# cp0_regfile_flat

cp0_regfile_flat, metal layers overlaid:
The bar under the picture is 50 um long.
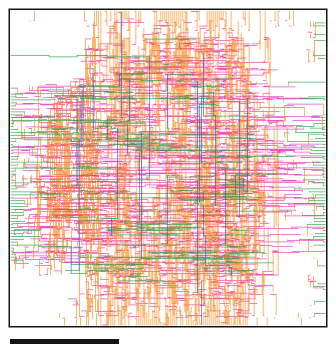

$ cat src/rtl/cp0_regfile_if.sv
// Execute/commit-side bus into the CP0 register file: mtc0/mfc0 access,
// exception/eret events, and the architectural state and interrupt request going back.
interface cp0_regfile_if;
  logic        cp0_w_ena;
  logic [4:0]  cp0_w_addr;
  logic [31:0] cp0_w_data;
  logic [4:0]  cp0_r_addr;
  logic [31:0] cp0_r_data;
  logic [5:0]  hw_int;
  logic        exc_valid;
  logic [4:0]  exc_code;
  logic [31:0] exc_pc;
  logic        exc_bd;
  logic [31:0] exc_badvaddr;
  logic        eret;
  logic [31:0] cp0_epc;
  logic [31:0] cp0_status;
  logic [31:0] cp0_cause;
  logic        int_req;

  modport master (
    output cp0_w_ena, cp0_w_addr, cp0_w_data, cp0_r_addr, hw_int,
           exc_valid, exc_code, exc_pc, exc_bd, exc_badvaddr, eret,
    input  cp0_r_data, cp0_epc, cp0_status, cp0_cause, int_req
  );

  modport slave (
    input  cp0_w_ena, cp0_w_addr, cp0_w_data, cp0_r_addr, hw_int,
           exc_valid, exc_code, exc_pc, exc_bd, exc_badvaddr, eret,
    output cp0_r_data, cp0_epc, cp0_status, cp0_cause, int_req
  );
endinterface

$ cat src/rtl/cp0_regfile.sv
// CP0 register file: BadVAddr/Count/Compare/Status/Cause/EPC, Count/Compare
// timer and merged hardware/timer interrupt request.
module cp0_regfile (
  input  logic          clk,
  input  logic          rst,
  cp0_regfile_if.slave  bus
);
  localparam logic [4:0] A_BADV = 5'd8,  A_COUNT = 5'd9,  A_COMP = 5'd11,
                         A_STAT = 5'd12, A_CAUSE = 5'd13, A_EPC  = 5'd14;

  logic [31:0] badv_q, badv_d, count_q, count_d, comp_q, comp_d, epc_q, epc_d;
  logic [7:0]  im_q, im_d;
  logic        exl_q, exl_d, ie_q, ie_d;
  logic        bd_q, bd_d, ti_q, ti_d, tick_q, tick_d;
  logic [5:0]  iphw_q, iphw_d;
  logic [1:0]  ipsw_q, ipsw_d;
  logic [4:0]  exc_q, exc_d;
  logic [7:0]  ip;
  logic [31:0] status, cause;

  // IP7 is shared between external line 5 and the timer
  assign ip     = {iphw_q[5] | ti_q, iphw_q[4:0], ipsw_q};
  assign status = {9'b0, 1'b1, 6'b0, im_q, 6'b0, exl_q, ie_q};
  assign cause  = {bd_q, ti_q, 14'b0, ip, 1'b0, exc_q, 2'b0};

  assign bus.cp0_status = status;
  assign bus.cp0_cause  = cause;
  assign bus.cp0_epc    = epc_q;
  assign bus.int_req    = ie_q & ~exl_q & |(ip & im_q);

  always_comb begin
    bus.cp0_r_data = 32'h0;
    case (bus.cp0_r_addr)
      A_BADV:  bus.cp0_r_data = badv_q;
      A_COUNT: bus.cp0_r_data = count_q;
      A_COMP:  bus.cp0_r_data = comp_q;
      A_STAT:  bus.cp0_r_data = status;
      A_CAUSE: bus.cp0_r_data = cause;
      A_EPC:   bus.cp0_r_data = epc_q;
      default: bus.cp0_r_data = 32'h0;
    endcase
  end

  always_comb begin
    badv_d  = badv_q;
    comp_d  = comp_q;
    epc_d   = epc_q;
    im_d    = im_q;
    exl_d   = exl_q;
    ie_d    = ie_q;
    bd_d    = bd_q;
    ipsw_d  = ipsw_q;
    exc_d   = exc_q;
    iphw_d  = bus.hw_int;
    tick_d  = ~tick_q;
    count_d = tick_q ? count_q + 32'd1 : count_q;
    ti_d    = ti_q | (count_q == comp_q);

    // Count/Compare writes are not blocked by a same-cycle exception
    if (bus.cp0_w_ena && bus.cp0_w_addr == A_COUNT) begin
      count_d = bus.cp0_w_data;
      tick_d  = 1'b0;
    end
    if (bus.cp0_w_ena && bus.cp0_w_addr == A_COMP) begin
      comp_d = bus.cp0_w_data;
      ti_d   = 1'b0;
    end

    if (bus.cp0_w_ena && !bus.exc_valid) begin
      case (bus.cp0_w_addr)
        A_STAT: begin
          im_d  = bus.cp0_w_data[15:8];
          exl_d = bus.cp0_w_data[1];
          ie_d  = bus.cp0_w_data[0];
        end
        A_CAUSE: ipsw_d = bus.cp0_w_data[9:8];
        A_EPC:   epc_d  = bus.cp0_w_data;
        default: ;
      endcase
    end

    if (bus.eret) exl_d = 1'b0;

    if (bus.exc_valid) begin
      // nested exceptions keep the original return point
      if (!exl_q) begin
        epc_d = bus.exc_bd ? bus.exc_pc - 32'd4 : bus.exc_pc;
        bd_d  = bus.exc_bd;
      end
      exl_d = 1'b1;
      exc_d = bus.exc_code;
      if (bus.exc_code == 5'd4 || bus.exc_code == 5'd5) badv_d = bus.exc_badvaddr;
    end
  end

  always_ff @(posedge clk or posedge rst) begin
    if (rst) begin
      badv_q  <= '0;
      count_q <= '0;
      comp_q  <= '0;
      epc_q   <= '0;
      im_q    <= '0;
      exl_q   <= 1'b0;
      ie_q    <= 1'b0;
      bd_q    <= 1'b0;
      ti_q    <= 1'b0;
      tick_q  <= 1'b0;
      iphw_q  <= '0;
      ipsw_q  <= '0;
      exc_q   <= '0;
    end else begin
      badv_q  <= badv_d;
      count_q <= count_d;
      comp_q  <= comp_d;
      epc_q   <= epc_d;
      im_q    <= im_d;
      exl_q   <= exl_d;
      ie_q    <= ie_d;
      bd_q    <= bd_d;
      ti_q    <= ti_d;
      tick_q  <= tick_d;
      iphw_q  <= iphw_d;
      ipsw_q  <= ipsw_d;
      exc_q   <= exc_d;
    end
  end
endmodule

$ cat src/flat_wrapper.sv
// flat-port wrapper written by rule: the top's interface ports become plain ports
module cp0_regfile_flat 
  (clk, rst, bus_cp0_w_ena, bus_cp0_w_addr, bus_cp0_w_data, bus_cp0_r_addr, bus_hw_int, bus_exc_valid, bus_exc_code, bus_exc_pc, bus_exc_bd, bus_exc_badvaddr, bus_eret, bus_cp0_r_data, bus_cp0_epc, bus_cp0_status, bus_cp0_cause, bus_int_req);
  cp0_regfile_if bus_i ();
  input  logic clk;
  input  logic rst;
  input wire logic [$bits(bus_i.cp0_w_ena)-1:0] bus_cp0_w_ena;
  input wire logic [$bits(bus_i.cp0_w_addr)-1:0] bus_cp0_w_addr;
  input wire logic [$bits(bus_i.cp0_w_data)-1:0] bus_cp0_w_data;
  input wire logic [$bits(bus_i.cp0_r_addr)-1:0] bus_cp0_r_addr;
  input wire logic [$bits(bus_i.hw_int)-1:0] bus_hw_int;
  input wire logic [$bits(bus_i.exc_valid)-1:0] bus_exc_valid;
  input wire logic [$bits(bus_i.exc_code)-1:0] bus_exc_code;
  input wire logic [$bits(bus_i.exc_pc)-1:0] bus_exc_pc;
  input wire logic [$bits(bus_i.exc_bd)-1:0] bus_exc_bd;
  input wire logic [$bits(bus_i.exc_badvaddr)-1:0] bus_exc_badvaddr;
  input wire logic [$bits(bus_i.eret)-1:0] bus_eret;
  output wire logic [$bits(bus_i.cp0_r_data)-1:0] bus_cp0_r_data;
  output wire logic [$bits(bus_i.cp0_epc)-1:0] bus_cp0_epc;
  output wire logic [$bits(bus_i.cp0_status)-1:0] bus_cp0_status;
  output wire logic [$bits(bus_i.cp0_cause)-1:0] bus_cp0_cause;
  output wire logic [$bits(bus_i.int_req)-1:0] bus_int_req;
  assign bus_i.cp0_w_ena = bus_cp0_w_ena;
  assign bus_i.cp0_w_addr = bus_cp0_w_addr;
  assign bus_i.cp0_w_data = bus_cp0_w_data;
  assign bus_i.cp0_r_addr = bus_cp0_r_addr;
  assign bus_i.hw_int = bus_hw_int;
  assign bus_i.exc_valid = bus_exc_valid;
  assign bus_i.exc_code = bus_exc_code;
  assign bus_i.exc_pc = bus_exc_pc;
  assign bus_i.exc_bd = bus_exc_bd;
  assign bus_i.exc_badvaddr = bus_exc_badvaddr;
  assign bus_i.eret = bus_eret;
  assign bus_cp0_r_data = bus_i.cp0_r_data;
  assign bus_cp0_epc = bus_i.cp0_epc;
  assign bus_cp0_status = bus_i.cp0_status;
  assign bus_cp0_cause = bus_i.cp0_cause;
  assign bus_int_req = bus_i.int_req;
  cp0_regfile u_core (.clk(clk), .rst(rst), .bus(bus_i));
endmodule
$ cat config.mk
export PLATFORM = sky130hd
export DESIGN_NAME = cp0_regfile_flat
export DESIGN_NICKNAME = d
export VERILOG_FILES = /design/src/rtl/cp0_regfile_if.sv /design/src/rtl/cp0_regfile.sv /design/src/flat_wrapper.sv
export SDC_FILE = /design/constraint.sdc
export NUM_CORES = 1
export LEC_CHECK = 0
export CAP_MARGIN = 30
export CORE_MARGIN = 2
export CORE_UTILIZATION = 44
export DETAILED_ROUTE_END_ITERATION = 10
export GPL_TIMING_DRIVEN = 0
export PLACE_DENSITY = 0.85
export SETUP_SLACK_MARGIN = 0.5
export SLEW_MARGIN = 20
export SYNTH_ARGS = -nofsm -noshare
export SYNTH_HDL_FRONTEND = slang
export SYNTH_SLANG_ARGS = --single-unit
$ cat constraint.sdc
create_clock -name clk -period 5.1 [get_ports clk]
set_input_delay 0.765 -clock clk [delete_from_list [all_inputs] [get_ports clk]]
set_output_delay 0.765 -clock clk [all_outputs]
set_load 0.02 [all_outputs]
# smash_port_arbiter

`config.mk`:
```
export PLATFORM = sky130hd
export DESIGN_NAME = smash_port_arbiter
export DESIGN_NICKNAME = d
export VERILOG_FILES = /design/src/rtl/smash_noc_pkg.sv /design/src/rtl/smash_rr_pick.sv /design/src/rtl/smash_port_arbiter.sv
export SDC_FILE = /design/constraint.sdc
export NUM_CORES = 1
export LEC_CHECK = 0
export CORE_ASPECT_RATIO = 0.5
export CORE_MARGIN = 2
export CORE_UTILIZATION = 28
export CTS_CLUSTER_SIZE = 24
export DETAILED_ROUTE_END_ITERATION = 10
export GPL_TIMING_DRIVEN = 0
export PLACE_DENSITY = 0.82
export SETUP_SLACK_MARGIN = 0.3
export SYNTH_ARGS = -nofsm -noshare
export SYNTH_HDL_FRONTEND = slang
export SYNTH_SLANG_ARGS = --single-unit
```
`constraint.sdc`:
```
create_clock -name i_clk -period 2.35 [get_ports i_clk]
set_input_delay 0.47 -clock i_clk [delete_from_list [all_inputs] [get_ports i_clk]]
set_output_delay 0.47 -clock i_clk [all_outputs]
set_load 0.03 [all_outputs]
```
`src/rtl/smash_noc_pkg.sv`:
```
// Shared NoC router definitions: default port count, flit framing and the
// output-port arbiter state type.
package smash_noc_pkg;

    localparam int SMASH_NUM_PORTS = 4;
    localparam int SMASH_DATA_SIZE = 32;

    // Tail flag position for the default flit width (MSB of the flit).
    localparam int FLIT_TAIL = SMASH_DATA_SIZE - 1;

    typedef enum logic {
        ARB_IDLE   = 1'b0,
        ARB_LOCKED = 1'b1
    } arb_state_t;

endpackage

```
`src/rtl/smash_rr_pick.sv`:
```
// Combinational round-robin picker shared by the router output ports.
// Rotates the request vector so that the entry after ptr_i sits at bit 0,
// takes the lowest set bit, then rotates the winner index back.
module smash_rr_pick #(
    parameter int NUM_IN = 4,
    parameter int PTR_W  = $clog2(NUM_IN)
) (
    input  logic [NUM_IN-1:0] req_i,
    input  logic [PTR_W-1:0]  ptr_i,
    output logic [NUM_IN-1:0] pick_o,
    output logic [PTR_W-1:0]  pick_idx_o
);

    logic [2*NUM_IN-1:0] req_dbl;
    logic [NUM_IN-1:0]   req_rot;
    logic [PTR_W:0]      shift;
    logic                found;
    int                  rot_idx;
    int                  abs_idx;

    // Rotate, priority-encode from bit 0, rotate back
    always_comb begin
        shift      = {1'b0, ptr_i} + 1'b1;
        req_dbl    = {req_i, req_i};
        req_rot    = req_dbl[shift +: NUM_IN];
        found      = 1'b0;
        rot_idx    = 0;
        abs_idx    = 0;
        pick_o     = '0;
        pick_idx_o = '0;
        for (int i = 0; i < NUM_IN; i++) begin
            if (!found && req_rot[i]) begin
                found   = 1'b1;
                rot_idx = i;
            end
        end
        if (found) begin
            abs_idx = rot_idx + int'(shift);
            if (abs_idx >= NUM_IN) begin
                abs_idx = abs_idx - NUM_IN;
            end
            pick_idx_o         = PTR_W'(abs_idx);
            pick_o[pick_idx_o] = 1'b1;
        end
    end

endmodule

```
`src/rtl/smash_port_arbiter.sv`:
```
// Wormhole round-robin arbiter for one router output port. An input that wins
// arbitration owns the link until its tail flit has been accepted downstream.
// Optional stall release is built when SMASH_ARB_TIMEOUT_EN is defined.
module smash_port_arbiter
    import smash_noc_pkg::*;
#(
    parameter int NUM_IN         = SMASH_NUM_PORTS,
    parameter int DATA_SIZE      = SMASH_DATA_SIZE,
    parameter int PTR_W          = $clog2(NUM_IN),
    parameter int TIMEOUT_CYCLES = 64
) (
    input  logic                        i_clk,
    input  logic                        i_rst,
    input  logic [NUM_IN-1:0]           i_empty,
    input  logic [NUM_IN*DATA_SIZE-1:0] i_data,
    output logic [NUM_IN-1:0]           o_read,
    output logic [DATA_SIZE-1:0]        o_data,
    output logic                        o_valid,
    input  logic                        i_ready,
    output logic [NUM_IN-1:0]           o_grant,
    output logic                        o_busy,
    output logic                        o_timeout
);

    // Equals FLIT_TAIL at the default flit width.
    localparam int TAIL_BIT = DATA_SIZE - 1;

    arb_state_t           state_q, state_d;
    logic [NUM_IN-1:0]    grant_q, grant_d;
    logic [PTR_W-1:0]     grant_idx_q, grant_idx_d;
    logic [PTR_W-1:0]     rr_ptr_q, rr_ptr_d;

    logic [NUM_IN-1:0]    req;
    logic [NUM_IN-1:0]    pick_oh;
    logic [PTR_W-1:0]     pick_idx;
    logic [DATA_SIZE-1:0] head;
    logic                 locked;
    logic                 xfer;
    logic                 stall_expire;

    assign req    = ~i_empty;
    assign locked = (state_q == ARB_LOCKED);
    assign head   = i_data[grant_idx_q*DATA_SIZE +: DATA_SIZE];

    assign o_valid = locked & ~i_empty[grant_idx_q];
    assign xfer    = o_valid & i_ready;
    assign o_read  = xfer ? grant_q : '0;
    assign o_data  = locked ? head : '0;
    assign o_grant = grant_q;
    assign o_busy  = locked;

    smash_rr_pick #(
        .NUM_IN (NUM_IN),
        .PTR_W  (PTR_W)
    ) u_pick (
        .req_i      (req),
        .ptr_i      (rr_ptr_q),
        .pick_o     (pick_oh),
        .pick_idx_o (pick_idx)
    );

`ifdef SMASH_ARB_TIMEOUT_EN
    localparam int STALL_W = $clog2(TIMEOUT_CYCLES + 1);

    logic [STALL_W-1:0] stall_q, stall_d;
    logic               timeout_q;

    // Count locked cycles without a transfer; expire when the limit is hit
    always_comb begin
        stall_d      = '0;
        stall_expire = 1'b0;
        if (locked && !xfer) begin
            stall_d = stall_q + 1'b1;
            if (stall_d == STALL_W'(TIMEOUT_CYCLES)) begin
                stall_expire = 1'b1;
                stall_d      = '0;
            end
        end
    end

    // Stall counter and one-cycle release pulse
    always_ff @(posedge i_clk) begin
        if (i_rst) begin
            stall_q   <= '0;
            timeout_q <= 1'b0;
        end else begin
            stall_q   <= stall_d;
            timeout_q <= stall_expire;
        end
    end

    assign o_timeout = timeout_q;
`else
    assign stall_expire = 1'b0;
    assign o_timeout    = 1'b0;
`endif

    // Grant on any request in IDLE; release on tail transfer or stall expiry
    always_comb begin
        state_d     = state_q;
        grant_d     = grant_q;
        grant_idx_d = grant_idx_q;
        rr_ptr_d    = rr_ptr_q;
        case (state_q)
            ARB_IDLE: begin
                if (|req) begin
                    state_d     = ARB_LOCKED;
                    grant_d     = pick_oh;
                    grant_idx_d = pick_idx;
                end
            end
            ARB_LOCKED: begin
                if ((xfer && head[TAIL_BIT]) || stall_expire) begin
                    state_d  = ARB_IDLE;
                    grant_d  = '0;
                    rr_ptr_d = grant_idx_q;
                end
            end
            default: begin
                state_d = ARB_IDLE;
                grant_d = '0;
            end
        endcase
    end

    // Arbiter state, owner and round-robin pointer
    always_ff @(posedge i_clk) begin
        if (i_rst) begin
            state_q     <= ARB_IDLE;
            grant_q     <= '0;
            grant_idx_q <= '0;
            rr_ptr_q    <= PTR_W'(NUM_IN - 1);
        end else begin
            state_q     <= state_d;
            grant_q     <= grant_d;
            grant_idx_q <= grant_idx_d;
            rr_ptr_q    <= rr_ptr_d;
        end
    end

endmodule

```
# end_screen_ctrl

<file path="config.mk">
export PLATFORM = sky130hd
export DESIGN_NAME = end_screen_ctrl
export DESIGN_NICKNAME = d
export VERILOG_FILES = /design/src/rtl/end_screen_ctrl.sv
export SDC_FILE = /design/constraint.sdc
export NUM_CORES = 1
export LEC_CHECK = 0
export ABC_AREA = 0
export ABC_CLOCK_PERIOD_IN_PS = 2260
export CORE_MARGIN = 2
export CORE_UTILIZATION = 47
export CTS_BUF_LIST = sky130_fd_sc_hd__clkbuf_8 sky130_fd_sc_hd__clkbuf_16
export DETAILED_ROUTE_END_ITERATION = 12
export GPL_TIMING_DRIVEN = 0
export PLACE_DENSITY = 0.77
export RECOVER_POWER = 50
export SLEW_MARGIN = 30
export SYNTH_ARGS = -nofsm -noshare
export SYNTH_HDL_FRONTEND = slang
export SYNTH_SLANG_ARGS = --single-unit
</file>
<file path="constraint.sdc">
create_clock -name clk -period 2.26 [get_ports clk]
set_clock_uncertainty 0.2 [all_clocks]
set_input_delay 0.452 -clock clk [delete_from_list [all_inputs] [get_ports clk]]
set_output_delay 0.452 -clock clk [all_outputs]
set_load 0.005 [all_outputs]
</file>
<file path="src/rtl/end_screen_ctrl.sv">
// end_screen_ctrl: game-over sequencer for the goose-run game.
// It freezes play on a collision and then shows the GAME OVER overlay.
// It waits for an armed restart press and then pulses game_rst.
// Ports:
//   clk, reset (async, active-high)
//   frame_tick, collide, btn_restart
//   freeze, show_end, overlay_on, game_rst, state[1:0]
// Optional blink: define END_BLINK_EN to blink overlay_on in OVER.
module end_screen_ctrl #(
   parameter int unsigned FREEZE_FRAMES = 30,
   parameter int unsigned ARM_FRAMES    = 15,
   parameter int unsigned BLINK_FRAMES  = 20,
   parameter int unsigned RST_CYCLES    = 4
) (
   input  logic       clk,
   input  logic       reset,
   input  logic       frame_tick,
   input  logic       collide,
   input  logic       btn_restart,
   output logic       freeze,
   output logic       show_end,
   output logic       overlay_on,
   output logic       game_rst,
   output logic [1:0] state
);

   typedef enum logic [1:0] {
      S_PLAY    = 2'd0,
      S_FREEZE  = 2'd1,
      S_OVER    = 2'd2,
      S_RESTART = 2'd3
   } state_t;

   localparam logic [7:0] FRZ_LAST = 8'(FREEZE_FRAMES - 1);
   localparam logic [7:0] ARM_LAST = 8'(ARM_FRAMES);
   localparam logic [7:0] RST_LAST = 8'(RST_CYCLES - 1);

   state_t     state_q, state_d;
   logic [7:0] cnt_q, cnt_d;
   logic       btn_q, btn_d;
   logic       freeze_q, freeze_d;
   logic       show_end_q, show_end_d;
   logic       overlay_on_q, overlay_on_d;
   logic       game_rst_q, game_rst_d;
   logic       armed;
   logic       btn_edge;

   always_ff @(posedge clk or posedge reset) begin
      if (reset) begin
         state_q      <= S_PLAY;
         cnt_q        <= 8'd0;
         btn_q        <= 1'b0;
         freeze_q     <= 1'b0;
         show_end_q   <= 1'b0;
         overlay_on_q <= 1'b0;
         game_rst_q   <= 1'b0;
      end else begin
         state_q      <= state_d;
         cnt_q        <= cnt_d;
         btn_q        <= btn_d;
         freeze_q     <= freeze_d;
         show_end_q   <= show_end_d;
         overlay_on_q <= overlay_on_d;
         game_rst_q   <= game_rst_d;
      end
   end

   always_comb begin
      state_d  = state_q;
      cnt_d    = cnt_q;
      btn_d    = btn_restart;
      btn_edge = btn_restart & ~btn_q;
      // armed uses the pre-update count, so an edge coinciding with the
      // arming tick is rejected.
      armed    = (cnt_q == ARM_LAST);
      unique case (state_q)
         S_PLAY: begin
            if (collide) begin
               state_d = S_FREEZE;
               cnt_d   = 8'd0;
            end
         end
         S_FREEZE: begin
            if (frame_tick) begin
               if (cnt_q == FRZ_LAST) begin
                  state_d = S_OVER;
                  cnt_d   = 8'd0;
               end else begin
                  cnt_d = cnt_q + 8'd1;
               end
            end
         end
         S_OVER: begin
            if (btn_edge && armed) begin
               state_d = S_RESTART;
               cnt_d   = 8'd0;
            end else if (frame_tick && !armed) begin
               cnt_d = cnt_q + 8'd1;
            end
         end
         S_RESTART: begin
            if (cnt_q == RST_LAST) begin
               state_d = S_PLAY;
               cnt_d   = 8'd0;
            end else begin
               cnt_d = cnt_q + 8'd1;
            end
         end
      endcase
      freeze_d   = (state_d != S_PLAY);
      show_end_d = (state_d == S_OVER);
      game_rst_d = (state_d == S_RESTART);
   end

`ifdef END_BLINK_EN
   logic [7:0] blink_cnt_q, blink_cnt_d;
   logic       phase_q, phase_d;

   localparam logic [7:0] BLK_LAST = 8'(BLINK_FRAMES - 1);

   always_ff @(posedge clk or posedge reset) begin
      if (reset) begin
         blink_cnt_q <= 8'd0;
         phase_q     <= 1'b1;
      end else begin
         blink_cnt_q <= blink_cnt_d;
         phase_q     <= phase_d;
      end
   end

   always_comb begin
      blink_cnt_d = blink_cnt_q;
      phase_d     = phase_q;
      if (state_q != S_OVER && state_d == S_OVER) begin
         blink_cnt_d = 8'd0;
         phase_d     = 1'b1;
      end else if (state_q == S_OVER && frame_tick) begin
         if (blink_cnt_q == BLK_LAST) begin
            blink_cnt_d = 8'd0;
            phase_d     = ~phase_q;
         end else begin
            blink_cnt_d = blink_cnt_q + 8'd1;
         end
      end
      overlay_on_d = show_end_d & phase_d;
   end
`else
   always_comb begin
      overlay_on_d = show_end_d;
   end
`endif

   assign freeze     = freeze_q;
   assign show_end   = show_end_q;
   assign overlay_on = overlay_on_q;
   assign game_rst   = game_rst_q;
   assign state      = state_q;

endmodule
</file>
smash_port_arbiter, cells colored by class:
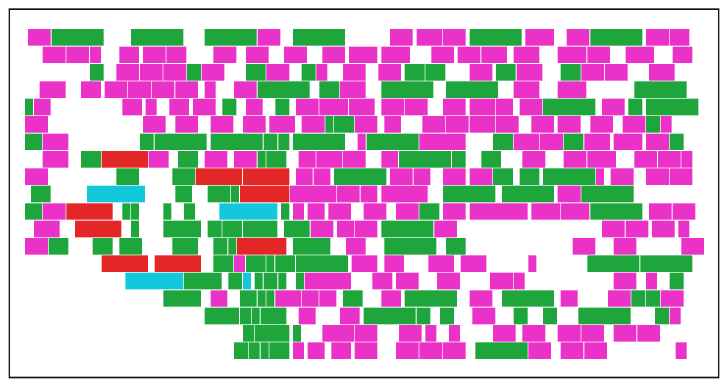
| color | class | cells | share of their area |
|---|---|---|---|
| cyan | clock drivers and dummy loads | 4 | 2.2% |
| magenta | remaining buffers and delay cells | 200 | 54% |
| red | registers | 9 | 5.0% |
| green | remaining logic cells | 125 | 39% |
core footprint: 0.005492 sq mm
share of the core filled with cells: 68.08%
design area: 0.003739 sq mm
row count: 19
register fraction of the total cell area: 4.886%

==> run notes, smash_port_arbiter <==
Results of the run.

The run finished with clean final reports. The family of cells with the greatest summed delay on the critical path is buffers and inverters. Per the cell usage report, the commonest logic cell in the layout is sky130_fd_sc_hd__clkdlybuf4s50_1. The die height is 57.33 um. The script logs the ratio of routed vias to standard cells as 4.910.

The area growth from synthesis to layout is 134.7%. Looking at the worst setup and hold paths, the clock pins of their registers show a slew of 0.04 ns. The total leakage power is 1.573 nW.

The global route total overflow is 0. The worst voltage drop across the vdd grid is 0.0004706 V. In the per-layer breakdown of the detailed-route log, met1 shows 2965 um.

The cell area power density is 393.2 mW/mm^2. The routed via count is 2,018. The depth of the CTS H-tree is 1. The cell sitting at the root of the clock tree is a sky130_fd_sc_hd__clkbuf_16. Once detailed placement completed, the half-perimeter wirelength came to 6110 um. On met3, the global router reports a usage of 4.251%. The largest driver fanout on the critical path is 1.

The die is 110.7 um wide. The total of endpoints with negative setup slack in the final report is 0. Setup repair after global routing could not meet its margin everywhere. The count of state elements after synthesis is 9. The maximum number of buffers from clock root to sink is 2.

The final routed wire length divided by cell count is 18.51 um. Looking at area per cell type in the netlist, the leader is sky130_fd_sc_hd__mux4_2. The portion of synthesized cell area occupied by the leading cell type is 46.66%. Entering global routing, the biggest net connects 11 pins. At floorplan, the net count of the design was reported as 286. TritonCTS built the clock tree. There are 9 flip-flops and latches. The stage logs contain a warning count of 29. The count of final max-slew check failures is 0. In this run, power in combinational logic comes to 0.987 mW. The total power of the final layout is 1.470 mW. The master of the slowest instance on the critical path is sky130_fd_sc_hd__mux4_2. For this run, the post-layout net count is 475. The worst hold-check path type is flip-flop to flip-flop.
==> smash_port_arbiter: how the worst max path moves through the flow <==
stage | from | to
floorplan | i_empty[3] | o_grant[2]
global placement | i_empty[2] | o_read[1]
detailed placement | i_empty[2] | o_read[0]
CTS | grant_idx_q[0] | o_read[0]
global route | grant_idx_q[0] | o_read[1]
finish | i_data[113] | o_data[17]
==> smash_port_arbiter: state kept, by name (all words and copies together), names as in the netlist <==
signal and count:
o_grant 4, grant_idx_q 2, rr_ptr_q 2, o_busy 1
cp0_regfile_flat, wiring heat map:
The bar under the picture is 50 um long. 29 x 29 tiles, from dark blue (low) to red (high), scaled to the fullest tile. Values are wire area over tile area, all layers added.
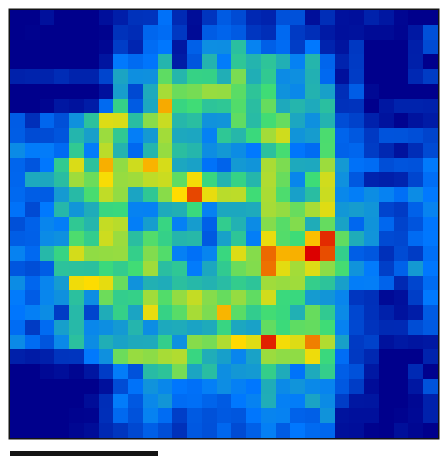
nearly empty tiles: 12%
mean over tiles: 0.24
fullest tile: 0.83
densest ninth of the die: middle
Tot GR Track Use: 28.54%
via count: 8,013
routed len/inst: 21.57 um
total wire length: 30,140 um

About 'metal layers overlaid' of cp0_regfile_flat:
| color | layer | wire length |
|---|---|---|
| green | M3 | 3,280 um |
| orange | M2 | 14,100 um |
| blue | M4 | 949 um |
| magenta | M1 | 11,800 um |

==> run notes, cp0_regfile_flat <==
Results of the run.

The run finished with clean final reports. The final layout reports a setup TNS of 0 ns. In this run, post-CTS hold repair placed 0 buffers.

The path with the worst hold slack has its endpoint at u_core.badv_q[20]. The worst setup path is launched from an input port. After routing the design area is 0.01203 sq mm.

The master of the slowest instance on the critical path is sky130_fd_sc_hd__clkbuf_1. The fraction of synthesized cell area in xor and xnor cells is 9.217%. Of the post-synthesis cell area, the part taken by muxes is 14.66%.

Tracing the worst setup path back leads to its startpoint at bus_cp0_r_addr[4]. The pre-CTS setup check shows a worst slack of 0.5301 ns. Overall power consumption after layout is estimated at 4.199 mW. The share of the core filled by cells before placement is 44.92%. The share of the Yosys chip area taken by registers is 44.08%. The count of state elements after synthesis is 154.

0 antenna diodes ended up in the layout. In this run the tools logged warnings totalling 26. Dividing the final minimum period by the clock period gives 90.97%. The power in sequential cells is 1.73 mW. The number of cells reported by Yosys stat comes to 846. The number of filler cells placed in the layout is 1,560. The hold-critical path depth is 1. Yosys mapped a number of flops with a built-in enable equal to 0. The total of endpoints with negative setup slack in the final report is 0.

The top routing layer in use is met4. The signed area change from the synthesized netlist to the final layout is 37.61%. Clock latency on the worst-skew pair, taken at its later pin, is 0.44 ns. The number of setup buffers added after CTS is 0.

The first-pass iteration count of the detailed router is 7. After clock tree synthesis, the repair step resized 0 gates. After detailed routing, the met2 layer carries 14,120 um of wire. A synthesized cell averages 10.33 sq um. The depth of the CTS H-tree is 4. The pin count of the biggest net entering global routing is 34.
-- cp0_regfile_flat: final cells by class --
class / instances / area share (%)
Timing Repair Buffer: 217 / 18.30
Sequential cell: 154 / 32.03
Clock inverter: 11 / 1.196
Multi-Input combinational cell: 627 / 36.88
Buffer: 95 / 4.753
Inverter: 7 / 0.2496
Clock buffer: 21 / 3.827
Tap cell: 265 / 2.756
end_screen_ctrl, metal layers overlaid:
The bar under the picture is 10 um long.
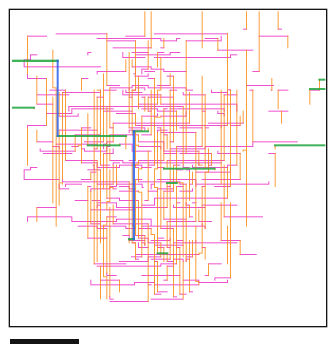
| color | layer | wire length |
|---|---|---|
| magenta | M1 | 853 um |
| orange | M2 | 942 um |
| green | M3 | 46.7 um |
| blue | M4 | 26.5 um |
Tot GR Track Use: 19.44%
routed len/inst: 15.97 um
total wire length: 1868 um
via count: 709

==> run notes, end_screen_ctrl <==
Results of the run.

The share of the core filled by cells before placement is 48.59%. The floorplan row count is 15. The share of the cycle needed by the critical path after routing is 106.9%.

The filler cells instantiated in the layout total 127. The flop count is 14. The switching fraction of total power is 35.31%. The number of buffers added to fix hold violations after cts is 0. Counting tap cells, the placed design contains a total of 104 instances.

The pin count of the biggest net entering global routing is 15. The main flop type is sky130_fd_sc_hd__dfrtp_1. The final report lists the setup-violating endpoint count as 8. The most common logic cell in the routed design is sky130_fd_sc_hd__dfrtp_1. The global-route layer with the greatest usage is met2. STA reports the tightest min-delay check as being of type input port to flip-flop. The flow ran to the end, but the final reports show violations. The via-per-instance ratio is 6.060. The number of top-level design ports is 11.

The checks that failed: negative setup slack. Once iteration 0 of detailed routing completed, the report listed 12 DRC markers. The average instance area after synthesis is 10.66 sq um. The internal power consumption is 0.6761 mW.

The Yosys warning count is 0. Once detailed placement completed, the half-perimeter wirelength came to 1115 um. The number of maximum-capacitance constraint violations is 0. The CTS log lists the clock sinks for this run as 14. Looking at the clock tree report, the H-tree level count equals 1. The combinational power reported by the tool is 0.413 mW. After floorplanning, the die was sized to cover 0.002097 sq mm. The net count after synthesis is 84. The global routing report lists met2 layer usage as 31.55%. The core utilization of the finished layout is 66.07%. The count of final max-slew check failures is 0. The post-synth design cell area is 820.8 sq um. The setup slack at placement is -0.6534 ns. In the post-route analysis, the smallest setup slack over all paths is -0.1549 ns. The global-route wire length before repair is 2904 um. The number of buffers other than clock buffers in the final layout is 20.

The detailed-routing wirelength on met1 is 853 um.
-- end_screen_ctrl: final timing paths --
check / endpoint / cells past startpoint / startpoint
worst min register to register: cnt_q[0] / 1 / cnt_q[0]
worst max-delay path: cnt_q[4] / 7 / cnt_q[0]
min in group asynchronous: game_rst / 2 / reset
worst max register to register: cnt_q[4] / 7 / cnt_q[0]
max in group asynchronous: btn_q / 2 / reset
worst min-delay path: btn_q / 1 / btn_restart
-- end_screen_ctrl: kinds of logic after synthesis --
group / share of synthesized area, %
simple gates: 26.98
compound gates: 23.32
flops: 42.68
buf+inv: 2.744
fa+ha+maj: 3.048
mux: 1.220

# pipe_ctrl

pipe_ctrl, metal layers overlaid:
The bar under the picture is 50 um long.
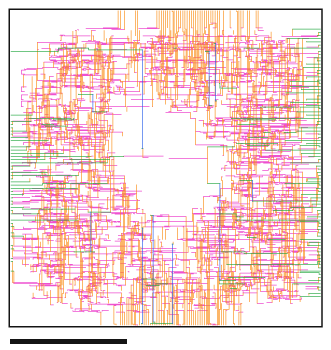

`src/rtl/pipe_ctrl_pkg.sv`:
```
// Shared types for the pipeline controller: the per-stage stall/flush bundle
// and the fetch-discard FSM state encoding.
package pipe_ctrl_pkg;

  typedef struct packed {
    logic stall_if;
    logic stall_id;
    logic stall_ex;
    logic stall_mem;
    logic flush_if_id;
    logic flush_id_ex;
    logic flush_ex_mem;
  } pctrl_t;

  typedef enum logic {
    FD_RUN     = 1'b0,
    FD_DISCARD = 1'b1
  } fd_state_t;

  localparam pctrl_t PCTRL_IDLE = '0;

endpackage

```
`src/rtl/pipe_ctrl_hazard.sv`:
```
// Combinational hazard detection: load-use check plus the stall chain and
// bubble insertion for every inter-stage register. No state lives here.
module pipe_ctrl_hazard
  import pipe_ctrl_pkg::*;
#(
  parameter int REG_W = 5
) (
  input  logic             mem_busy,
  input  logic             ex_busy,
  input  logic             ex_is_load,
  input  logic [REG_W-1:0] ex_rd,
  input  logic [REG_W-1:0] id_rs1,
  input  logic [REG_W-1:0] id_rs2,
  input  logic             id_use_rs1,
  input  logic             id_use_rs2,
  input  logic             ex_redirect,
  input  logic             fetch_wait,
  output pctrl_t           ctrl,
  output logic             take
);

  logic load_use;
  logic rs1_hit;
  logic rs2_hit;

  // Stall chain flows from MEM back to IF; a bubble goes into a register
  // only when that register is not itself being held.
  always_comb begin
    ctrl     = PCTRL_IDLE;
    rs1_hit  = id_use_rs1 && (id_rs1 == ex_rd);
    rs2_hit  = id_use_rs2 && (id_rs2 == ex_rd);
    load_use = ex_is_load && (ex_rd != '0) && (rs1_hit || rs2_hit);

    ctrl.stall_mem = mem_busy;
    ctrl.stall_ex  = ctrl.stall_mem | ex_busy;
    ctrl.stall_id  = ctrl.stall_ex | load_use;
    ctrl.stall_if  = ctrl.stall_id | fetch_wait;

    // A redirect seen while EX is held is ignored; EX keeps presenting it.
    take = ex_redirect & ~ctrl.stall_ex;

    ctrl.flush_ex_mem = ex_busy & ~ctrl.stall_mem;
    ctrl.flush_id_ex  = (load_use & ~ctrl.stall_ex) | take;
    ctrl.flush_if_id  = take | (fetch_wait & ~ctrl.stall_id);
  end

endmodule

```
`src/rtl/pipe_ctrl.sv`:
```
// Central hazard/stall/flush controller for the 5-stage pipeline. Owns the
// fetch-discard FSM, the redirect target register and two perf counters.
module pipe_ctrl
  import pipe_ctrl_pkg::*;
#(
  parameter int XLEN  = 64,
  parameter int REG_W = 5,
  parameter int CNT_W = 32
) (
  input  logic             clk,
  input  logic             reset,
  input  logic             if_req_pending,
  input  logic             if_data_ok,
  input  logic [REG_W-1:0] id_rs1,
  input  logic [REG_W-1:0] id_rs2,
  input  logic             id_use_rs1,
  input  logic             id_use_rs2,
  input  logic [REG_W-1:0] ex_rd,
  input  logic             ex_is_load,
  input  logic             ex_busy,
  input  logic             mem_busy,
  input  logic             ex_redirect,
  input  logic [XLEN-1:0]  ex_redirect_pc,
  output logic             stall_if,
  output logic             stall_id,
  output logic             stall_ex,
  output logic             stall_mem,
  output logic             flush_if_id,
  output logic             flush_id_ex,
  output logic             flush_ex_mem,
  output logic             drop_ifetch,
  output logic             pc_load,
  output logic [XLEN-1:0]  pc_target,
  output logic [CNT_W-1:0] perf_stall_cnt,
  output logic [CNT_W-1:0] perf_flush_cnt
);

  fd_state_t        state_q, state_d;
  logic [XLEN-1:0]  tgt_q, tgt_d;
  logic [CNT_W-1:0] stall_cnt_q, stall_cnt_d;
  logic [CNT_W-1:0] flush_cnt_q, flush_cnt_d;

  pctrl_t          ctrl;
  logic            take;
  logic            fetch_wait;
  logic            drop_raw;
  logic            load_raw;
  logic [XLEN-1:0] target_raw;

  assign fetch_wait = (state_q == FD_DISCARD) | (if_req_pending & ~if_data_ok);

  pipe_ctrl_hazard #(
    .REG_W(REG_W)
  ) u_hazard (
    .mem_busy   (mem_busy),
    .ex_busy    (ex_busy),
    .ex_is_load (ex_is_load),
    .ex_rd      (ex_rd),
    .id_rs1     (id_rs1),
    .id_rs2     (id_rs2),
    .id_use_rs1 (id_use_rs1),
    .id_use_rs2 (id_use_rs2),
    .ex_redirect(ex_redirect),
    .fetch_wait (fetch_wait),
    .ctrl       (ctrl),
    .take       (take)
  );

  // Fetch-discard FSM next state and redirect outputs. A redirect that
  // lands while an imem request is still outstanding must wait for (and
  // throw away) that stale response before the PC can be reloaded.
  always_comb begin
    state_d    = state_q;
    tgt_d      = tgt_q;
    drop_raw   = 1'b0;
    load_raw   = 1'b0;
    target_raw = '0;
    unique case (state_q)
      FD_RUN: begin
        if (take) begin
          if (if_req_pending && !if_data_ok) begin
            tgt_d   = ex_redirect_pc;
            state_d = FD_DISCARD;
          end else begin
            drop_raw   = if_data_ok;
            load_raw   = 1'b1;
            target_raw = ex_redirect_pc;
          end
        end
      end
      FD_DISCARD: begin
        if (take) begin
          tgt_d = ex_redirect_pc;
        end
        if (if_data_ok) begin
          drop_raw   = 1'b1;
          load_raw   = 1'b1;
          target_raw = take ? ex_redirect_pc : tgt_q;
          state_d    = FD_RUN;
        end
      end
      default: state_d = FD_RUN;
    endcase
  end

  // Performance counters; both wrap naturally at CNT_W bits.
  always_comb begin
    stall_cnt_d = stall_cnt_q + (ctrl.stall_if ? CNT_W'(1) : CNT_W'(0));
    flush_cnt_d = flush_cnt_q + (take ? CNT_W'(1) : CNT_W'(0));
  end

  // Outputs are zero-latency, but forced quiet for as long as reset is held.
  always_comb begin
    stall_if       = ctrl.stall_if     & ~reset;
    stall_id       = ctrl.stall_id     & ~reset;
    stall_ex       = ctrl.stall_ex     & ~reset;
    stall_mem      = ctrl.stall_mem    & ~reset;
    flush_if_id    = ctrl.flush_if_id  & ~reset;
    flush_id_ex    = ctrl.flush_id_ex  & ~reset;
    flush_ex_mem   = ctrl.flush_ex_mem & ~reset;
    drop_ifetch    = drop_raw & ~reset;
    pc_load        = load_raw & ~reset;
    pc_target      = reset ? '0 : target_raw;
    perf_stall_cnt = reset ? '0 : stall_cnt_q;
    perf_flush_cnt = reset ? '0 : flush_cnt_q;
  end

  // State, target and counter registers. A reset during DISCARD drops the
  // pending target on purpose.
  always_ff @(posedge clk) begin
    if (reset) begin
      state_q     <= FD_RUN;
      tgt_q       <= '0;
      stall_cnt_q <= '0;
      flush_cnt_q <= '0;
    end else begin
      state_q     <= state_d;
      tgt_q       <= tgt_d;
      stall_cnt_q <= stall_cnt_d;
      flush_cnt_q <= flush_cnt_d;
    end
  end

endmodule
```
`config.mk`:
```
export PLATFORM = sky130hd
export DESIGN_NAME = pipe_ctrl
export DESIGN_NICKNAME = d
export VERILOG_FILES = /design/src/rtl/pipe_ctrl_pkg.sv /design/src/rtl/pipe_ctrl_hazard.sv /design/src/rtl/pipe_ctrl.sv
export SDC_FILE = /design/constraint.sdc
export NUM_CORES = 1
export LEC_CHECK = 0
export CORE_AREA = 5 5 128 130
export DETAILED_ROUTE_END_ITERATION = 10
export DIE_AREA = 0 0 133 135
export HOLD_SLACK_MARGIN = 0.12
export PLACE_DENSITY = 0.78
export SYNTH_ARGS = -nofsm -noshare
export SYNTH_HDL_FRONTEND = slang
export SYNTH_HIERARCHICAL = 1
export SYNTH_SLANG_ARGS = --single-unit
```
`constraint.sdc`:
```
create_clock -name clk -period 8.75 [get_ports clk]
set_input_delay 1.75 -clock clk [delete_from_list [all_inputs] [get_ports clk]]
set_output_delay 1.75 -clock clk [all_outputs]
set_load 0.02 [all_outputs]
```
# multi_queue_flat

### src/rtl/multi_queue_pkg.sv
// rtl/multi_queue_pkg.sv - shared entry type and modular pointer helpers for multi_queue
package multi_queue_pkg;

  typedef logic [31:0] gpreg;

  // Modular add for ring pointers; inc never exceeds depth, so one subtract covers the wrap.
  function automatic int ptr_add(int ptr, int inc, int depth);
    int sum;
    sum = ptr + inc;
    return (sum >= depth) ? sum - depth : sum;
  endfunction

  function automatic int imin(int a, int b);
    return (a < b) ? a : b;
  endfunction

endpackage

### src/rtl/multi_queue_if.sv
// rtl/multi_queue_if.sv - multi-lane enqueue/dequeue handshake bundle for multi_queue
interface multi_queue_if
  import multi_queue_pkg::*;
#(
  parameter type Data  = gpreg,
  parameter int  DEPTH = 8,
  parameter int  ENQ_W = 2,
  parameter int  DEQ_W = 2
) ();

  logic                         flush;
  Data                          enq_data [ENQ_W];
  logic [$clog2(ENQ_W+1)-1:0]   enq_cnt;
  logic [$clog2(ENQ_W+1)-1:0]   enq_free;
  Data                          deq_data [DEQ_W];
  logic [$clog2(DEQ_W+1)-1:0]   deq_avail;
  logic [$clog2(DEQ_W+1)-1:0]   deq_cnt;
  logic [$clog2(DEPTH+1)-1:0]   count;

  modport master (
    output flush, enq_data, enq_cnt, deq_cnt,
    input  enq_free, deq_data, deq_avail, count
  );

  modport slave (
    input  flush, enq_data, enq_cnt, deq_cnt,
    output enq_free, deq_data, deq_avail, count
  );

endinterface

### src/rtl/multi_queue_ring_ptr.sv
// rtl/multi_queue_ring_ptr.sv - ring_ptr: mod-DEPTH pointer register with variable increment
module ring_ptr
  import multi_queue_pkg::*;
#(
  parameter int DEPTH = 8,
  parameter int PW    = 3,
  parameter int IW    = 2
) (
  input  logic          clk,
  input  logic          rst,
  input  logic          clr,
  input  logic [IW-1:0] inc,
  output logic [PW-1:0] ptr
);

  // Advance by inc with explicit wrap so non-power-of-two depths work.
  always_ff @(posedge clk) begin
    if (rst || clr) ptr <= '0;
    else            ptr <= PW'(ptr_add(int'(ptr), int'(inc), DEPTH));
  end

endmodule

### src/rtl/multi_queue.sv
// rtl/multi_queue.sv - multi-lane queue top; define MULTI_QUEUE_BYPASS_EN for enqueue-to-dequeue bypass
module multi_queue
  import multi_queue_pkg::*;
#(
  parameter type Data  = gpreg,
  parameter int  DEPTH = 8,
  parameter int  ENQ_W = 2,
  parameter int  DEQ_W = 2
) (
  input  logic         clk,
  input  logic         rst,
  multi_queue_if.slave q
);

  localparam int EW   = $clog2(ENQ_W + 1);
  localparam int DW   = $clog2(DEQ_W + 1);
  localparam int CW   = $clog2(DEPTH + 1);
  localparam int PW   = (DEPTH > 1) ? $clog2(DEPTH) : 1;
  localparam int MAXW = (ENQ_W > DEQ_W) ? ENQ_W : DEQ_W;
  localparam int IW   = $clog2(MAXW + 1);

  Data           store [DEPTH];
  logic [CW-1:0] count_q;
  logic [PW-1:0] head;
  logic [PW-1:0] tail;
  logic [IW-1:0] head_inc;
  logic [IW-1:0] tail_inc;

  int cnt;
  int room;
  int acc;
  int avail;
  int tak;
  int byp;

  // Lane arithmetic: acceptance uses registered occupancy only; byp counts arrivals consumed on arrival.
  always_comb begin
    cnt   = int'(count_q);
    room  = imin(DEPTH - cnt, ENQ_W);
    acc   = imin(int'(q.enq_cnt), room);
`ifdef MULTI_QUEUE_BYPASS_EN
    avail = imin(cnt + acc, DEQ_W);
`else
    avail = imin(cnt, DEQ_W);
`endif
    tak      = imin(int'(q.deq_cnt), avail);
    byp      = (tak > cnt) ? tak - cnt : 0;
    head_inc = IW'(tak - byp);
    tail_inc = IW'(acc - byp);

    q.enq_free  = EW'(room);
    q.deq_avail = DW'(avail);
    q.count     = count_q;
    for (int i = 0; i < DEQ_W; i++) begin
      q.deq_data[i] = store[PW'(ptr_add(int'(head), i, DEPTH))];
`ifdef MULTI_QUEUE_BYPASS_EN
      for (int j = 0; j < ENQ_W; j++) begin
        if (i >= cnt && i - cnt == j) q.deq_data[i] = q.enq_data[j];
      end
`endif
    end
  end

  // Write only the accepted lanes that were not already handed straight to the consumer.
  always_ff @(posedge clk) begin
    if (!rst && !q.flush) begin
      for (int i = 0; i < ENQ_W; i++) begin
        if (i >= byp && i < acc)
          store[PW'(ptr_add(int'(tail), i - byp, DEPTH))] <= q.enq_data[i];
      end
    end
  end

  // Occupancy lives in its own register; flush and reset both empty the queue.
  always_ff @(posedge clk) begin
    if (rst || q.flush) count_q <= '0;
    else                count_q <= CW'(cnt + acc - tak);
  end

  ring_ptr #(.DEPTH(DEPTH), .PW(PW), .IW(IW)) u_head (
    .clk (clk),
    .rst (rst),
    .clr (q.flush),
    .inc (head_inc),
    .ptr (head)
  );

  ring_ptr #(.DEPTH(DEPTH), .PW(PW), .IW(IW)) u_tail (
    .clk (clk),
    .rst (rst),
    .clr (q.flush),
    .inc (tail_inc),
    .ptr (tail)
  );

endmodule

### src/flat_wrapper.sv
// flat-port wrapper written by rule: the top's interface ports become plain ports
module multi_queue_flat import multi_queue_pkg::*;
#(
  parameter type Data  = gpreg,
  parameter int  DEPTH = 8,
  parameter int  ENQ_W = 2,
  parameter int  DEQ_W = 2
)
  (clk, rst, q_flush, q_enq_data, q_enq_cnt, q_deq_cnt, q_enq_free, q_deq_data, q_deq_avail, q_count);
  multi_queue_if #(.Data(Data), .DEPTH(DEPTH), .ENQ_W(ENQ_W), .DEQ_W(DEQ_W)) q_i ();
  input  logic clk;
  input  logic rst;
  input wire logic [$bits(q_i.flush)-1:0] q_flush;
  input wire logic [$bits(q_i.enq_data)-1:0] q_enq_data;
  input wire logic [$bits(q_i.enq_cnt)-1:0] q_enq_cnt;
  input wire logic [$bits(q_i.deq_cnt)-1:0] q_deq_cnt;
  output wire logic [$bits(q_i.enq_free)-1:0] q_enq_free;
  output wire logic [$bits(q_i.deq_data)-1:0] q_deq_data;
  output wire logic [$bits(q_i.deq_avail)-1:0] q_deq_avail;
  output wire logic [$bits(q_i.count)-1:0] q_count;
  assign q_i.flush = q_flush;
  assign q_i.enq_data = {>>{q_enq_data}};
  assign q_i.enq_cnt = q_enq_cnt;
  assign q_i.deq_cnt = q_deq_cnt;
  assign q_enq_free = q_i.enq_free;
  assign q_deq_data = {>>{q_i.deq_data}};
  assign q_deq_avail = q_i.deq_avail;
  assign q_count = q_i.count;
  multi_queue #(.Data(Data), .DEPTH(DEPTH), .ENQ_W(ENQ_W), .DEQ_W(DEQ_W)) u_core (.clk(clk), .rst(rst), .q(q_i));
endmodule
### config.mk
export PLATFORM = sky130hd
export DESIGN_NAME = multi_queue_flat
export DESIGN_NICKNAME = d
export VERILOG_FILES = /design/src/rtl/multi_queue_pkg.sv /design/src/rtl/multi_queue_if.sv /design/src/rtl/multi_queue_ring_ptr.sv /design/src/rtl/multi_queue.sv /design/src/flat_wrapper.sv
export SDC_FILE = /design/constraint.sdc
export NUM_CORES = 1
export LEC_CHECK = 0
export ABC_AREA = 1
export CORE_ASPECT_RATIO = 0.75
export CORE_MARGIN = 8
export CORE_UTILIZATION = 28
export DETAILED_ROUTE_END_ITERATION = 7
export DONT_BUFFER_PORTS = 1
export PLACE_DENSITY = 0.51
export SYNTH_ARGS = -nofsm -noshare
export SYNTH_HDL_FRONTEND = slang
export SYNTH_SLANG_ARGS = --single-unit
### constraint.sdc
create_clock -name clk -period 6.27 [get_ports clk]
set_clock_uncertainty 0.15 [all_clocks]
set_input_delay 1.881 -clock clk [delete_from_list [all_inputs] [get_ports clk]]
set_output_delay 1.881 -clock clk [all_outputs]
set_load 0.005 [all_outputs]
# alu_ctrl_muldiv

--- config.mk ---
export PLATFORM = sky130hd
export DESIGN_NAME = alu_ctrl_muldiv
export DESIGN_NICKNAME = d
export VERILOG_FILES = /design/src/rtl/alu_ctrl_muldiv.sv
export SDC_FILE = /design/constraint.sdc
export NUM_CORES = 1
export LEC_CHECK = 0
export CORE_UTILIZATION = 47
export CTS_BUF_LIST = sky130_fd_sc_hd__clkbuf_8
export DETAILED_ROUTE_END_ITERATION = 8
export PLACE_DENSITY = 0.75
export SKIP_LAST_GASP = 1
export SYNTH_ARGS = -nofsm -noshare
export SYNTH_HDL_FRONTEND = slang
export SYNTH_SLANG_ARGS = --single-unit
--- constraint.sdc ---
create_clock -name clk -period 5 [get_ports clk]
set_clock_uncertainty 0.15 [all_clocks]
set_input_delay 0.75 -clock clk [delete_from_list [all_inputs] [get_ports clk]]
set_output_delay 0.75 -clock clk [all_outputs]
set_load 0.05 [all_outputs]
--- src/rtl/alu_ctrl_muldiv.sv ---
// EX-stage ALU control for RV32I with an iterative RV32M multiply/divide sequencer.
// Base ops decode to alu_select with one cycle of latency. M-ops run bit-serially
// and hold stall until their result is posted on md_result.
module alu_ctrl_muldiv #(
    parameter int unsigned XLEN     = 32,
    parameter int unsigned SEL_W    = 4,
    parameter bit          ENABLE_M = 1'b1
) (
    input  logic             clk,
    input  logic             rst,
    input  logic             in_valid,
    input  logic [31:0]      instr,
    input  logic [1:0]       alu_op,
    input  logic [XLEN-1:0]  op_a,
    input  logic [XLEN-1:0]  op_b,
    input  logic             flush,
    output logic [SEL_W-1:0] alu_select,
    output logic             sel_valid,
    output logic             illegal,
    output logic             stall,
    output logic             md_done,
    output logic [XLEN-1:0]  md_result
);

    localparam int unsigned CNT_W = $clog2(XLEN);
    localparam int unsigned PW    = 2 * XLEN + 1;

    localparam logic [SEL_W-1:0] SEL_ADD  = SEL_W'(0);
    localparam logic [SEL_W-1:0] SEL_SUB  = SEL_W'(1);
    localparam logic [SEL_W-1:0] SEL_SLL  = SEL_W'(2);
    localparam logic [SEL_W-1:0] SEL_SRL  = SEL_W'(3);
    localparam logic [SEL_W-1:0] SEL_SRA  = SEL_W'(4);
    localparam logic [SEL_W-1:0] SEL_XOR  = SEL_W'(5);
    localparam logic [SEL_W-1:0] SEL_OR   = SEL_W'(6);
    localparam logic [SEL_W-1:0] SEL_AND  = SEL_W'(7);
    localparam logic [SEL_W-1:0] SEL_SLT  = SEL_W'(8);
    localparam logic [SEL_W-1:0] SEL_SLTU = SEL_W'(9);

    localparam logic [6:0] OPC_LOAD   = 7'b0000011;
    localparam logic [6:0] OPC_STORE  = 7'b0100011;
    localparam logic [6:0] OPC_BRANCH = 7'b1100011;
    localparam logic [6:0] OPC_OP     = 7'b0110011;
    localparam logic [6:0] OPC_OPIMM  = 7'b0010011;
    localparam logic [6:0] F7_BASE    = 7'b0000000;
    localparam logic [6:0] F7_ALT     = 7'b0100000;
    localparam logic [6:0] F7_M       = 7'b0000001;

    localparam logic [1:0] ST_IDLE = 2'b00;
    localparam logic [1:0] ST_RUN  = 2'b01;
    localparam logic [1:0] ST_FIX  = 2'b10;

    localparam logic [XLEN-1:0] MIN_INT = {1'b1, {(XLEN-1){1'b0}}};

    logic [6:0] opcode;
    logic [2:0] f3;
    logic [6:0] f7;
    logic       unused_instr;

    assign opcode       = instr[6:0];
    assign f3           = instr[14:12];
    assign f7           = instr[31:25];
    assign unused_instr = ^{instr[24:15], instr[11:7]};

    logic [1:0]       state_q, state_d;
    logic [CNT_W-1:0] cnt_q, cnt_d;
    logic [PW-1:0]    p_q, p_d;
    logic [XLEN-1:0]  b_q, b_d;
    logic [2:0]       f3_q, f3_d;
    logic             neg_q, neg_d;
    logic             special_q, special_d;
    logic             wait_q, wait_d;
    logic [SEL_W-1:0] sel_q, sel_d;
    logic             sel_valid_q, sel_valid_d;
    logic             illegal_q, illegal_d;
    logic             stall_q, stall_d;
    logic             md_done_q, md_done_d;
    logic [XLEN-1:0]  md_result_q, md_result_d;

    logic [SEL_W-1:0] dec_sel;
    logic             dec_ok;
    logic             dec_m;

    // Decode of the instruction fields into an ALU select / M-op / illegal
    always_comb begin
        dec_sel = SEL_ADD;
        dec_ok  = 1'b0;
        dec_m   = 1'b0;
        unique case (alu_op)
            2'b00: begin
                if (opcode == OPC_LOAD && (f3 == 3'b000 || f3 == 3'b001 || f3 == 3'b010 ||
                                           f3 == 3'b100 || f3 == 3'b101)) begin
                    dec_ok = 1'b1;
                end else if (opcode == OPC_STORE && (f3 == 3'b000 || f3 == 3'b001 ||
                                                     f3 == 3'b010)) begin
                    dec_ok = 1'b1;
                end
            end
            2'b01: begin
                if (opcode == OPC_BRANCH && f3 != 3'b010 && f3 != 3'b011) begin
                    dec_sel = SEL_SUB;
                    dec_ok  = 1'b1;
                end
            end
            2'b10: begin
                if (opcode == OPC_OP) begin
                    if (f7 == F7_BASE) begin
                        dec_ok = 1'b1;
                        unique case (f3)
                            3'b000:  dec_sel = SEL_ADD;
                            3'b001:  dec_sel = SEL_SLL;
                            3'b010:  dec_sel = SEL_SLT;
                            3'b011:  dec_sel = SEL_SLTU;
                            3'b100:  dec_sel = SEL_XOR;
                            3'b101:  dec_sel = SEL_SRL;
                            3'b110:  dec_sel = SEL_OR;
                            default: dec_sel = SEL_AND;
                        endcase
                    end else if (f7 == F7_ALT && f3 == 3'b000) begin
                        dec_sel = SEL_SUB;
                        dec_ok  = 1'b1;
                    end else if (f7 == F7_ALT && f3 == 3'b101) begin
                        dec_sel = SEL_SRA;
                        dec_ok  = 1'b1;
                    end else if (f7 == F7_M && ENABLE_M) begin
                        dec_m = 1'b1;
                    end
                end else if (opcode == OPC_OPIMM) begin
                    unique case (f3)
                        3'b000: begin dec_sel = SEL_ADD;  dec_ok = 1'b1; end
                        3'b010: begin dec_sel = SEL_SLT;  dec_ok = 1'b1; end
                        3'b011: begin dec_sel = SEL_SLTU; dec_ok = 1'b1; end
                        3'b100: begin dec_sel = SEL_XOR;  dec_ok = 1'b1; end
                        3'b110: begin dec_sel = SEL_OR;   dec_ok = 1'b1; end
                        3'b111: begin dec_sel = SEL_AND;  dec_ok = 1'b1; end
                        3'b001: begin
                            if (f7 == F7_BASE) begin
                                dec_sel = SEL_SLL;
                                dec_ok  = 1'b1;
                            end
                        end
                        default: begin
                            if (f7 == F7_BASE) begin
                                dec_sel = SEL_SRL;
                                dec_ok  = 1'b1;
                            end else if (f7 == F7_ALT) begin
                                dec_sel = SEL_SRA;
                                dec_ok  = 1'b1;
                            end
                        end
                    endcase
                end
            end
            default: ;
        endcase
    end

    logic            is_div;
    logic            a_signed, b_signed;
    logic            a_neg, b_neg;
    logic [XLEN-1:0] a_mag, b_mag;
    logic            res_neg;
    logic            div_zero, div_ovf, is_special;
    logic [XLEN-1:0] special_res;

    // Operand magnitudes, result sign and the divide special cases at accept time
    always_comb begin
        is_div      = f3[2];
        a_signed    = is_div ? ~f3[0] : (f3 == 3'b001 || f3 == 3'b010);
        b_signed    = is_div ? ~f3[0] : (f3 == 3'b001);
        a_neg       = a_signed & op_a[XLEN-1];
        b_neg       = b_signed & op_b[XLEN-1];
        // min_int negates to itself, which is already the correct unsigned magnitude
        a_mag       = a_neg ? -op_a : op_a;
        b_mag       = b_neg ? -op_b : op_b;
        res_neg     = (is_div && f3[1]) ? a_neg : (a_neg ^ b_neg);
        div_zero    = (op_b == '0);
        div_ovf     = ~f3[0] && (op_a == MIN_INT) && (op_b == '1);
        is_special  = is_div && (div_zero || div_ovf);
        special_res = '0;
        if (div_zero) begin
            special_res = f3[1] ? op_a : '1;
        end else begin
            special_res = f3[1] ? '0 : op_a;
        end
    end

    logic [XLEN:0]   mul_sum;
    logic [PW-1:0]   mul_next;
    logic [XLEN:0]   div_rem_s;
    logic [XLEN+1:0] div_trial;
    logic [PW-1:0]   div_next;

    // One shift-add multiply step and one restoring-divide step on {hi, lo}
    always_comb begin
        mul_sum   = p_q[PW-1:XLEN] + {1'b0, b_q};
        mul_next  = p_q[0] ? {1'b0, mul_sum, p_q[XLEN-1:1]}
                           : {1'b0, p_q[PW-1:XLEN], p_q[XLEN-1:1]};
        div_rem_s = {p_q[2*XLEN-1:XLEN], p_q[XLEN-1]};
        div_trial = {1'b0, div_rem_s} - {2'b00, b_q};
        div_next  = div_trial[XLEN+1] ? {div_rem_s, p_q[XLEN-2:0], 1'b0}
                                      : {div_trial[XLEN:0], p_q[XLEN-2:0], 1'b1};
    end

    logic [2*XLEN-1:0] prod, prod_s;
    logic [XLEN-1:0]   div_sel, div_res, fix_res;

    // Sign fix-up and result selection for the finishing cycle
    always_comb begin
        prod    = p_q[2*XLEN-1:0];
        prod_s  = neg_q ? -prod : prod;
        div_sel = f3_q[1] ? p_q[2*XLEN-1:XLEN] : p_q[XLEN-1:0];
        div_res = neg_q ? -div_sel : div_sel;
        if (special_q) begin
            fix_res = p_q[XLEN-1:0];
        end else if (f3_q[2]) begin
            fix_res = div_res;
        end else if (f3_q == 3'b000) begin
            fix_res = prod_s[XLEN-1:0];
        end else begin
            fix_res = prod_s[2*XLEN-1:XLEN];
        end
    end

    logic accept;

    // Next-state and registered-output logic for decode and the M-engine FSM
    always_comb begin
        state_d     = state_q;
        cnt_d       = cnt_q;
        p_d         = p_q;
        b_d         = b_q;
        f3_d        = f3_q;
        neg_d       = neg_q;
        special_d   = special_q;
        wait_d      = wait_q;
        sel_d       = sel_q;
        sel_valid_d = 1'b0;
        illegal_d   = 1'b0;
        md_done_d   = 1'b0;
        md_result_d = md_result_q;

        accept = in_valid && !flush && (state_q == ST_IDLE);

        if (accept) begin
            sel_d       = dec_m ? SEL_ADD : dec_sel;
            sel_valid_d = dec_ok;
            illegal_d   = !dec_ok && !dec_m;
        end

        if (flush) begin
            state_d = ST_IDLE;
            wait_d  = 1'b0;
        end else begin
            unique case (state_q)
                ST_IDLE: begin
                    if (accept && dec_m) begin
                        f3_d      = f3;
                        neg_d     = res_neg;
                        b_d       = b_mag;
                        special_d = is_special;
                        if (is_special) begin
                            // Result is known up front; FIX waits one cycle before posting it
                            p_d     = PW'(special_res);
                            wait_d  = 1'b1;
                            state_d = ST_FIX;
                        end else begin
                            p_d     = PW'(a_mag);
                            cnt_d   = CNT_W'(XLEN - 1);
                            state_d = ST_RUN;
                        end
                    end
                end
                ST_RUN: begin
                    p_d = f3_q[2] ? div_next : mul_next;
                    if (cnt_q == '0) begin
                        state_d = ST_FIX;
                    end else begin
                        cnt_d = cnt_q - CNT_W'(1);
                    end
                end
                ST_FIX: begin
                    if (wait_q) begin
                        wait_d = 1'b0;
                    end else begin
                        md_done_d   = 1'b1;
                        md_result_d = fix_res;
                        state_d     = ST_IDLE;
                    end
                end
                default: state_d = ST_IDLE;
            endcase
        end

        stall_d = (state_d != ST_IDLE);
    end

    // State and output registers
    always_ff @(posedge clk or posedge rst) begin
        if (rst) begin
            state_q     <= ST_IDLE;
            cnt_q       <= '0;
            p_q         <= '0;
            b_q         <= '0;
            f3_q        <= '0;
            neg_q       <= 1'b0;
            special_q   <= 1'b0;
            wait_q      <= 1'b0;
            sel_q       <= '0;
            sel_valid_q <= 1'b0;
            illegal_q   <= 1'b0;
            stall_q     <= 1'b0;
            md_done_q   <= 1'b0;
            md_result_q <= '0;
        end else begin
            state_q     <= state_d;
            cnt_q       <= cnt_d;
            p_q         <= p_d;
            b_q         <= b_d;
            f3_q        <= f3_d;
            neg_q       <= neg_d;
            special_q   <= special_d;
            wait_q      <= wait_d;
            sel_q       <= sel_d;
            sel_valid_q <= sel_valid_d;
            illegal_q   <= illegal_d;
            stall_q     <= stall_d;
            md_done_q   <= md_done_d;
            md_result_q <= md_result_d;
        end
    end

    assign alu_select = sel_q;
    assign sel_valid  = sel_valid_q;
    assign illegal    = illegal_q;
    assign stall      = stall_q;
    assign md_done    = md_done_q;
    assign md_result  = md_result_q;

endmodule

pipe_ctrl, routing congestion:
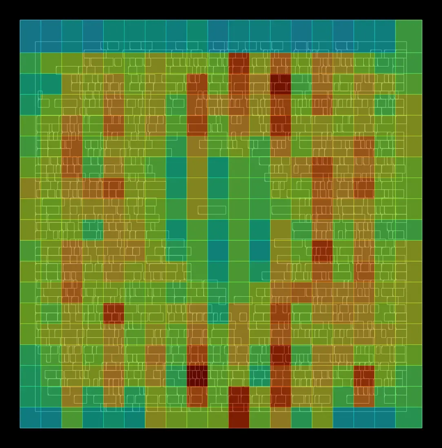
Tot GR Track Use: 20.77%
grt met2 use: 32.76%
grt peak-use layer: met2
Global Route met3 Usage: 6.408%
routed len/inst: 15.39 um

Notes on 'metal layers overlaid' of pipe_ctrl above:
| color | layer | wire length |
|---|---|---|
| orange | M2 | 9,010 um |
| magenta | M1 | 8,720 um |
| blue | M4 | 285 um |
| green | M3 | 1,380 um |
total wire length: 19,390 um
via count: 6,723

==> run notes, pipe_ctrl <==
Results of the run.

The clock tree buffer count of the final layout is 21. The die height is 135 um. For this run, the slowest stage of the critical path takes 0.69 ns.

The flow ran to the end, and the final reports show no timing, DRC or antenna violations. The chip occupies 0.01796 sq mm. The most common logic cells in the final layout are sky130_fd_sc_hd__clkdlybuf4s50_1, sky130_fd_sc_hd__nand2_1, sky130_fd_sc_hd__dfxtp_1. The complex-gate fraction of the synthesized area is 15.96%. The layout has 1,322 filler cells. TritonRoute reported its final design rule violation total as 0.

The flip-flop and latch area is 0.002582 sq mm. The Yosys warning count is 6. Per the post-synthesis stats, the area per cell is 7.564 sq um. Summing the areas of all xor and xnor instances in the mapped netlist gives 4.352% of the synthesized area. The maximum clock frequency is 158.4 MHz. The endpoint of the most critical setup path is pc_target[31].

At the worst endpoint, the arrival time is 4.56 ns. The number of clock sinks is 129. The number of nets in the finished design is 1,154.

The share of the core filled by cells before placement is 44.18%. Per the area breakdown, the dominant cell category is multi-input combinational cells. In the synthesized netlist, the cells that appear most often are sky130_fd_sc_hd__nand2_1, sky130_fd_sc_hd__dfxtp_1, sky130_fd_sc_hd__nor2_1. The number of buffers other than clock buffers in the final layout is 231. The area occupied by multi-input gates is 0.003777 sq mm. The placement report lists the number of port buffers as 225. The transition time of the tightest slew-check pin is 0.9728 ns.

The largest driver fanout on the critical path is 35. Leaving out fill and tap cells, the most frequent cell in the layout is sky130_fd_sc_hd__clkdlybuf4s50_1. In this run, post-CTS hold repair placed 0 buffers.

The report lists the cells along the critical path as clkdlybuf4s50_1 -> nor2_1 -> nand2_1 -> inv_2 -> and3b_2 -> buf_4 -> a22oi_1 -> nor2_1 -> clkdlybuf4s50_1.
==> pipe_ctrl: sequential cells by signal (all words and copies together), names as in the netlist <==
name,cells
flush_cnt_q,32
stall_cnt_q,32
tgt_q,64
state_q,1
==> pipe_ctrl: layer usage <==
| layer | vias to the layer above | routed length (um) |
|---|---|---|
| li1 | 3367 | - |
| met1 | 3120 | 8715 |
| met2 | 214 | 9013 |
| met3 | 22 | 1380 |
| met4 | 0 | 284 |
| met5 | - | 0 |
==> pipe_ctrl: where the power goes <==
group,internal [mW],switching (mW),leakage (nW)
logic,0.0647,0.0662,1.84
registers,0.594,0.00409,1.04
clock network,0.438,0.254,0.277
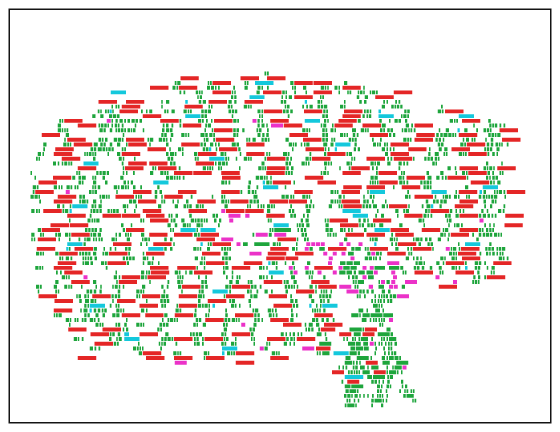
multi_queue_flat: cells colored by class
| color | class | cells | share of their area |
|---|---|---|---|
| magenta | remaining buffers and delay cells | 62 | 3.4% |
| green | remaining logic cells | 1,825 | 49% |
| red | registers | 266 | 43% |
| cyan | clock drivers and dummy loads | 54 | 5.1% |
share of the core filled with cells: 30.53%
core footprint: 0.06376 sq mm
design area: 0.01947 sq mm
register fraction of the total cell area: 40.56%

==> run notes, multi_queue_flat <==
Results of the run.

The flow ran to the end, and the final reports show no timing, DRC or antenna violations. The number of DRC violations after detailed routing is 0. Of the post-synthesis cell area, the dominant cell type holds 42.43%. For this run, combinational gates with multiple inputs come to 1,678. Buffers inserted to repair hold after CTS numbered 0.

The switching power is 5.908 mW. The sum of met3 wire segment lengths after detailed routing is 6569 um. The number of tapcells is 861. The final critical path time including I/O delays and setup is 5.505 ns.

The number of hold-slack violations in the final timing report is 0. For reference, full adder, half adder and majority cells occupy 2.196% of the area reported after synthesis. The synthesis stats list as the most numerous cell sky130_fd_sc_hd__nand2_1. The pin count of the biggest net entering global routing is 248.

The most critical min-delay path falls under flip-flop to flip-flop. The post-synthesis cell type count is 33. Combinational logic burns 58.9% of the power. In the final layout, the share of cells above drive strength 1 is 6.706%. The average instance area after synthesis is 7.694 sq um. The total instance count after detailed placement is 3,014. The later pin in the worst-skew pair is clocked with a latency of 0.58 ns. Detailed-route iteration 0 reported a violation count of 1,963. The detailed route wirelength on metal2 is 31,080 um. The cell count after synthesis is 2,355. In this run, the synthesized area fraction spent on and/or/nand/nor cells is recorded as 27.43%. The clock network consumes a total of 1.76 mW. The total combinational power is 6.48 mW. In this run the cell area measured after placement is 0.01853 sq mm. Per the final report, max-transition violations number 0.

After Yosys synthesis, XOR and XNOR cells account for 0.6284% of the synthesized area. The share of the cycle needed by the critical path after routing is 87.80%. Per STA, the worst path is made up of ha_1 -> o21ai_1 -> nand2_1 -> nand2_1 -> o21ai_0 -> ha_1 -> fa_1 -> o21ai_1 -> nand2_1 -> nor2_1 -> inv_1 -> ha_1 -> ha_1 -> xnor2_1 -> inv_1 -> nand2_1 -> nand3_2 -> nor2_4 -> nand3_2 -> nand2_2 -> buf_12. Of all flip-flops after synthesis, the portion carrying an async set or reset was 0%. The via-per-instance ratio is 5.499.

The completed layout was analyzed and its total power is 11.00 mW.
## multi_queue_flat: path summary, 6_finish.rpt
kind                                            from                    to  slack, ns  cells after the start
worst max-delay path                    q_deq_cnt[1]   u_core.store[6][31]       0.76                     21
worst min-delay path            u_core.u_tail.ptr[2]  u_core.u_tail.ptr[2]       0.46                      2
worst max register to register     u_core.q.count[3]   u_core.store[6][31]       1.25                     24
worst min register to register  u_core.u_tail.ptr[2]  u_core.u_tail.ptr[2]       0.46                      2
alu_ctrl_muldiv, cells colored by class:
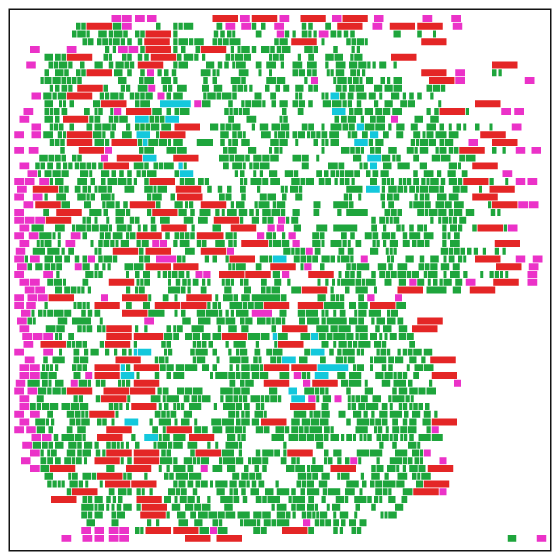
| color | class | cells | share of their area |
|---|---|---|---|
| green | remaining logic cells | 1,884 | 67% |
| red | registers | 150 | 21% |
| cyan | clock drivers and dummy loads | 31 | 2.1% |
| magenta | remaining buffers and delay cells | 174 | 9.2% |
register fraction of the total cell area: 20.46%
core footprint: 0.03454 sq mm

==> run notes, alu_ctrl_muldiv <==
Results of the run.

The total global-route track usage is 31.11%. TritonRoute output was used to compute an average wire per cell of 20.89 um. 142 I/O pins were placed.

The worst setup path is captured at a flip-flop. According to the timing report, the critical path is launched from p_q[32]. The master of the slowest instance on the critical path is sky130_fd_sc_hd__dfrtp_1. The source-to-sink clock delay at the later pin of the worst-skew pair is 0.49 ns.

The flow ran to the end, and the final reports show no timing, DRC or antenna violations. The die is 189.3 um tall. The fraction of final layout cells sized beyond drive strength 1 is 5.851%. TritonCTS built the clock tree. The most common cell in the synthesized netlist is sky130_fd_sc_hd__nand2_1. Yosys mapped the design onto 91 distinct sky130hd cell types. For this run, the detailed router's first-pass iteration total came to 6. The endpoint identified for the worst register-to-register timing path is p_q[61]. The end point of the worst hold path is md_result[20]. The sequential power reported by the tool is 1.24 mW. The DRC violation total after the first TritonRoute iteration is 1,931. The via-per-instance ratio is 6.405. The switching power is 0.8084 mW. STA classifies the critical path startpoint as a flip-flop.

The most repeated library cell on the critical path is sky130_fd_sc_hd__a21oi_1. In the final design database the tool counted 2,405 nets. The stage logs contain a warning count of 45. The number of hold-slack violations in the final timing report is 0. The initial utilization of the core area, before any placement, comes to 47.72%. The data required time of the worst path is 5.24 ns. The top cell type in the final layout, fill and taps aside, is sky130_fd_sc_hd__nand2_1.

The fraction of synthesized cell area in xor and xnor cells is 9.085%. Once routing completed, OpenROAD measured the worst setup slack at 0.6762 ns. Summed over all nets, wire length on met3 after detailed routing comes to 5649 um. The non-filler instance count after layout is 2,694.

The depth of the CTS H-tree is 4. The multiplexer fraction of the synthesized cell area is 5.639%. The clock network is responsible for 36.9% of the overall power. The dominant combinational cell family by area after synthesis is AND-OR/OR-AND gates. The final max-slew violation count recorded for this run is 0. For this design, the CTS-stage hold fixing added 0 buffers. The logic gate share of total power is 16.8%.

The routed via count is 17,250. The die is 189.3 um wide. The portion of synthesized cell area occupied by the leading cell type is 22.77%. The final-layout non-clock buffer area share is 8.962%.

The initial antenna violation count is 0. The category of the critical setup timing path is flip-flop to flip-flop.
## alu_ctrl_muldiv: metal layers
layer,vias up,global-route usage (%)
li1,8096,-
met1,8087,44.20
met2,939,45.64
met3,132,5.060
met4,0,14.76
met5,-,0
## alu_ctrl_muldiv: per-stage QoR
stage	hold WS (ns)	power (mW)	cell area, sq um
finish	0.3385	2.678	18370
global route	0.3527	2.775	18370
CTS	0.3435	2.684	18370
detailed placement	0.3203	1.711	17990
global placement	0.3152	1.705	17990
floorplan	0.3012	1.525	16480

==> notes/layouts.md <==
Pictures saved along the way, in no particular order.

Sequential cells colored by netlist name.
panel A
The bar under the picture is 50 um long. Other sequential cells in the stronger gray, the rest of the logic in the fainter gray.
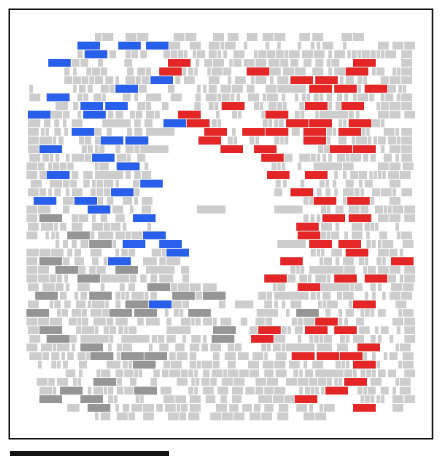
panel B
The bar under the picture is 50 um long. Other sequential cells in the stronger gray, the rest of the logic in the fainter gray.
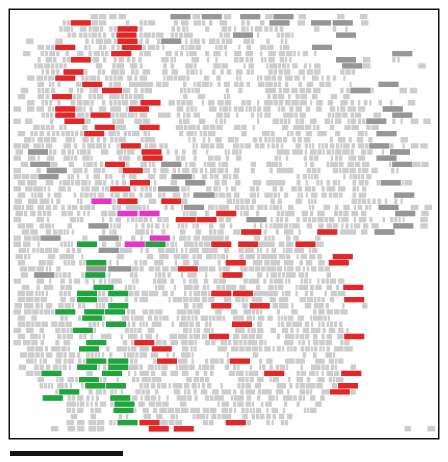
panel C
The bar under the picture is 100 um long. Other sequential cells in the stronger gray, the rest of the logic in the fainter gray.
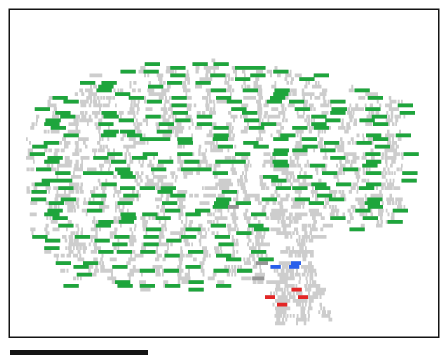
| from | picture |
|---|---|
| multi_queue_flat | panel C |
| pipe_ctrl | panel A |
| alu_ctrl_muldiv | panel B |
- smallest die: panel A
- fewest cells: panel A

Key to panel C:
| color | name in the netlist | sequential cells |
|---|---|---|
| red | u_core.q.count | 4 |
| blue | u_core.u_tail.ptr | 3 |
| green | u_core.store | 256 |
not colored: 3


# seq_detector

seq_detector, sequential cells colored by netlist name:
The bar under the picture is 20 um long. Other sequential cells in the stronger gray, the rest of the logic in the fainter gray.
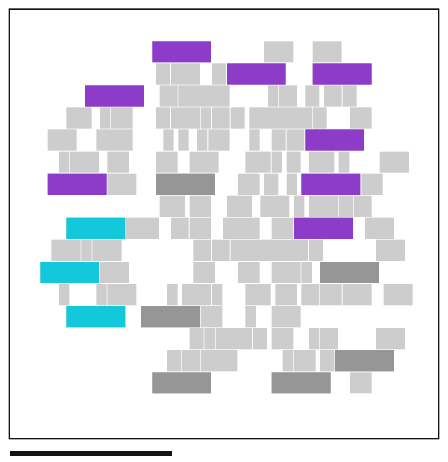

--- config.mk ---
export PLATFORM = sky130hd
export DESIGN_NAME = seq_detector
export DESIGN_NICKNAME = d
export VERILOG_FILES = /design/src/rtl/seq_detector.sv
export SDC_FILE = /design/constraint.sdc
export NUM_CORES = 1
export LEC_CHECK = 0
export CORE_MARGIN = 3
export CORE_UTILIZATION = 40
export DETAILED_ROUTE_END_ITERATION = 7
export PLACE_DENSITY = 0.62
export SYNTH_ARGS = -nofsm -noshare
export SYNTH_HDL_FRONTEND = slang
export SYNTH_SLANG_ARGS = --single-unit
--- constraint.sdc ---
create_clock -name Clk -period 1.8 [get_ports Clk]
set_input_delay 0.18 -clock Clk [delete_from_list [all_inputs] [get_ports Clk]]
set_output_delay 0.18 -clock Clk [all_outputs]
set_load 0.02 [all_outputs]
--- src/rtl/seq_detector.sv ---
`default_nettype none
// ============================================================================
//  Module   : seq_detector
//  Purpose  : Serial N-bit pattern detector with overlap mode, bit-valid
//             enable and a saturating match counter.
//  Revision : 1.0  initial release
// ============================================================================
module seq_detector #(
    parameter int             N       = 4,
    parameter logic [N-1:0]   PATTERN = 4'b1101,
    parameter int             CNT_W   = 8
) (
    input  logic             Clk,
    input  logic             Clr,
    input  logic             X,
    input  logic             En,
    input  logic             Overlap,
    output logic             Z,
    output logic [CNT_W-1:0] Count,
    output logic             Sat
);

    localparam int FILL_W = $clog2(N + 1);
    localparam logic [FILL_W-1:0] C_FILL_FULL = FILL_W'(N);
    localparam logic [FILL_W-1:0] C_FILL_LAST = FILL_W'(N - 1);

    typedef enum logic [0:0] {
        S_FILL  = 1'b0,
        S_ARMED = 1'b1
    } state_t;

    state_t             state_q;
    logic [FILL_W-1:0]  fill_q;
    logic [N-2:0]       hist_q;
    logic               z_q;
    logic [CNT_W-1:0]   count_q;
    logic               sat_q;

    logic [N-1:0]       hist_d;
    logic [FILL_W-1:0]  fill_d;
    logic               full_d;
    logic               match_d;
    logic [CNT_W-1:0]   count_d;

    // Only the N-1 most recent bits need storing: the incoming bit completes
    // the N-bit comparison window.
    assign hist_d  = {hist_q, X};
    assign full_d  = (state_q == S_ARMED) || (fill_q == C_FILL_LAST);
    assign fill_d  = full_d ? C_FILL_FULL : fill_q + FILL_W'(1);
    assign match_d = full_d && (hist_d == PATTERN);
    assign count_d = (match_d && !(&count_q)) ? count_q + CNT_W'(1) : count_q;

    always_ff @(posedge Clk) begin
        if (Clr) begin
            state_q <= S_FILL;
            fill_q  <= '0;
            hist_q  <= '0;
            z_q     <= 1'b0;
            count_q <= '0;
            sat_q   <= 1'b0;
        end else if (En) begin
            hist_q  <= hist_d[N-2:0];
            z_q     <= match_d;
            count_q <= count_d;
            sat_q   <= &count_d;
            // A non-overlapping match discards the window and refills from zero.
            if (match_d && !Overlap) begin
                state_q <= S_FILL;
                fill_q  <= '0;
            end else begin
                state_q <= full_d ? S_ARMED : S_FILL;
                fill_q  <= fill_d;
            end
        end else begin
            z_q <= 1'b0;
        end
    end

    assign Z     = z_q;
    assign Count = count_q;
    assign Sat   = sat_q;

endmodule
`default_nettype wire
# wb_burst_arbiter

===== config.mk =====
export PLATFORM = sky130hd
export DESIGN_NAME = wb_burst_arbiter
export DESIGN_NICKNAME = d
export VERILOG_FILES = /design/src/rtl/wb_burst_arbiter.sv
export SDC_FILE = /design/constraint.sdc
export NUM_CORES = 1
export LEC_CHECK = 0
export CAP_MARGIN = 10
export CORE_ASPECT_RATIO = 0.7
export CORE_MARGIN = 5
export CORE_UTILIZATION = 34
export DETAILED_ROUTE_END_ITERATION = 10
export PLACE_DENSITY = 0.88
export SYNTH_ARGS = -nofsm -noshare
export SYNTH_HDL_FRONTEND = slang
export SYNTH_SLANG_ARGS = --single-unit

===== constraint.sdc =====
create_clock -name clk_i -period 2.7 [get_ports clk_i]
set_input_delay 0.405 -clock clk_i [delete_from_list [all_inputs] [get_ports clk_i]]
set_output_delay 0.405 -clock clk_i [all_outputs]
set_load 0.01 [all_outputs]

===== src/rtl/wb_burst_arbiter.sv =====
// Round-robin Wishbone B4 burst arbiter: shares one master bus between NUM_REQ
// requesters and sequences incrementing bursts (cti 010 / 111, bte linear).
// Optional ack watchdog: define WB_ARB_TIMEOUT_EN to abort a beat that waits
// TIMEOUT cycles without ack/err.
module wb_burst_arbiter #(
    parameter int unsigned NUM_REQ   = 2,
    parameter int unsigned MAX_BURST = 8,
    parameter int unsigned TIMEOUT   = 255,
    localparam int unsigned LW = $clog2(MAX_BURST) + 1,
    localparam int unsigned GW = (NUM_REQ > 1) ? $clog2(NUM_REQ) : 1
) (
    input  logic                  clk_i,
    input  logic                  rst_i,
    input  logic [NUM_REQ-1:0]    req_i,
    input  logic [NUM_REQ*30-1:0] req_adr_i,
    input  logic [NUM_REQ-1:0]    req_we_i,
    input  logic [NUM_REQ*4-1:0]  req_sel_i,
    input  logic [NUM_REQ*LW-1:0] req_len_i,
    input  logic [NUM_REQ*32-1:0] req_wdat_i,
    output logic [NUM_REQ-1:0]    beat_ack_o,
    output logic [31:0]           rdat_o,
    output logic [NUM_REQ-1:0]    done_o,
    output logic [NUM_REQ-1:0]    err_o,
    output logic [29:0]           wb_adr_o,
    output logic [31:0]           wb_dat_w_o,
    output logic [3:0]            wb_sel_o,
    output logic                  wb_cyc_o,
    output logic                  wb_stb_o,
    output logic                  wb_we_o,
    output logic [2:0]            wb_cti_o,
    output logic [1:0]            wb_bte_o,
    input  logic [31:0]           wb_dat_r_i,
    input  logic                  wb_ack_i,
    input  logic                  wb_err_i
);

    typedef enum logic {StIdle, StBus} state_e;

    state_e        state_q;
    logic [GW-1:0] grant_q, rr_q;
    logic [LW-1:0] beats_q;
    logic [29:0]   adr_q;
    logic [3:0]    sel_q;
    logic          we_q, cyc_q, stb_q;
    logic [2:0]    cti_q;

    logic [GW-1:0]      grant_sel, grant_hi, grant_lo, rr_next;
    logic               found_hi;
    logic [29:0]        sel_adr;
    logic               sel_we;
    logic [3:0]         sel_be;
    logic [LW-1:0]      sel_len, len_eff;
    logic [31:0]        cur_wdat;
    logic [NUM_REQ-1:0] grant_oh;
    logic               in_bus, beat_fire, abort, last_beat, timeout;

    // Pick the first requester at or after rr_q, wrapping to the lowest set request.
    always_comb begin
        grant_hi = '0;
        grant_lo = '0;
        found_hi = 1'b0;
        for (int i = NUM_REQ - 1; i >= 0; i--) begin
            if (req_i[i]) begin
                grant_lo = GW'(i);
                if (GW'(i) >= rr_q) begin
                    grant_hi = GW'(i);
                    found_hi = 1'b1;
                end
            end
        end
        grant_sel = found_hi ? grant_hi : grant_lo;
    end

    // Field muxes: candidate grant for latching, current grant for write data.
    always_comb begin
        sel_adr  = '0;
        sel_we   = 1'b0;
        sel_be   = '0;
        sel_len  = '0;
        cur_wdat = '0;
        for (int i = 0; i < NUM_REQ; i++) begin
            if (grant_sel == GW'(i)) begin
                sel_adr = req_adr_i[i*30 +: 30];
                sel_we  = req_we_i[i];
                sel_be  = req_sel_i[i*4 +: 4];
                sel_len = req_len_i[i*LW +: LW];
            end
            if (grant_q == GW'(i)) begin
                cur_wdat = req_wdat_i[i*32 +: 32];
            end
        end
        len_eff = (sel_len == '0) ? LW'(1) : sel_len;
    end

    assign in_bus    = (state_q == StBus) && stb_q;
    // Error (or watchdog) beats the ack when both arrive together.
    assign abort     = in_bus && (wb_err_i || timeout);
    assign beat_fire = in_bus && wb_ack_i && !wb_err_i && !timeout;
    assign last_beat = beat_fire && (beats_q == LW'(1));
    assign rr_next   = (grant_q == GW'(NUM_REQ - 1)) ? '0 : grant_q + GW'(1);
    assign grant_oh  = NUM_REQ'(1) << grant_q;

`ifdef WB_ARB_TIMEOUT_EN
    localparam int unsigned TW = $clog2(TIMEOUT + 1);
    logic [TW-1:0] to_q;

    assign timeout = (state_q == StBus) && stb_q && !wb_ack_i && !wb_err_i &&
                     (to_q == TW'(TIMEOUT - 1));

    // Watchdog: counts stalled strobe cycles, cleared on every beat, error and grant.
    always_ff @(posedge clk_i) begin
        if (rst_i || (state_q != StBus) || wb_ack_i || wb_err_i) begin
            to_q <= '0;
        end else if (stb_q) begin
            to_q <= to_q + TW'(1);
        end
    end
`else
    assign timeout = 1'b0;
`endif

    // Arbitration FSM with registered Wishbone master outputs.
    always_ff @(posedge clk_i) begin
        if (rst_i) begin
            state_q <= StIdle;
            grant_q <= '0;
            rr_q    <= '0;
            beats_q <= '0;
            adr_q   <= '0;
            sel_q   <= '0;
            we_q    <= 1'b0;
            cyc_q   <= 1'b0;
            stb_q   <= 1'b0;
            cti_q   <= 3'b000;
        end else begin
            case (state_q)
                StIdle: begin
                    if (|req_i) begin
                        state_q <= StBus;
                        grant_q <= grant_sel;
                        adr_q   <= sel_adr;
                        beats_q <= len_eff;
                        we_q    <= sel_we;
                        sel_q   <= sel_be;
                        cyc_q   <= 1'b1;
                        stb_q   <= 1'b1;
                        cti_q   <= (len_eff > LW'(1)) ? 3'b010 : 3'b111;
                    end
                end
                StBus: begin
                    if (beat_fire) begin
                        adr_q   <= adr_q + 30'd1;
                        beats_q <= beats_q - LW'(1);
                        cti_q   <= (beats_q > LW'(2)) ? 3'b010 : 3'b111;
                    end
                    if (abort || last_beat) begin
                        state_q <= StIdle;
                        cyc_q   <= 1'b0;
                        stb_q   <= 1'b0;
                        we_q    <= 1'b0;
                        cti_q   <= 3'b000;
                        rr_q    <= rr_next;
                    end
                end
                default: state_q <= StIdle;
            endcase
        end
    end

    // Per-beat handshakes back to the granted requester.
    always_comb begin
        beat_ack_o = beat_fire ? grant_oh : '0;
        done_o     = (last_beat || abort) ? grant_oh : '0;
        err_o      = abort ? grant_oh : '0;
        rdat_o     = beat_fire ? wb_dat_r_i : '0;
        wb_dat_w_o = (state_q == StBus) ? cur_wdat : '0;
    end

    assign wb_adr_o = adr_q;
    assign wb_sel_o = sel_q;
    assign wb_we_o  = we_q;
    assign wb_cyc_o = cyc_q;
    assign wb_stb_o = stb_q;
    assign wb_cti_o = cti_q;
    assign wb_bte_o = 2'b00;

endmodule


seq_detector, routing congestion:
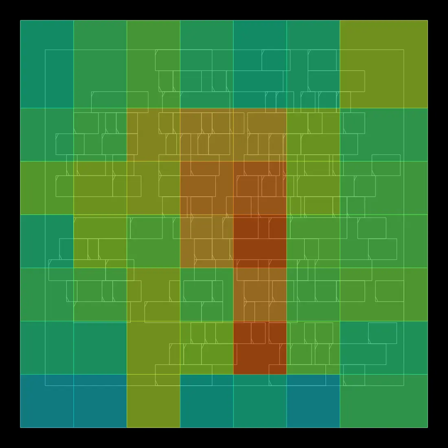
Global Route met3 Usage: 3.989%
grt met2 use: 22.52%
share of the core filled with cells: 57.18%
grt peak-use layer: met2

seq_detector, wiring heat map:
The bar under the picture is 20 um long. 11 x 11 tiles, from dark blue (low) to red (high), scaled to the fullest tile. Values are wire area over tile area, all layers added.
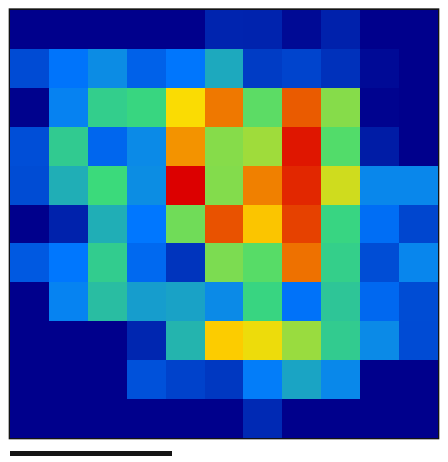
densest ninth of the die: middle
tiles over half the peak: 21%
fullest tile: 0.37
emptiest ninth of the die: bottom left
mean over tiles: 0.11
Tot GR Track Use: 15.08%
via count: 767
routed len/inst: 12.54 um
total wire length: 1869 um

About 'sequential cells colored by netlist name' of seq_detector:
| color | name in the netlist | sequential cells |
|---|---|---|
| purple | Count | 8 |
| cyan | hist_q | 3 |
not colored: 6
FF/Latch Area: 340.3 sq um
register fraction of the total cell area: 29.44%
Flop+latch power: 0.388 mW

==> run notes, seq_detector <==
Results of the run.

The flow ran to the end, and the final reports show no timing, DRC or antenna violations. The total non-filler cell area in the finished layout is 0.001156 sq mm. Post-CTS repair ended up resizing 0 cells. In this run the cell area measured after placement is 0.001116 sq mm.

The depth of the worst register-to-register path is 8. The portion of synthesized cell area occupied by the leading cell type is 38.91%. After detailed routing, no signal wire sits above met4.

The number of global-route vias before repair is 693. In the routed layout, each cell is associated on average with a via count of 5.148. The number of clock sinks is 17. The share of the cycle needed by the critical path after routing is 94.71%. Sequential cells burn 60.0% of the power. The relative slew slack is 76.27%. Per the layout area report, the combinational fraction of cell area is 44.48%. The timing report attributes the biggest portion of critical-path delay to adder cells. The design has 17 sequential cells. The nature of the critical path startpoint is a flip-flop. The mapped netlist covers 874.6 sq um.

The number of maximum-capacitance constraint violations is 0. The number of buffers added to fix hold violations after cts is 0. The signed area change from the synthesized netlist to the final layout is 32.19%. By area, the class that comes first in the final layout consists of multi-input combinational cells. The sum of met3 wire segment lengths after detailed routing is 116 um. Adding up every negative setup slack in the final design gives 0 ns. Per the OpenROAD floorplan log, the area of the core is 0.002022 sq mm. STA classifies the critical path endpoint as a flip-flop. The number of multi-input logic gates is 72. The maximum clock frequency is 586.6 MHz.

The number of hold-slack violations in the final timing report is 0. The end point of the worst hold path is fill_q[1]. The largest share of the power goes to sequential cells. The global-route wire length before repair is 3098 um. In the final layout, non-clock buffers account for 19.91% of the cell area. The clock network power reported by the tool is 0.206 mW. The power report lists the combinational group at 0.0533 mW. The number of filler cells placed in the layout is 194. In this run, the number of DRC markers left after iteration 0 of detailed routing was 20. TritonCTS built the clock tree. The most common logic cells in the final layout are sky130_fd_sc_hd__dfxtp_1, sky130_fd_sc_hd__nor2_1, sky130_fd_sc_hd__clkdlybuf4s50_1.

The layout summary lists the proportion of cells stronger than drive strength 1 as 19.67%. The met1 track utilization from global routing is 20.21%. The source-to-sink clock delay at the later pin of the worst-skew pair is 0.28 ns.
## seq_detector: stage by stage
step	instances	util (%)	power [mW]	hold WS, ns	setup WS, ns
after floorplan	96	-	0.4260	0.3274	0.08549
after global placement	145	55.20	0.4487	0.4541	-0.01847
after detailed placement	145	55.20	0.4491	0.4632	-0.04584
after CTS	149	56.50	0.6585	0.4804	0.001296
after global routing	149	57.18	0.6765	0.5025	0.006232
final	149	57.18	0.6472	0.4754	0.09530
## seq_detector: flip-flops by register name (all words and copies together) (netlist names)
name	cells
Z	1
hist_q	3
state_q	1
fill_q	3
Sat	1
Count	8
wb_burst_arbiter, metal layers overlaid:
The bar under the picture is 50 um long.
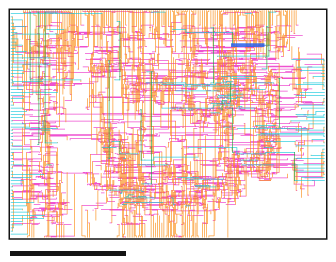
| color | layer | wire length |
|---|---|---|
| blue | M5 | 12.9 um |
| green | M4 | 417 um |
| cyan | M3 | 1,390 um |
| orange | M2 | 8,650 um |
| magenta | M1 | 6,740 um |
total wire length: 17,210 um
routed len/inst: 18.12 um
via count: 5,124
Tot GR Track Use: 24.30%

==> run notes, wb_burst_arbiter <==
Results of the run.

The run finished with clean final reports. The total clock buffers created by CTS is 5. Of all flip-flops after synthesis, the portion carrying an async set or reset was 0%. The depth of the worst register-to-register path is 6. The met1 track utilization from global routing is 29.13%.

The share of the core filled by cells before placement is 34.66%. The tool warning count for the run is 28. The cell area power density is 339.2 mW/mm^2. The floorplan has 32 rows. Yosys reports that the most numerous cell types are sky130_fd_sc_hd__nor2_1, sky130_fd_sc_hd__dfxtp_1, sky130_fd_sc_hd__nand2_1.

In the final design, more cell area goes to buffers than to any other class. The post-DP HPWL is 14,050 um. Clock buffers in the final layout number 8.

The signed area change from the synthesized netlist to the final layout is 84.21%. In the power breakdown, the internal column shows 1.644 mW. The beginning of the worst hold path is wb_cti_o[1]. The share of synthesized area occupied by flip-flops and latches is 23.69%.

The number of top-level design ports is 292. The global route total overflow is 0. The analysis attributes to net switching a power of 0.7317 mW.

The setup path with the least slack is of type input port to output port. According to the timing report, the critical path is launched from wb_err_i. The power report attributes to the clock group a share of 24.7%. The final report lists the setup-violating endpoint count as 0. The master of the slowest instance on the critical path is sky130_fd_sc_hd__clkdlybuf4s50_1. The most repeated library cell on the critical path is sky130_fd_sc_hd__clkdlybuf4s50_1. By instance count after routing, the leading logic cell type is sky130_fd_sc_hd__clkdlybuf4s50_1. The first TritonRoute pass finished after 5 iterations. The die is 98.48 um tall. The main flop type is sky130_fd_sc_hd__dfxtp_1. The total leakage power is 2.509 nW. The floorplan step set the die width to 136.4 um. The worst setup path is launched from an input port.
[wb_burst_arbiter: logic make-up (layout without fill, tap and decap cells)]
logic type / after synthesis / after routing / share of synthesized area (%)
and+or+nand+nor: 221 / 221 / 29.06
AOI/OAI and AO/OA: 145 / 145 / 25.27
buffers and inverters: 59 / 327 / 6.285
muxes: 52 / 52 / 14.05
DFF: 45 / 45 / 23.69
adders and majority gates: 4 / 4 / 1.316
other: 1 / 2 / 0.09862
xor gates and xnor gates: 1 / 1 / 0.2304

# mhsa_job_dispatcher

mhsa_job_dispatcher, cells colored by class:
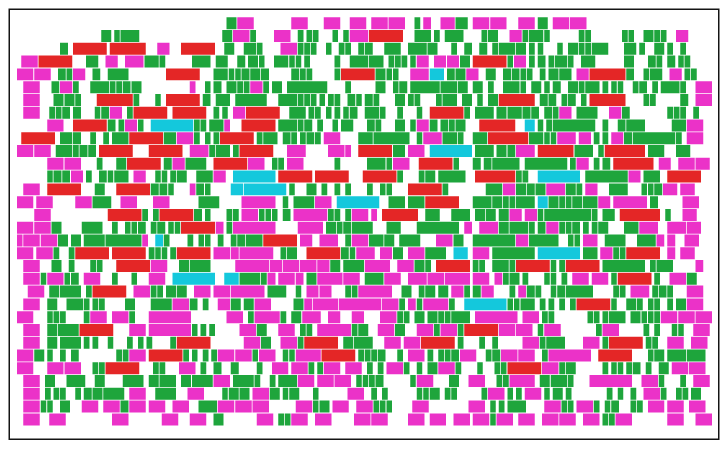

==> src/rtl/mhsa_job_dispatcher.sv <==
// Multi-channel job front end for the MHSA accelerator: round-robin arbitration of host
// channels onto one start/done handshake, with a per-job watchdog and per-channel responses.
module mhsa_job_dispatcher #(
    parameter int NUM_CH = 4,
    parameter int ADDR_W = 32,
    parameter int TMO_W  = 16,
    parameter int CNT_W  = 16
) (
    input  logic                     clk,
    input  logic                     rst,
    input  logic [NUM_CH-1:0]        req_valid,
    input  logic [NUM_CH*ADDR_W-1:0] req_addr,
    output logic [NUM_CH-1:0]        req_ready,
    output logic                     acc_start,
    output logic [ADDR_W-1:0]        acc_addr,
    output logic                     acc_abort,
    input  logic                     acc_done,
    input  logic [TMO_W-1:0]         timeout_cycles,
    output logic [NUM_CH-1:0]        rsp_valid,
    output logic                     rsp_err,
    output logic                     busy,
    output logic [CNT_W-1:0]         job_cnt,
    output logic                     spurious_done
);

    localparam int CH_W = (NUM_CH > 1) ? $clog2(NUM_CH) : 1;

    typedef enum logic [1:0] {
        IDLE  = 2'd0,
        START = 2'd1,
        RUN   = 2'd2,
        RESP  = 2'd3
    } state_t;

    state_t              state_reg, state_next;
    logic [CH_W-1:0]     rr_ptr_reg;
    logic [CH_W-1:0]     grant_reg;
    logic [ADDR_W-1:0]   addr_reg;
    logic [TMO_W-1:0]    wd_reg;
    logic                rsp_err_reg;
    logic [CNT_W-1:0]    job_cnt_reg;
    logic                spurious_reg;

    logic [CH_W-1:0]     pick;
    logic                pick_found;
    logic                expire;
    logic [ADDR_W-1:0]   ch_addr [NUM_CH];

    // Per-channel address slices and one-hot decodes of the arbiter pick / owning channel.
    for (genvar gi = 0; gi < NUM_CH; gi++) begin : g_ch
        assign ch_addr[gi]   = req_addr[gi*ADDR_W +: ADDR_W];
        assign req_ready[gi] = (state_reg == IDLE) && pick_found && (pick == CH_W'(gi));
        assign rsp_valid[gi] = (state_reg == RESP) && (grant_reg == CH_W'(gi));
    end

    // Search rr_ptr, rr_ptr+1, ... wrapping at NUM_CH; iterate backwards so the
    // closest channel to rr_ptr is the last (winning) assignment.
    always_comb begin
        logic [CH_W:0] idx_w;
        pick       = '0;
        pick_found = 1'b0;
        idx_w      = '0;
        for (int k = NUM_CH - 1; k >= 0; k--) begin
            idx_w = {1'b0, rr_ptr_reg} + (CH_W+1)'(k);
            if (idx_w >= (CH_W+1)'(NUM_CH)) begin
                idx_w = idx_w - (CH_W+1)'(NUM_CH);
            end
            if (req_valid[idx_w[CH_W-1:0]]) begin
                pick       = idx_w[CH_W-1:0];
                pick_found = 1'b1;
            end
        end
    end

    assign expire = (timeout_cycles != '0) && ((wd_reg + TMO_W'(1)) == timeout_cycles);

    always_comb begin
        state_next = state_reg;
        case (state_reg)
            IDLE:    if (pick_found) state_next = START;
            START:   state_next = RUN;
            RUN:     if (acc_done || expire) state_next = RESP;
            RESP:    state_next = IDLE;
            default: state_next = IDLE;
        endcase
    end

    always_ff @(posedge clk) begin
        if (rst) begin
            state_reg    <= IDLE;
            rr_ptr_reg   <= '0;
            grant_reg    <= '0;
            addr_reg     <= '0;
            wd_reg       <= '0;
            rsp_err_reg  <= 1'b0;
            job_cnt_reg  <= '0;
            spurious_reg <= 1'b0;
        end else begin
            state_reg <= state_next;
            case (state_reg)
                IDLE: begin
                    if (pick_found) begin
                        grant_reg  <= pick;
                        addr_reg   <= ch_addr[pick];
                        rr_ptr_reg <= (pick == CH_W'(NUM_CH - 1)) ? '0 : pick + 1'b1;
                    end
                end
                START: wd_reg <= '0;
                RUN: begin
                    if (wd_reg != '1) begin
                        wd_reg <= wd_reg + 1'b1;
                    end
                    // Completion beats a coincident watchdog expiry.
                    if (acc_done) begin
                        rsp_err_reg <= 1'b0;
                        job_cnt_reg <= job_cnt_reg + 1'b1;
                    end else if (expire) begin
                        rsp_err_reg <= 1'b1;
                    end
                end
                RESP:    rsp_err_reg <= 1'b0;
                default: ;
            endcase
            if (acc_done && (state_reg != RUN)) begin
                spurious_reg <= 1'b1;
            end
        end
    end

    assign acc_start     = (state_reg == START);
    assign acc_abort     = (state_reg == RUN) && !acc_done && expire;
    assign acc_addr      = addr_reg;
    assign rsp_err       = rsp_err_reg;
    assign busy          = (state_reg != IDLE);
    assign job_cnt       = job_cnt_reg;
    assign spurious_done = spurious_reg;

endmodule
==> config.mk <==
export PLATFORM = sky130hd
export DESIGN_NAME = mhsa_job_dispatcher
export DESIGN_NICKNAME = d
export VERILOG_FILES = /design/src/rtl/mhsa_job_dispatcher.sv
export SDC_FILE = /design/constraint.sdc
export NUM_CORES = 1
export LEC_CHECK = 0
export ABC_AREA = 1
export CAP_MARGIN = 20
export CORE_ASPECT_RATIO = 0.6
export CORE_MARGIN = 1
export CORE_UTILIZATION = 40
export CTS_BUF_LIST = sky130_fd_sc_hd__clkbuf_16
export CTS_CLUSTER_SIZE = 40
export DETAILED_ROUTE_END_ITERATION = 8
export GPL_TIMING_DRIVEN = 0
export PLACE_DENSITY_LB_ADDON = 0.05
export SLEW_MARGIN = 20
export SYNTH_ARGS = -nofsm -noshare
export SYNTH_HDL_FRONTEND = slang
export SYNTH_SLANG_ARGS = --single-unit
==> constraint.sdc <==
create_clock -name clk -period 1.9 [get_ports clk]
set_input_delay 0.38 -clock clk [delete_from_list [all_inputs] [get_ports clk]]
set_output_delay 0.38 -clock clk [all_outputs]
set_load 0.005 [all_outputs]
# arbitro_escrita_registradores_flat

File: src/rtl/arbitro_escrita_registradores_if.sv
// ---------------------------------------------------------------------------
// arbitro_escrita_registradores_if
//
// Bundles every non-clock signal of the register-file write-port arbiter.
//
//   ALU write-back     : alu_valid, alu_reg, alu_data  -> alu_ready
//   Load write-back    : mem_valid, mem_reg, mem_data  -> mem_ready
//   Decode scoreboard  : marca_valid, marca_reg (mark pending),
//                        read_register_1/2 -> busy_1/2
//   Register file port : regWrite, write_register, write_data
//
// Modports:
//   master - the pipeline side (requesters, decode, register file)
//   slave  - the arbiter itself
// ---------------------------------------------------------------------------
interface arbitro_escrita_registradores_if #(
    parameter int DATA_WIDTH = 32,
    parameter int ADDR_WIDTH = 5
);
    // ALU write-back requester
    logic                  alu_valid;
    logic [ADDR_WIDTH-1:0] alu_reg;
    logic [DATA_WIDTH-1:0] alu_data;
    logic                  alu_ready;

    // Memory-load write-back requester
    logic                  mem_valid;
    logic [ADDR_WIDTH-1:0] mem_reg;
    logic [DATA_WIDTH-1:0] mem_data;
    logic                  mem_ready;

    // Decode-stage scoreboard access
    logic                  marca_valid;
    logic [ADDR_WIDTH-1:0] marca_reg;
    logic [ADDR_WIDTH-1:0] read_register_1;
    logic [ADDR_WIDTH-1:0] read_register_2;
    logic                  busy_1;
    logic                  busy_2;

    // Register-file write port
    logic                  regWrite;
    logic [ADDR_WIDTH-1:0] write_register;
    logic [DATA_WIDTH-1:0] write_data;

    modport master (
        output alu_valid, alu_reg, alu_data,
        input  alu_ready,
        output mem_valid, mem_reg, mem_data,
        input  mem_ready,
        output marca_valid, marca_reg, read_register_1, read_register_2,
        input  busy_1, busy_2,
        input  regWrite, write_register, write_data
    );

    modport slave (
        input  alu_valid, alu_reg, alu_data,
        output alu_ready,
        input  mem_valid, mem_reg, mem_data,
        output mem_ready,
        input  marca_valid, marca_reg, read_register_1, read_register_2,
        output busy_1, busy_2,
        output regWrite, write_register, write_data
    );
endinterface

File: src/rtl/arbitro_escrita_registradores.sv
// ---------------------------------------------------------------------------
// arbitro_escrita_registradores
//
// Shares the single write port of the MIPS register file between the ALU
// write-back path and the memory-load write-back path, using round-robin
// arbitration over a valid/ready handshake. The winning request is
// registered and presented to the register file one cycle later.
//
// A pending-write scoreboard (one bit per architectural register) is set by
// decode when it issues an instruction with a destination register and
// cleared when that register's write-back is accepted, so decode can detect
// read-after-write hazards on its two source operands.
//
// Ports:
//   clock - rising-edge system clock
//   reset - asynchronous, active-high reset
//   bus   - arbitro_escrita_registradores_if.slave (handshakes, scoreboard
//           access, register-file write port)
// ---------------------------------------------------------------------------
module arbitro_escrita_registradores #(
    parameter int DATA_WIDTH = 32,
    parameter int ADDR_WIDTH = 5,
    parameter int NUM_REGS   = 2 ** ADDR_WIDTH
) (
    input  logic                              clock,
    input  logic                              reset,
    arbitro_escrita_registradores_if.slave    bus
);

    // Which requester wins when both are valid in the same cycle.
    typedef enum logic {
        PRIO_ALU = 1'b0,
        PRIO_MEM = 1'b1
    } prio_e;

    prio_e                 prio_q,           prio_d;
    logic                  reg_write_q,      reg_write_d;
    logic [ADDR_WIDTH-1:0] write_register_q, write_register_d;
    logic [DATA_WIDTH-1:0] write_data_q,     write_data_d;
    logic [NUM_REGS-1:0]   pendente_q,       pendente_d;

    logic                  alu_grant;
    logic                  mem_grant;
    logic                  xfer;
    logic [ADDR_WIDTH-1:0] xfer_reg;
    logic [DATA_WIDTH-1:0] xfer_data;

    // -----------------------------------------------------------------------
    // Arbitration: a lone requester always wins; on contention the pointer
    // decides. Both grants are combinational so a requester sees ready in
    // the same cycle it raises valid.
    // -----------------------------------------------------------------------
    // NOTE: every signal assigned in an always_comb gets a default first so
    // no path leaves it unassigned, which would infer a latch.
    always_comb begin
        alu_grant = 1'b0;
        mem_grant = 1'b0;
        if (bus.alu_valid && bus.mem_valid) begin
            alu_grant = (prio_q == PRIO_ALU);
            mem_grant = (prio_q == PRIO_MEM);
        end else begin
            alu_grant = bus.alu_valid;
            mem_grant = bus.mem_valid;
        end
    end

    assign xfer      = alu_grant || mem_grant;
    assign xfer_reg  = alu_grant ? bus.alu_reg  : bus.mem_reg;
    assign xfer_data = alu_grant ? bus.alu_data : bus.mem_data;

    // -----------------------------------------------------------------------
    // Pointer next state: after any accepted request the loser (or, for a
    // single requester, the other path) is favoured next time.
    // -----------------------------------------------------------------------
    always_comb begin
        prio_d = prio_q;
        if (alu_grant) begin
            prio_d = PRIO_MEM;
        end else if (mem_grant) begin
            prio_d = PRIO_ALU;
        end
    end

    // -----------------------------------------------------------------------
    // Register-file write port next state. Register 0 is hardwired to zero in
    // MIPS, so a write to it still goes through the handshake and updates the
    // index/data registers but never raises regWrite. Index and data simply
    // hold their last value while idle.
    // -----------------------------------------------------------------------
    always_comb begin
        reg_write_d      = 1'b0;
        write_register_d = write_register_q;
        write_data_d     = write_data_q;
        if (xfer) begin
            reg_write_d      = (xfer_reg != '0);
            write_register_d = xfer_reg;
            write_data_d     = xfer_data;
        end
    end

    // -----------------------------------------------------------------------
    // Scoreboard next state. The clear is applied before the set so that a
    // register retired and re-issued in the same cycle stays pending: the
    // new producer is still outstanding. Bit 0 is forced low because $zero
    // never has a pending writer.
    // -----------------------------------------------------------------------
    always_comb begin
        pendente_d = pendente_q;
        if (xfer) begin
            pendente_d[xfer_reg] = 1'b0;
        end
        if (bus.marca_valid && (bus.marca_reg != '0)) begin
            pendente_d[bus.marca_reg] = 1'b1;
        end
        pendente_d[0] = 1'b0;
    end

    // -----------------------------------------------------------------------
    // State registers
    // -----------------------------------------------------------------------
    // NOTE: sequential state uses non-blocking assignments so every flop
    // samples its _d value from before the edge, regardless of block order.
    always_ff @(posedge clock or posedge reset) begin
        if (reset) begin
            prio_q <= PRIO_ALU;
        end else begin
            prio_q <= prio_d;
        end
    end

    always_ff @(posedge clock or posedge reset) begin
        if (reset) begin
            reg_write_q      <= 1'b0;
            write_register_q <= '0;
            write_data_q     <= '0;
        end else begin
            reg_write_q      <= reg_write_d;
            write_register_q <= write_register_d;
            write_data_q     <= write_data_d;
        end
    end

    // NOTE: the scoreboard is a flop vector, not a RAM, so it is reset as a
    // whole; busy must read 0 for every register straight out of reset.
    always_ff @(posedge clock or posedge reset) begin
        if (reset) begin
            pendente_q <= '0;
        end else begin
            pendente_q <= pendente_d;
        end
    end

    // -----------------------------------------------------------------------
    // Outputs
    // -----------------------------------------------------------------------
    assign bus.alu_ready      = alu_grant;
    assign bus.mem_ready      = mem_grant;

    // No bypass: busy drops in the cycle the register file is being written,
    // so decode reads the new value one cycle after that.
    assign bus.busy_1         = pendente_q[bus.read_register_1];
    assign bus.busy_2         = pendente_q[bus.read_register_2];

    assign bus.regWrite       = reg_write_q;
    assign bus.write_register = write_register_q;
    assign bus.write_data     = write_data_q;

endmodule

File: src/flat_wrapper.sv
// flat-port wrapper written by rule: the top's interface ports become plain ports
module arbitro_escrita_registradores_flat 
#(
    parameter int DATA_WIDTH = 32,
    parameter int ADDR_WIDTH = 5,
    parameter int NUM_REGS   = 2 ** ADDR_WIDTH
)
  (clock, reset, bus_alu_valid, bus_alu_reg, bus_alu_data, bus_alu_ready, bus_mem_valid, bus_mem_reg, bus_mem_data, bus_mem_ready, bus_marca_valid, bus_marca_reg, bus_read_register_1, bus_read_register_2, bus_busy_1, bus_busy_2, bus_regWrite, bus_write_register, bus_write_data);
  arbitro_escrita_registradores_if #(.DATA_WIDTH(DATA_WIDTH), .ADDR_WIDTH(ADDR_WIDTH)) bus_i ();
  input  logic clock;
  input  logic reset;
  input wire logic [$bits(bus_i.alu_valid)-1:0] bus_alu_valid;
  input wire logic [$bits(bus_i.alu_reg)-1:0] bus_alu_reg;
  input wire logic [$bits(bus_i.alu_data)-1:0] bus_alu_data;
  output wire logic [$bits(bus_i.alu_ready)-1:0] bus_alu_ready;
  input wire logic [$bits(bus_i.mem_valid)-1:0] bus_mem_valid;
  input wire logic [$bits(bus_i.mem_reg)-1:0] bus_mem_reg;
  input wire logic [$bits(bus_i.mem_data)-1:0] bus_mem_data;
  output wire logic [$bits(bus_i.mem_ready)-1:0] bus_mem_ready;
  input wire logic [$bits(bus_i.marca_valid)-1:0] bus_marca_valid;
  input wire logic [$bits(bus_i.marca_reg)-1:0] bus_marca_reg;
  input wire logic [$bits(bus_i.read_register_1)-1:0] bus_read_register_1;
  input wire logic [$bits(bus_i.read_register_2)-1:0] bus_read_register_2;
  output wire logic [$bits(bus_i.busy_1)-1:0] bus_busy_1;
  output wire logic [$bits(bus_i.busy_2)-1:0] bus_busy_2;
  output wire logic [$bits(bus_i.regWrite)-1:0] bus_regWrite;
  output wire logic [$bits(bus_i.write_register)-1:0] bus_write_register;
  output wire logic [$bits(bus_i.write_data)-1:0] bus_write_data;
  assign bus_i.alu_valid = bus_alu_valid;
  assign bus_i.alu_reg = bus_alu_reg;
  assign bus_i.alu_data = bus_alu_data;
  assign bus_alu_ready = bus_i.alu_ready;
  assign bus_i.mem_valid = bus_mem_valid;
  assign bus_i.mem_reg = bus_mem_reg;
  assign bus_i.mem_data = bus_mem_data;
  assign bus_mem_ready = bus_i.mem_ready;
  assign bus_i.marca_valid = bus_marca_valid;
  assign bus_i.marca_reg = bus_marca_reg;
  assign bus_i.read_register_1 = bus_read_register_1;
  assign bus_i.read_register_2 = bus_read_register_2;
  assign bus_busy_1 = bus_i.busy_1;
  assign bus_busy_2 = bus_i.busy_2;
  assign bus_regWrite = bus_i.regWrite;
  assign bus_write_register = bus_i.write_register;
  assign bus_write_data = bus_i.write_data;
  arbitro_escrita_registradores #(.DATA_WIDTH(DATA_WIDTH), .ADDR_WIDTH(ADDR_WIDTH), .NUM_REGS(NUM_REGS)) u_core (.clock(clock), .reset(reset), .bus(bus_i));
endmodule
File: config.mk
export PLATFORM = sky130hd
export DESIGN_NAME = arbitro_escrita_registradores_flat
export DESIGN_NICKNAME = d
export VERILOG_FILES = /design/src/rtl/arbitro_escrita_registradores_if.sv /design/src/rtl/arbitro_escrita_registradores.sv /design/src/flat_wrapper.sv
export SDC_FILE = /design/constraint.sdc
export NUM_CORES = 1
export LEC_CHECK = 0
export CORE_ASPECT_RATIO = 0.75
export CORE_MARGIN = 2
export CORE_UTILIZATION = 25
export CTS_BUF_LIST = sky130_fd_sc_hd__clkbuf_2
export CTS_CLUSTER_SIZE = 28
export DETAILED_ROUTE_END_ITERATION = 10
export PLACE_DENSITY_LB_ADDON = 0.15
export SLEW_MARGIN = 0
export SYNTH_ARGS = -nofsm -noshare
export SYNTH_HDL_FRONTEND = slang
export SYNTH_SLANG_ARGS = --single-unit
File: constraint.sdc
create_clock -name clock -period 3.5 [get_ports clock]
set_input_delay 0.7 -clock clock [delete_from_list [all_inputs] [get_ports clock]]
set_output_delay 0.7 -clock clock [all_outputs]
set_load 0.005 [all_outputs]
arbitro_escrita_registradores_flat, routing congestion:
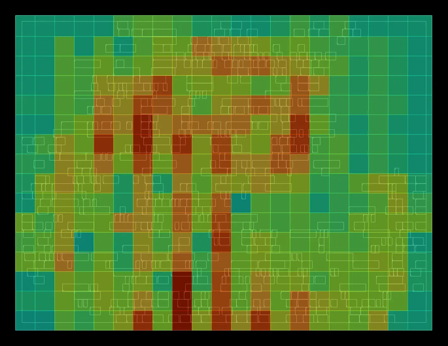
routed len/inst: 16.57 um
Global Route met3 Usage: 4.033%
global-route track usage on met1: 21.65%
Tot GR Track Use: 15.74%

arbitro_escrita_registradores_flat, wiring heat map:
The bar under the picture is 50 um long. 29 x 22 tiles, from dark blue (low) to red (high), scaled to the fullest tile. Values are wire area over tile area, all layers added.
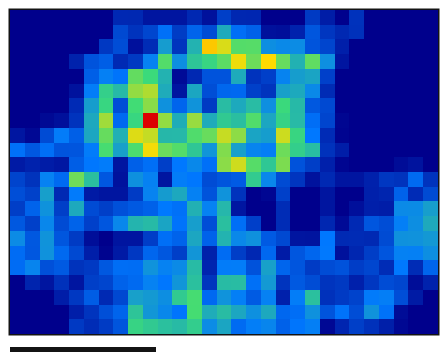
tiles over half the peak: 6.7%
fullest tile: 0.65
nearly empty tiles: 23%
via count: 3,673
total wire length: 12,410 um

==> run notes, arbitro_escrita_registradores_flat <==
Results of the run.

The flow ran to the end, and the final reports show no timing, DRC or antenna violations. The category of the critical setup timing path is input port to output port. The number of setup buffers added after CTS is 0. The endpoint kind of the worst setup timing path is an output port. The number of filler cells placed in the layout is 1,527.

The dominant combinational cell family by area after synthesis is AND-OR/OR-AND gates. The first global-routing pass estimated 20,340 um of wire. Per the post-synthesis report, the number of cells in the design is 402. In the final report, the number of pins over their slew limit comes to 0. The non-filler instance count after layout is 749.

The Yosys warning count is 0. The mapped netlist covers 0.003809 sq mm. Summing all placed instances gives a cell area of 0.005409 sq mm. The flip-flop and latch area is 0.001752 sq mm.

The transition time of the tightest slew-check pin is 0.8536 ns. The power share of the sequential group is 48.1%. Leaving out buffers and inverters, the combinational logic in the layout accounts for 0.001857 sq mm. The relative slew slack is 43.01%. The number of antenna diodes in the final layout is 0. The report puts the cell count of the worst reg-to-reg path at 5. In the final report, the number of endpoints failing setup comes to 0. According to the I/O placement log, the pin count is 136. The script extracted a total leakage power of 2.183 nW. The arrival time of data at the critical path endpoint is 2.68 ns. The multiplexer fraction of the synthesized cell area is 11.40%. CTS built an H-tree with a depth of 3.
-- arbitro_escrita_registradores_flat: flip-flops by register name, indices dropped and copies added (netlist names) --
signal                     cells
u_core.bus.write_data         32
u_core.pendente_q             31
u_core.bus.write_register      5
u_core.bus.regWrite            1
u_core.prio_q                  1
-- arbitro_escrita_registradores_flat: power by group through the flow --
stage / clock network (mW) / logic, mW / registers, mW
after floorplan: 0 / 0.386 / 1.08
after global placement: 0 / 0.728 / 1.12
after detailed placement: 0 / 0.734 / 1.13
after CTS: 0.490 / 0.737 / 1.11
after global routing: 0.522 / 0.803 / 1.13
final: 0.463 / 0.731 / 1.11
mhsa_job_dispatcher, routing congestion:
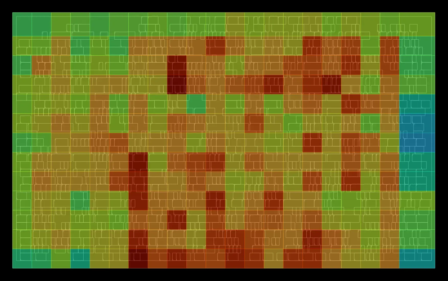
global-route track usage on met1: 39.98%
routed len/inst: 15.73 um
share of the core filled with cells: 73.96%
grt met2 use: 44.09%
Global Route met3 Usage: 8.090%

Notes on 'cells colored by class' of mhsa_job_dispatcher above:
| color | class | cells | share of their area |
|---|---|---|---|
| magenta | remaining buffers and delay cells | 315 | 34% |
| green | remaining logic cells | 779 | 47% |
| red | registers | 72 | 16% |
| cyan | clock drivers and dummy loads | 16 | 3.0% |
register fraction of the total cell area: 15.42%
design area: 0.009535 sq mm

==> run notes, mhsa_job_dispatcher <==
Results of the run.

The routed layout has 6,747 vias. The run finished, with violations left. Once placement completed, the tool counted placed cells totaling 1,266.

The worst setup path is of the flip-flop to output port kind. The first global-routing pass estimated 30,760 um of wire. After global routing, the most crowded layer is met2. The main flop type is sky130_fd_sc_hd__dfxtp_1.

The number of logic inverters in the finished layout is 96. The post-synthesis share of cell area spent on and, or, nand and nor gates is 47.15%. The fraction of final layout cells sized beyond drive strength 1 is 29.19%. The placed instances occupy a cell area of 0.007754 sq mm. The total power of the final layout is 14.77 mW. The share of the core filled by cells before placement is 41.17%. The share of the cycle needed by the critical path after routing is 138.7%. 212 I/O pins were placed.

The nature of the critical path startpoint is a flip-flop. Setup repair after global routing could not meet its margin everywhere. Once detail routing completed, the nets flagged for antenna violations numbered 0. The startpoint of the worst register-to-register path is wd_reg[0]. The number of flip-flops under the largest register name is 32. The internal power consumption is 8.000 mW. After layout, the worst setup slack is -0.7358 ns.

The most numerous cell type found on the critical path is sky130_fd_sc_hd__nand2_2. The final reports fail on negative setup slack. Endpoints with negative setup slack in the final report add up to 62.

The number of buffers added to fix hold violations after cts is 0. The global route total overflow is 0. For this run, asynchronously set or reset flops after synthesis account for 0%.

The buffer_ports step reported a buffer count of 210. The final antenna diode tally reported by the flow is 0. The placeable core region is 0.01289 sq mm. Once synthesis finished, the tally of register bits stood at 72.
==> mhsa_job_dispatcher: worst reg2reg max path: cells and delay by family, from the launching register on <==
family | cells | cell delay [ns]
buf+inv | 2 | 0.26
simple gates | 12 | 1.33
flops | 1 | 0.38
fa+ha+maj | 1 | 0.16
compound gates | 1 | 0.05
==> mhsa_job_dispatcher: cells by family after synthesis <==
family          after synthesis
compound gates               80
xor+xnor                      7
fa+ha+maj                    10
buf+inv                     131
flops                        72
simple gates                586


==> screenshots <==
Metal layers overlaid.
picture 1
The bar under the picture is 20 um long.
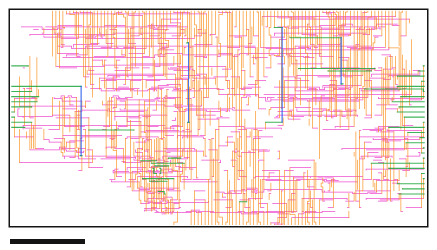
picture 2
The bar under the picture is 50 um long.
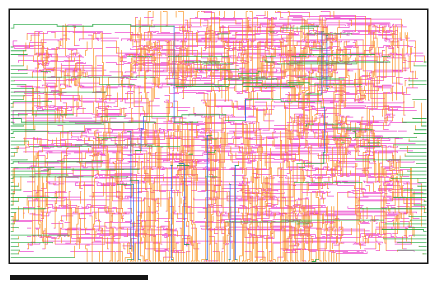
picture 3
The bar under the picture is 50 um long.
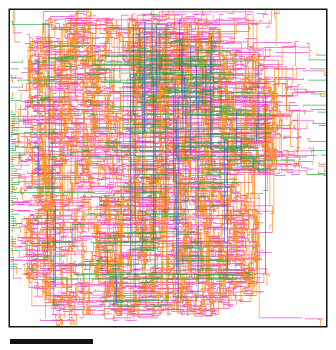
picture 4
The bar under the picture is 50 um long.
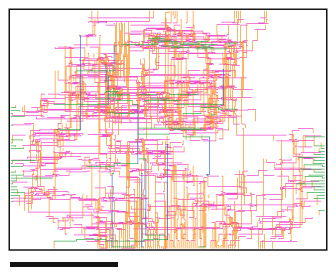
picture 5
The bar under the picture is 20 um long.
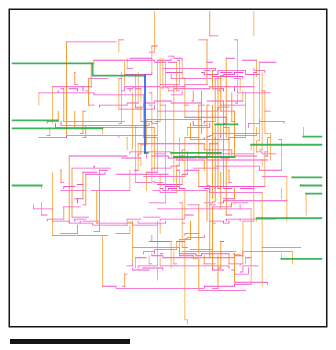
picture 6
The bar under the picture is 100 um long.
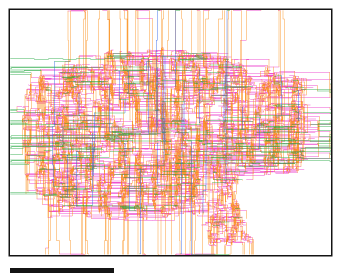
alu_ctrl_muldiv: picture 3
seq_detector: picture 5
mhsa_job_dispatcher: picture 2
smash_port_arbiter: picture 1
multi_queue_flat: picture 6
arbitro_escrita_registradores_flat: picture 4

Key to picture 2:
| color | layer | wire length |
|---|---|---|
| magenta | M1 | 9,940 um |
| blue | M4 | 382 um |
| green | M3 | 1,780 um |
| orange | M2 | 9,160 um |


## Gallery

Routing congestion.
(a)
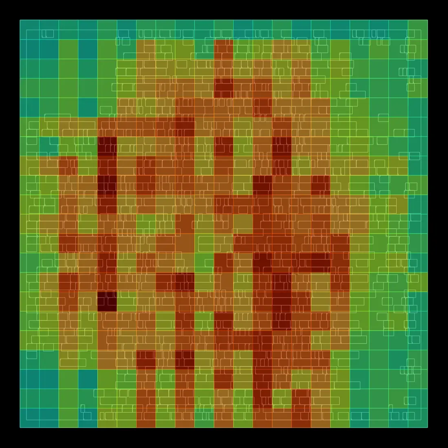
(b)
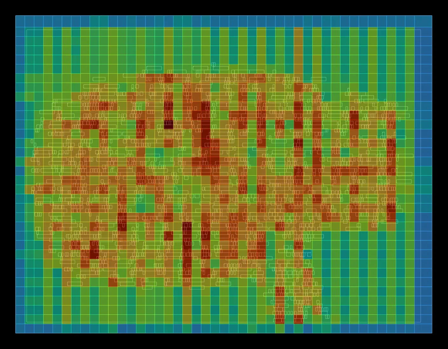
(c)
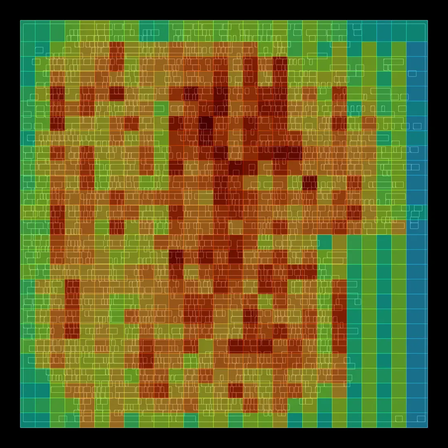
(d)
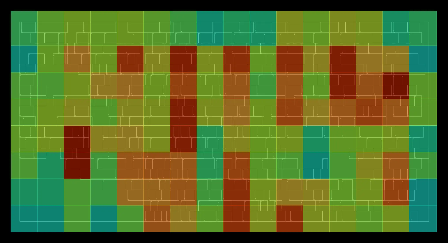
(e)
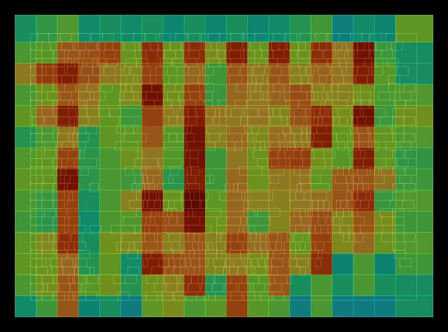
| from | picture |
|---|---|
| alu_ctrl_muldiv | (c) |
| multi_queue_flat | (b) |
| cp0_regfile_flat | (a) |
| wb_burst_arbiter | (e) |
| smash_port_arbiter | (d) |
- lowest track usage: (b)
- lowest utilization: (b)

Power figures rest on the tool's default switching activity, not on a simulated workload.
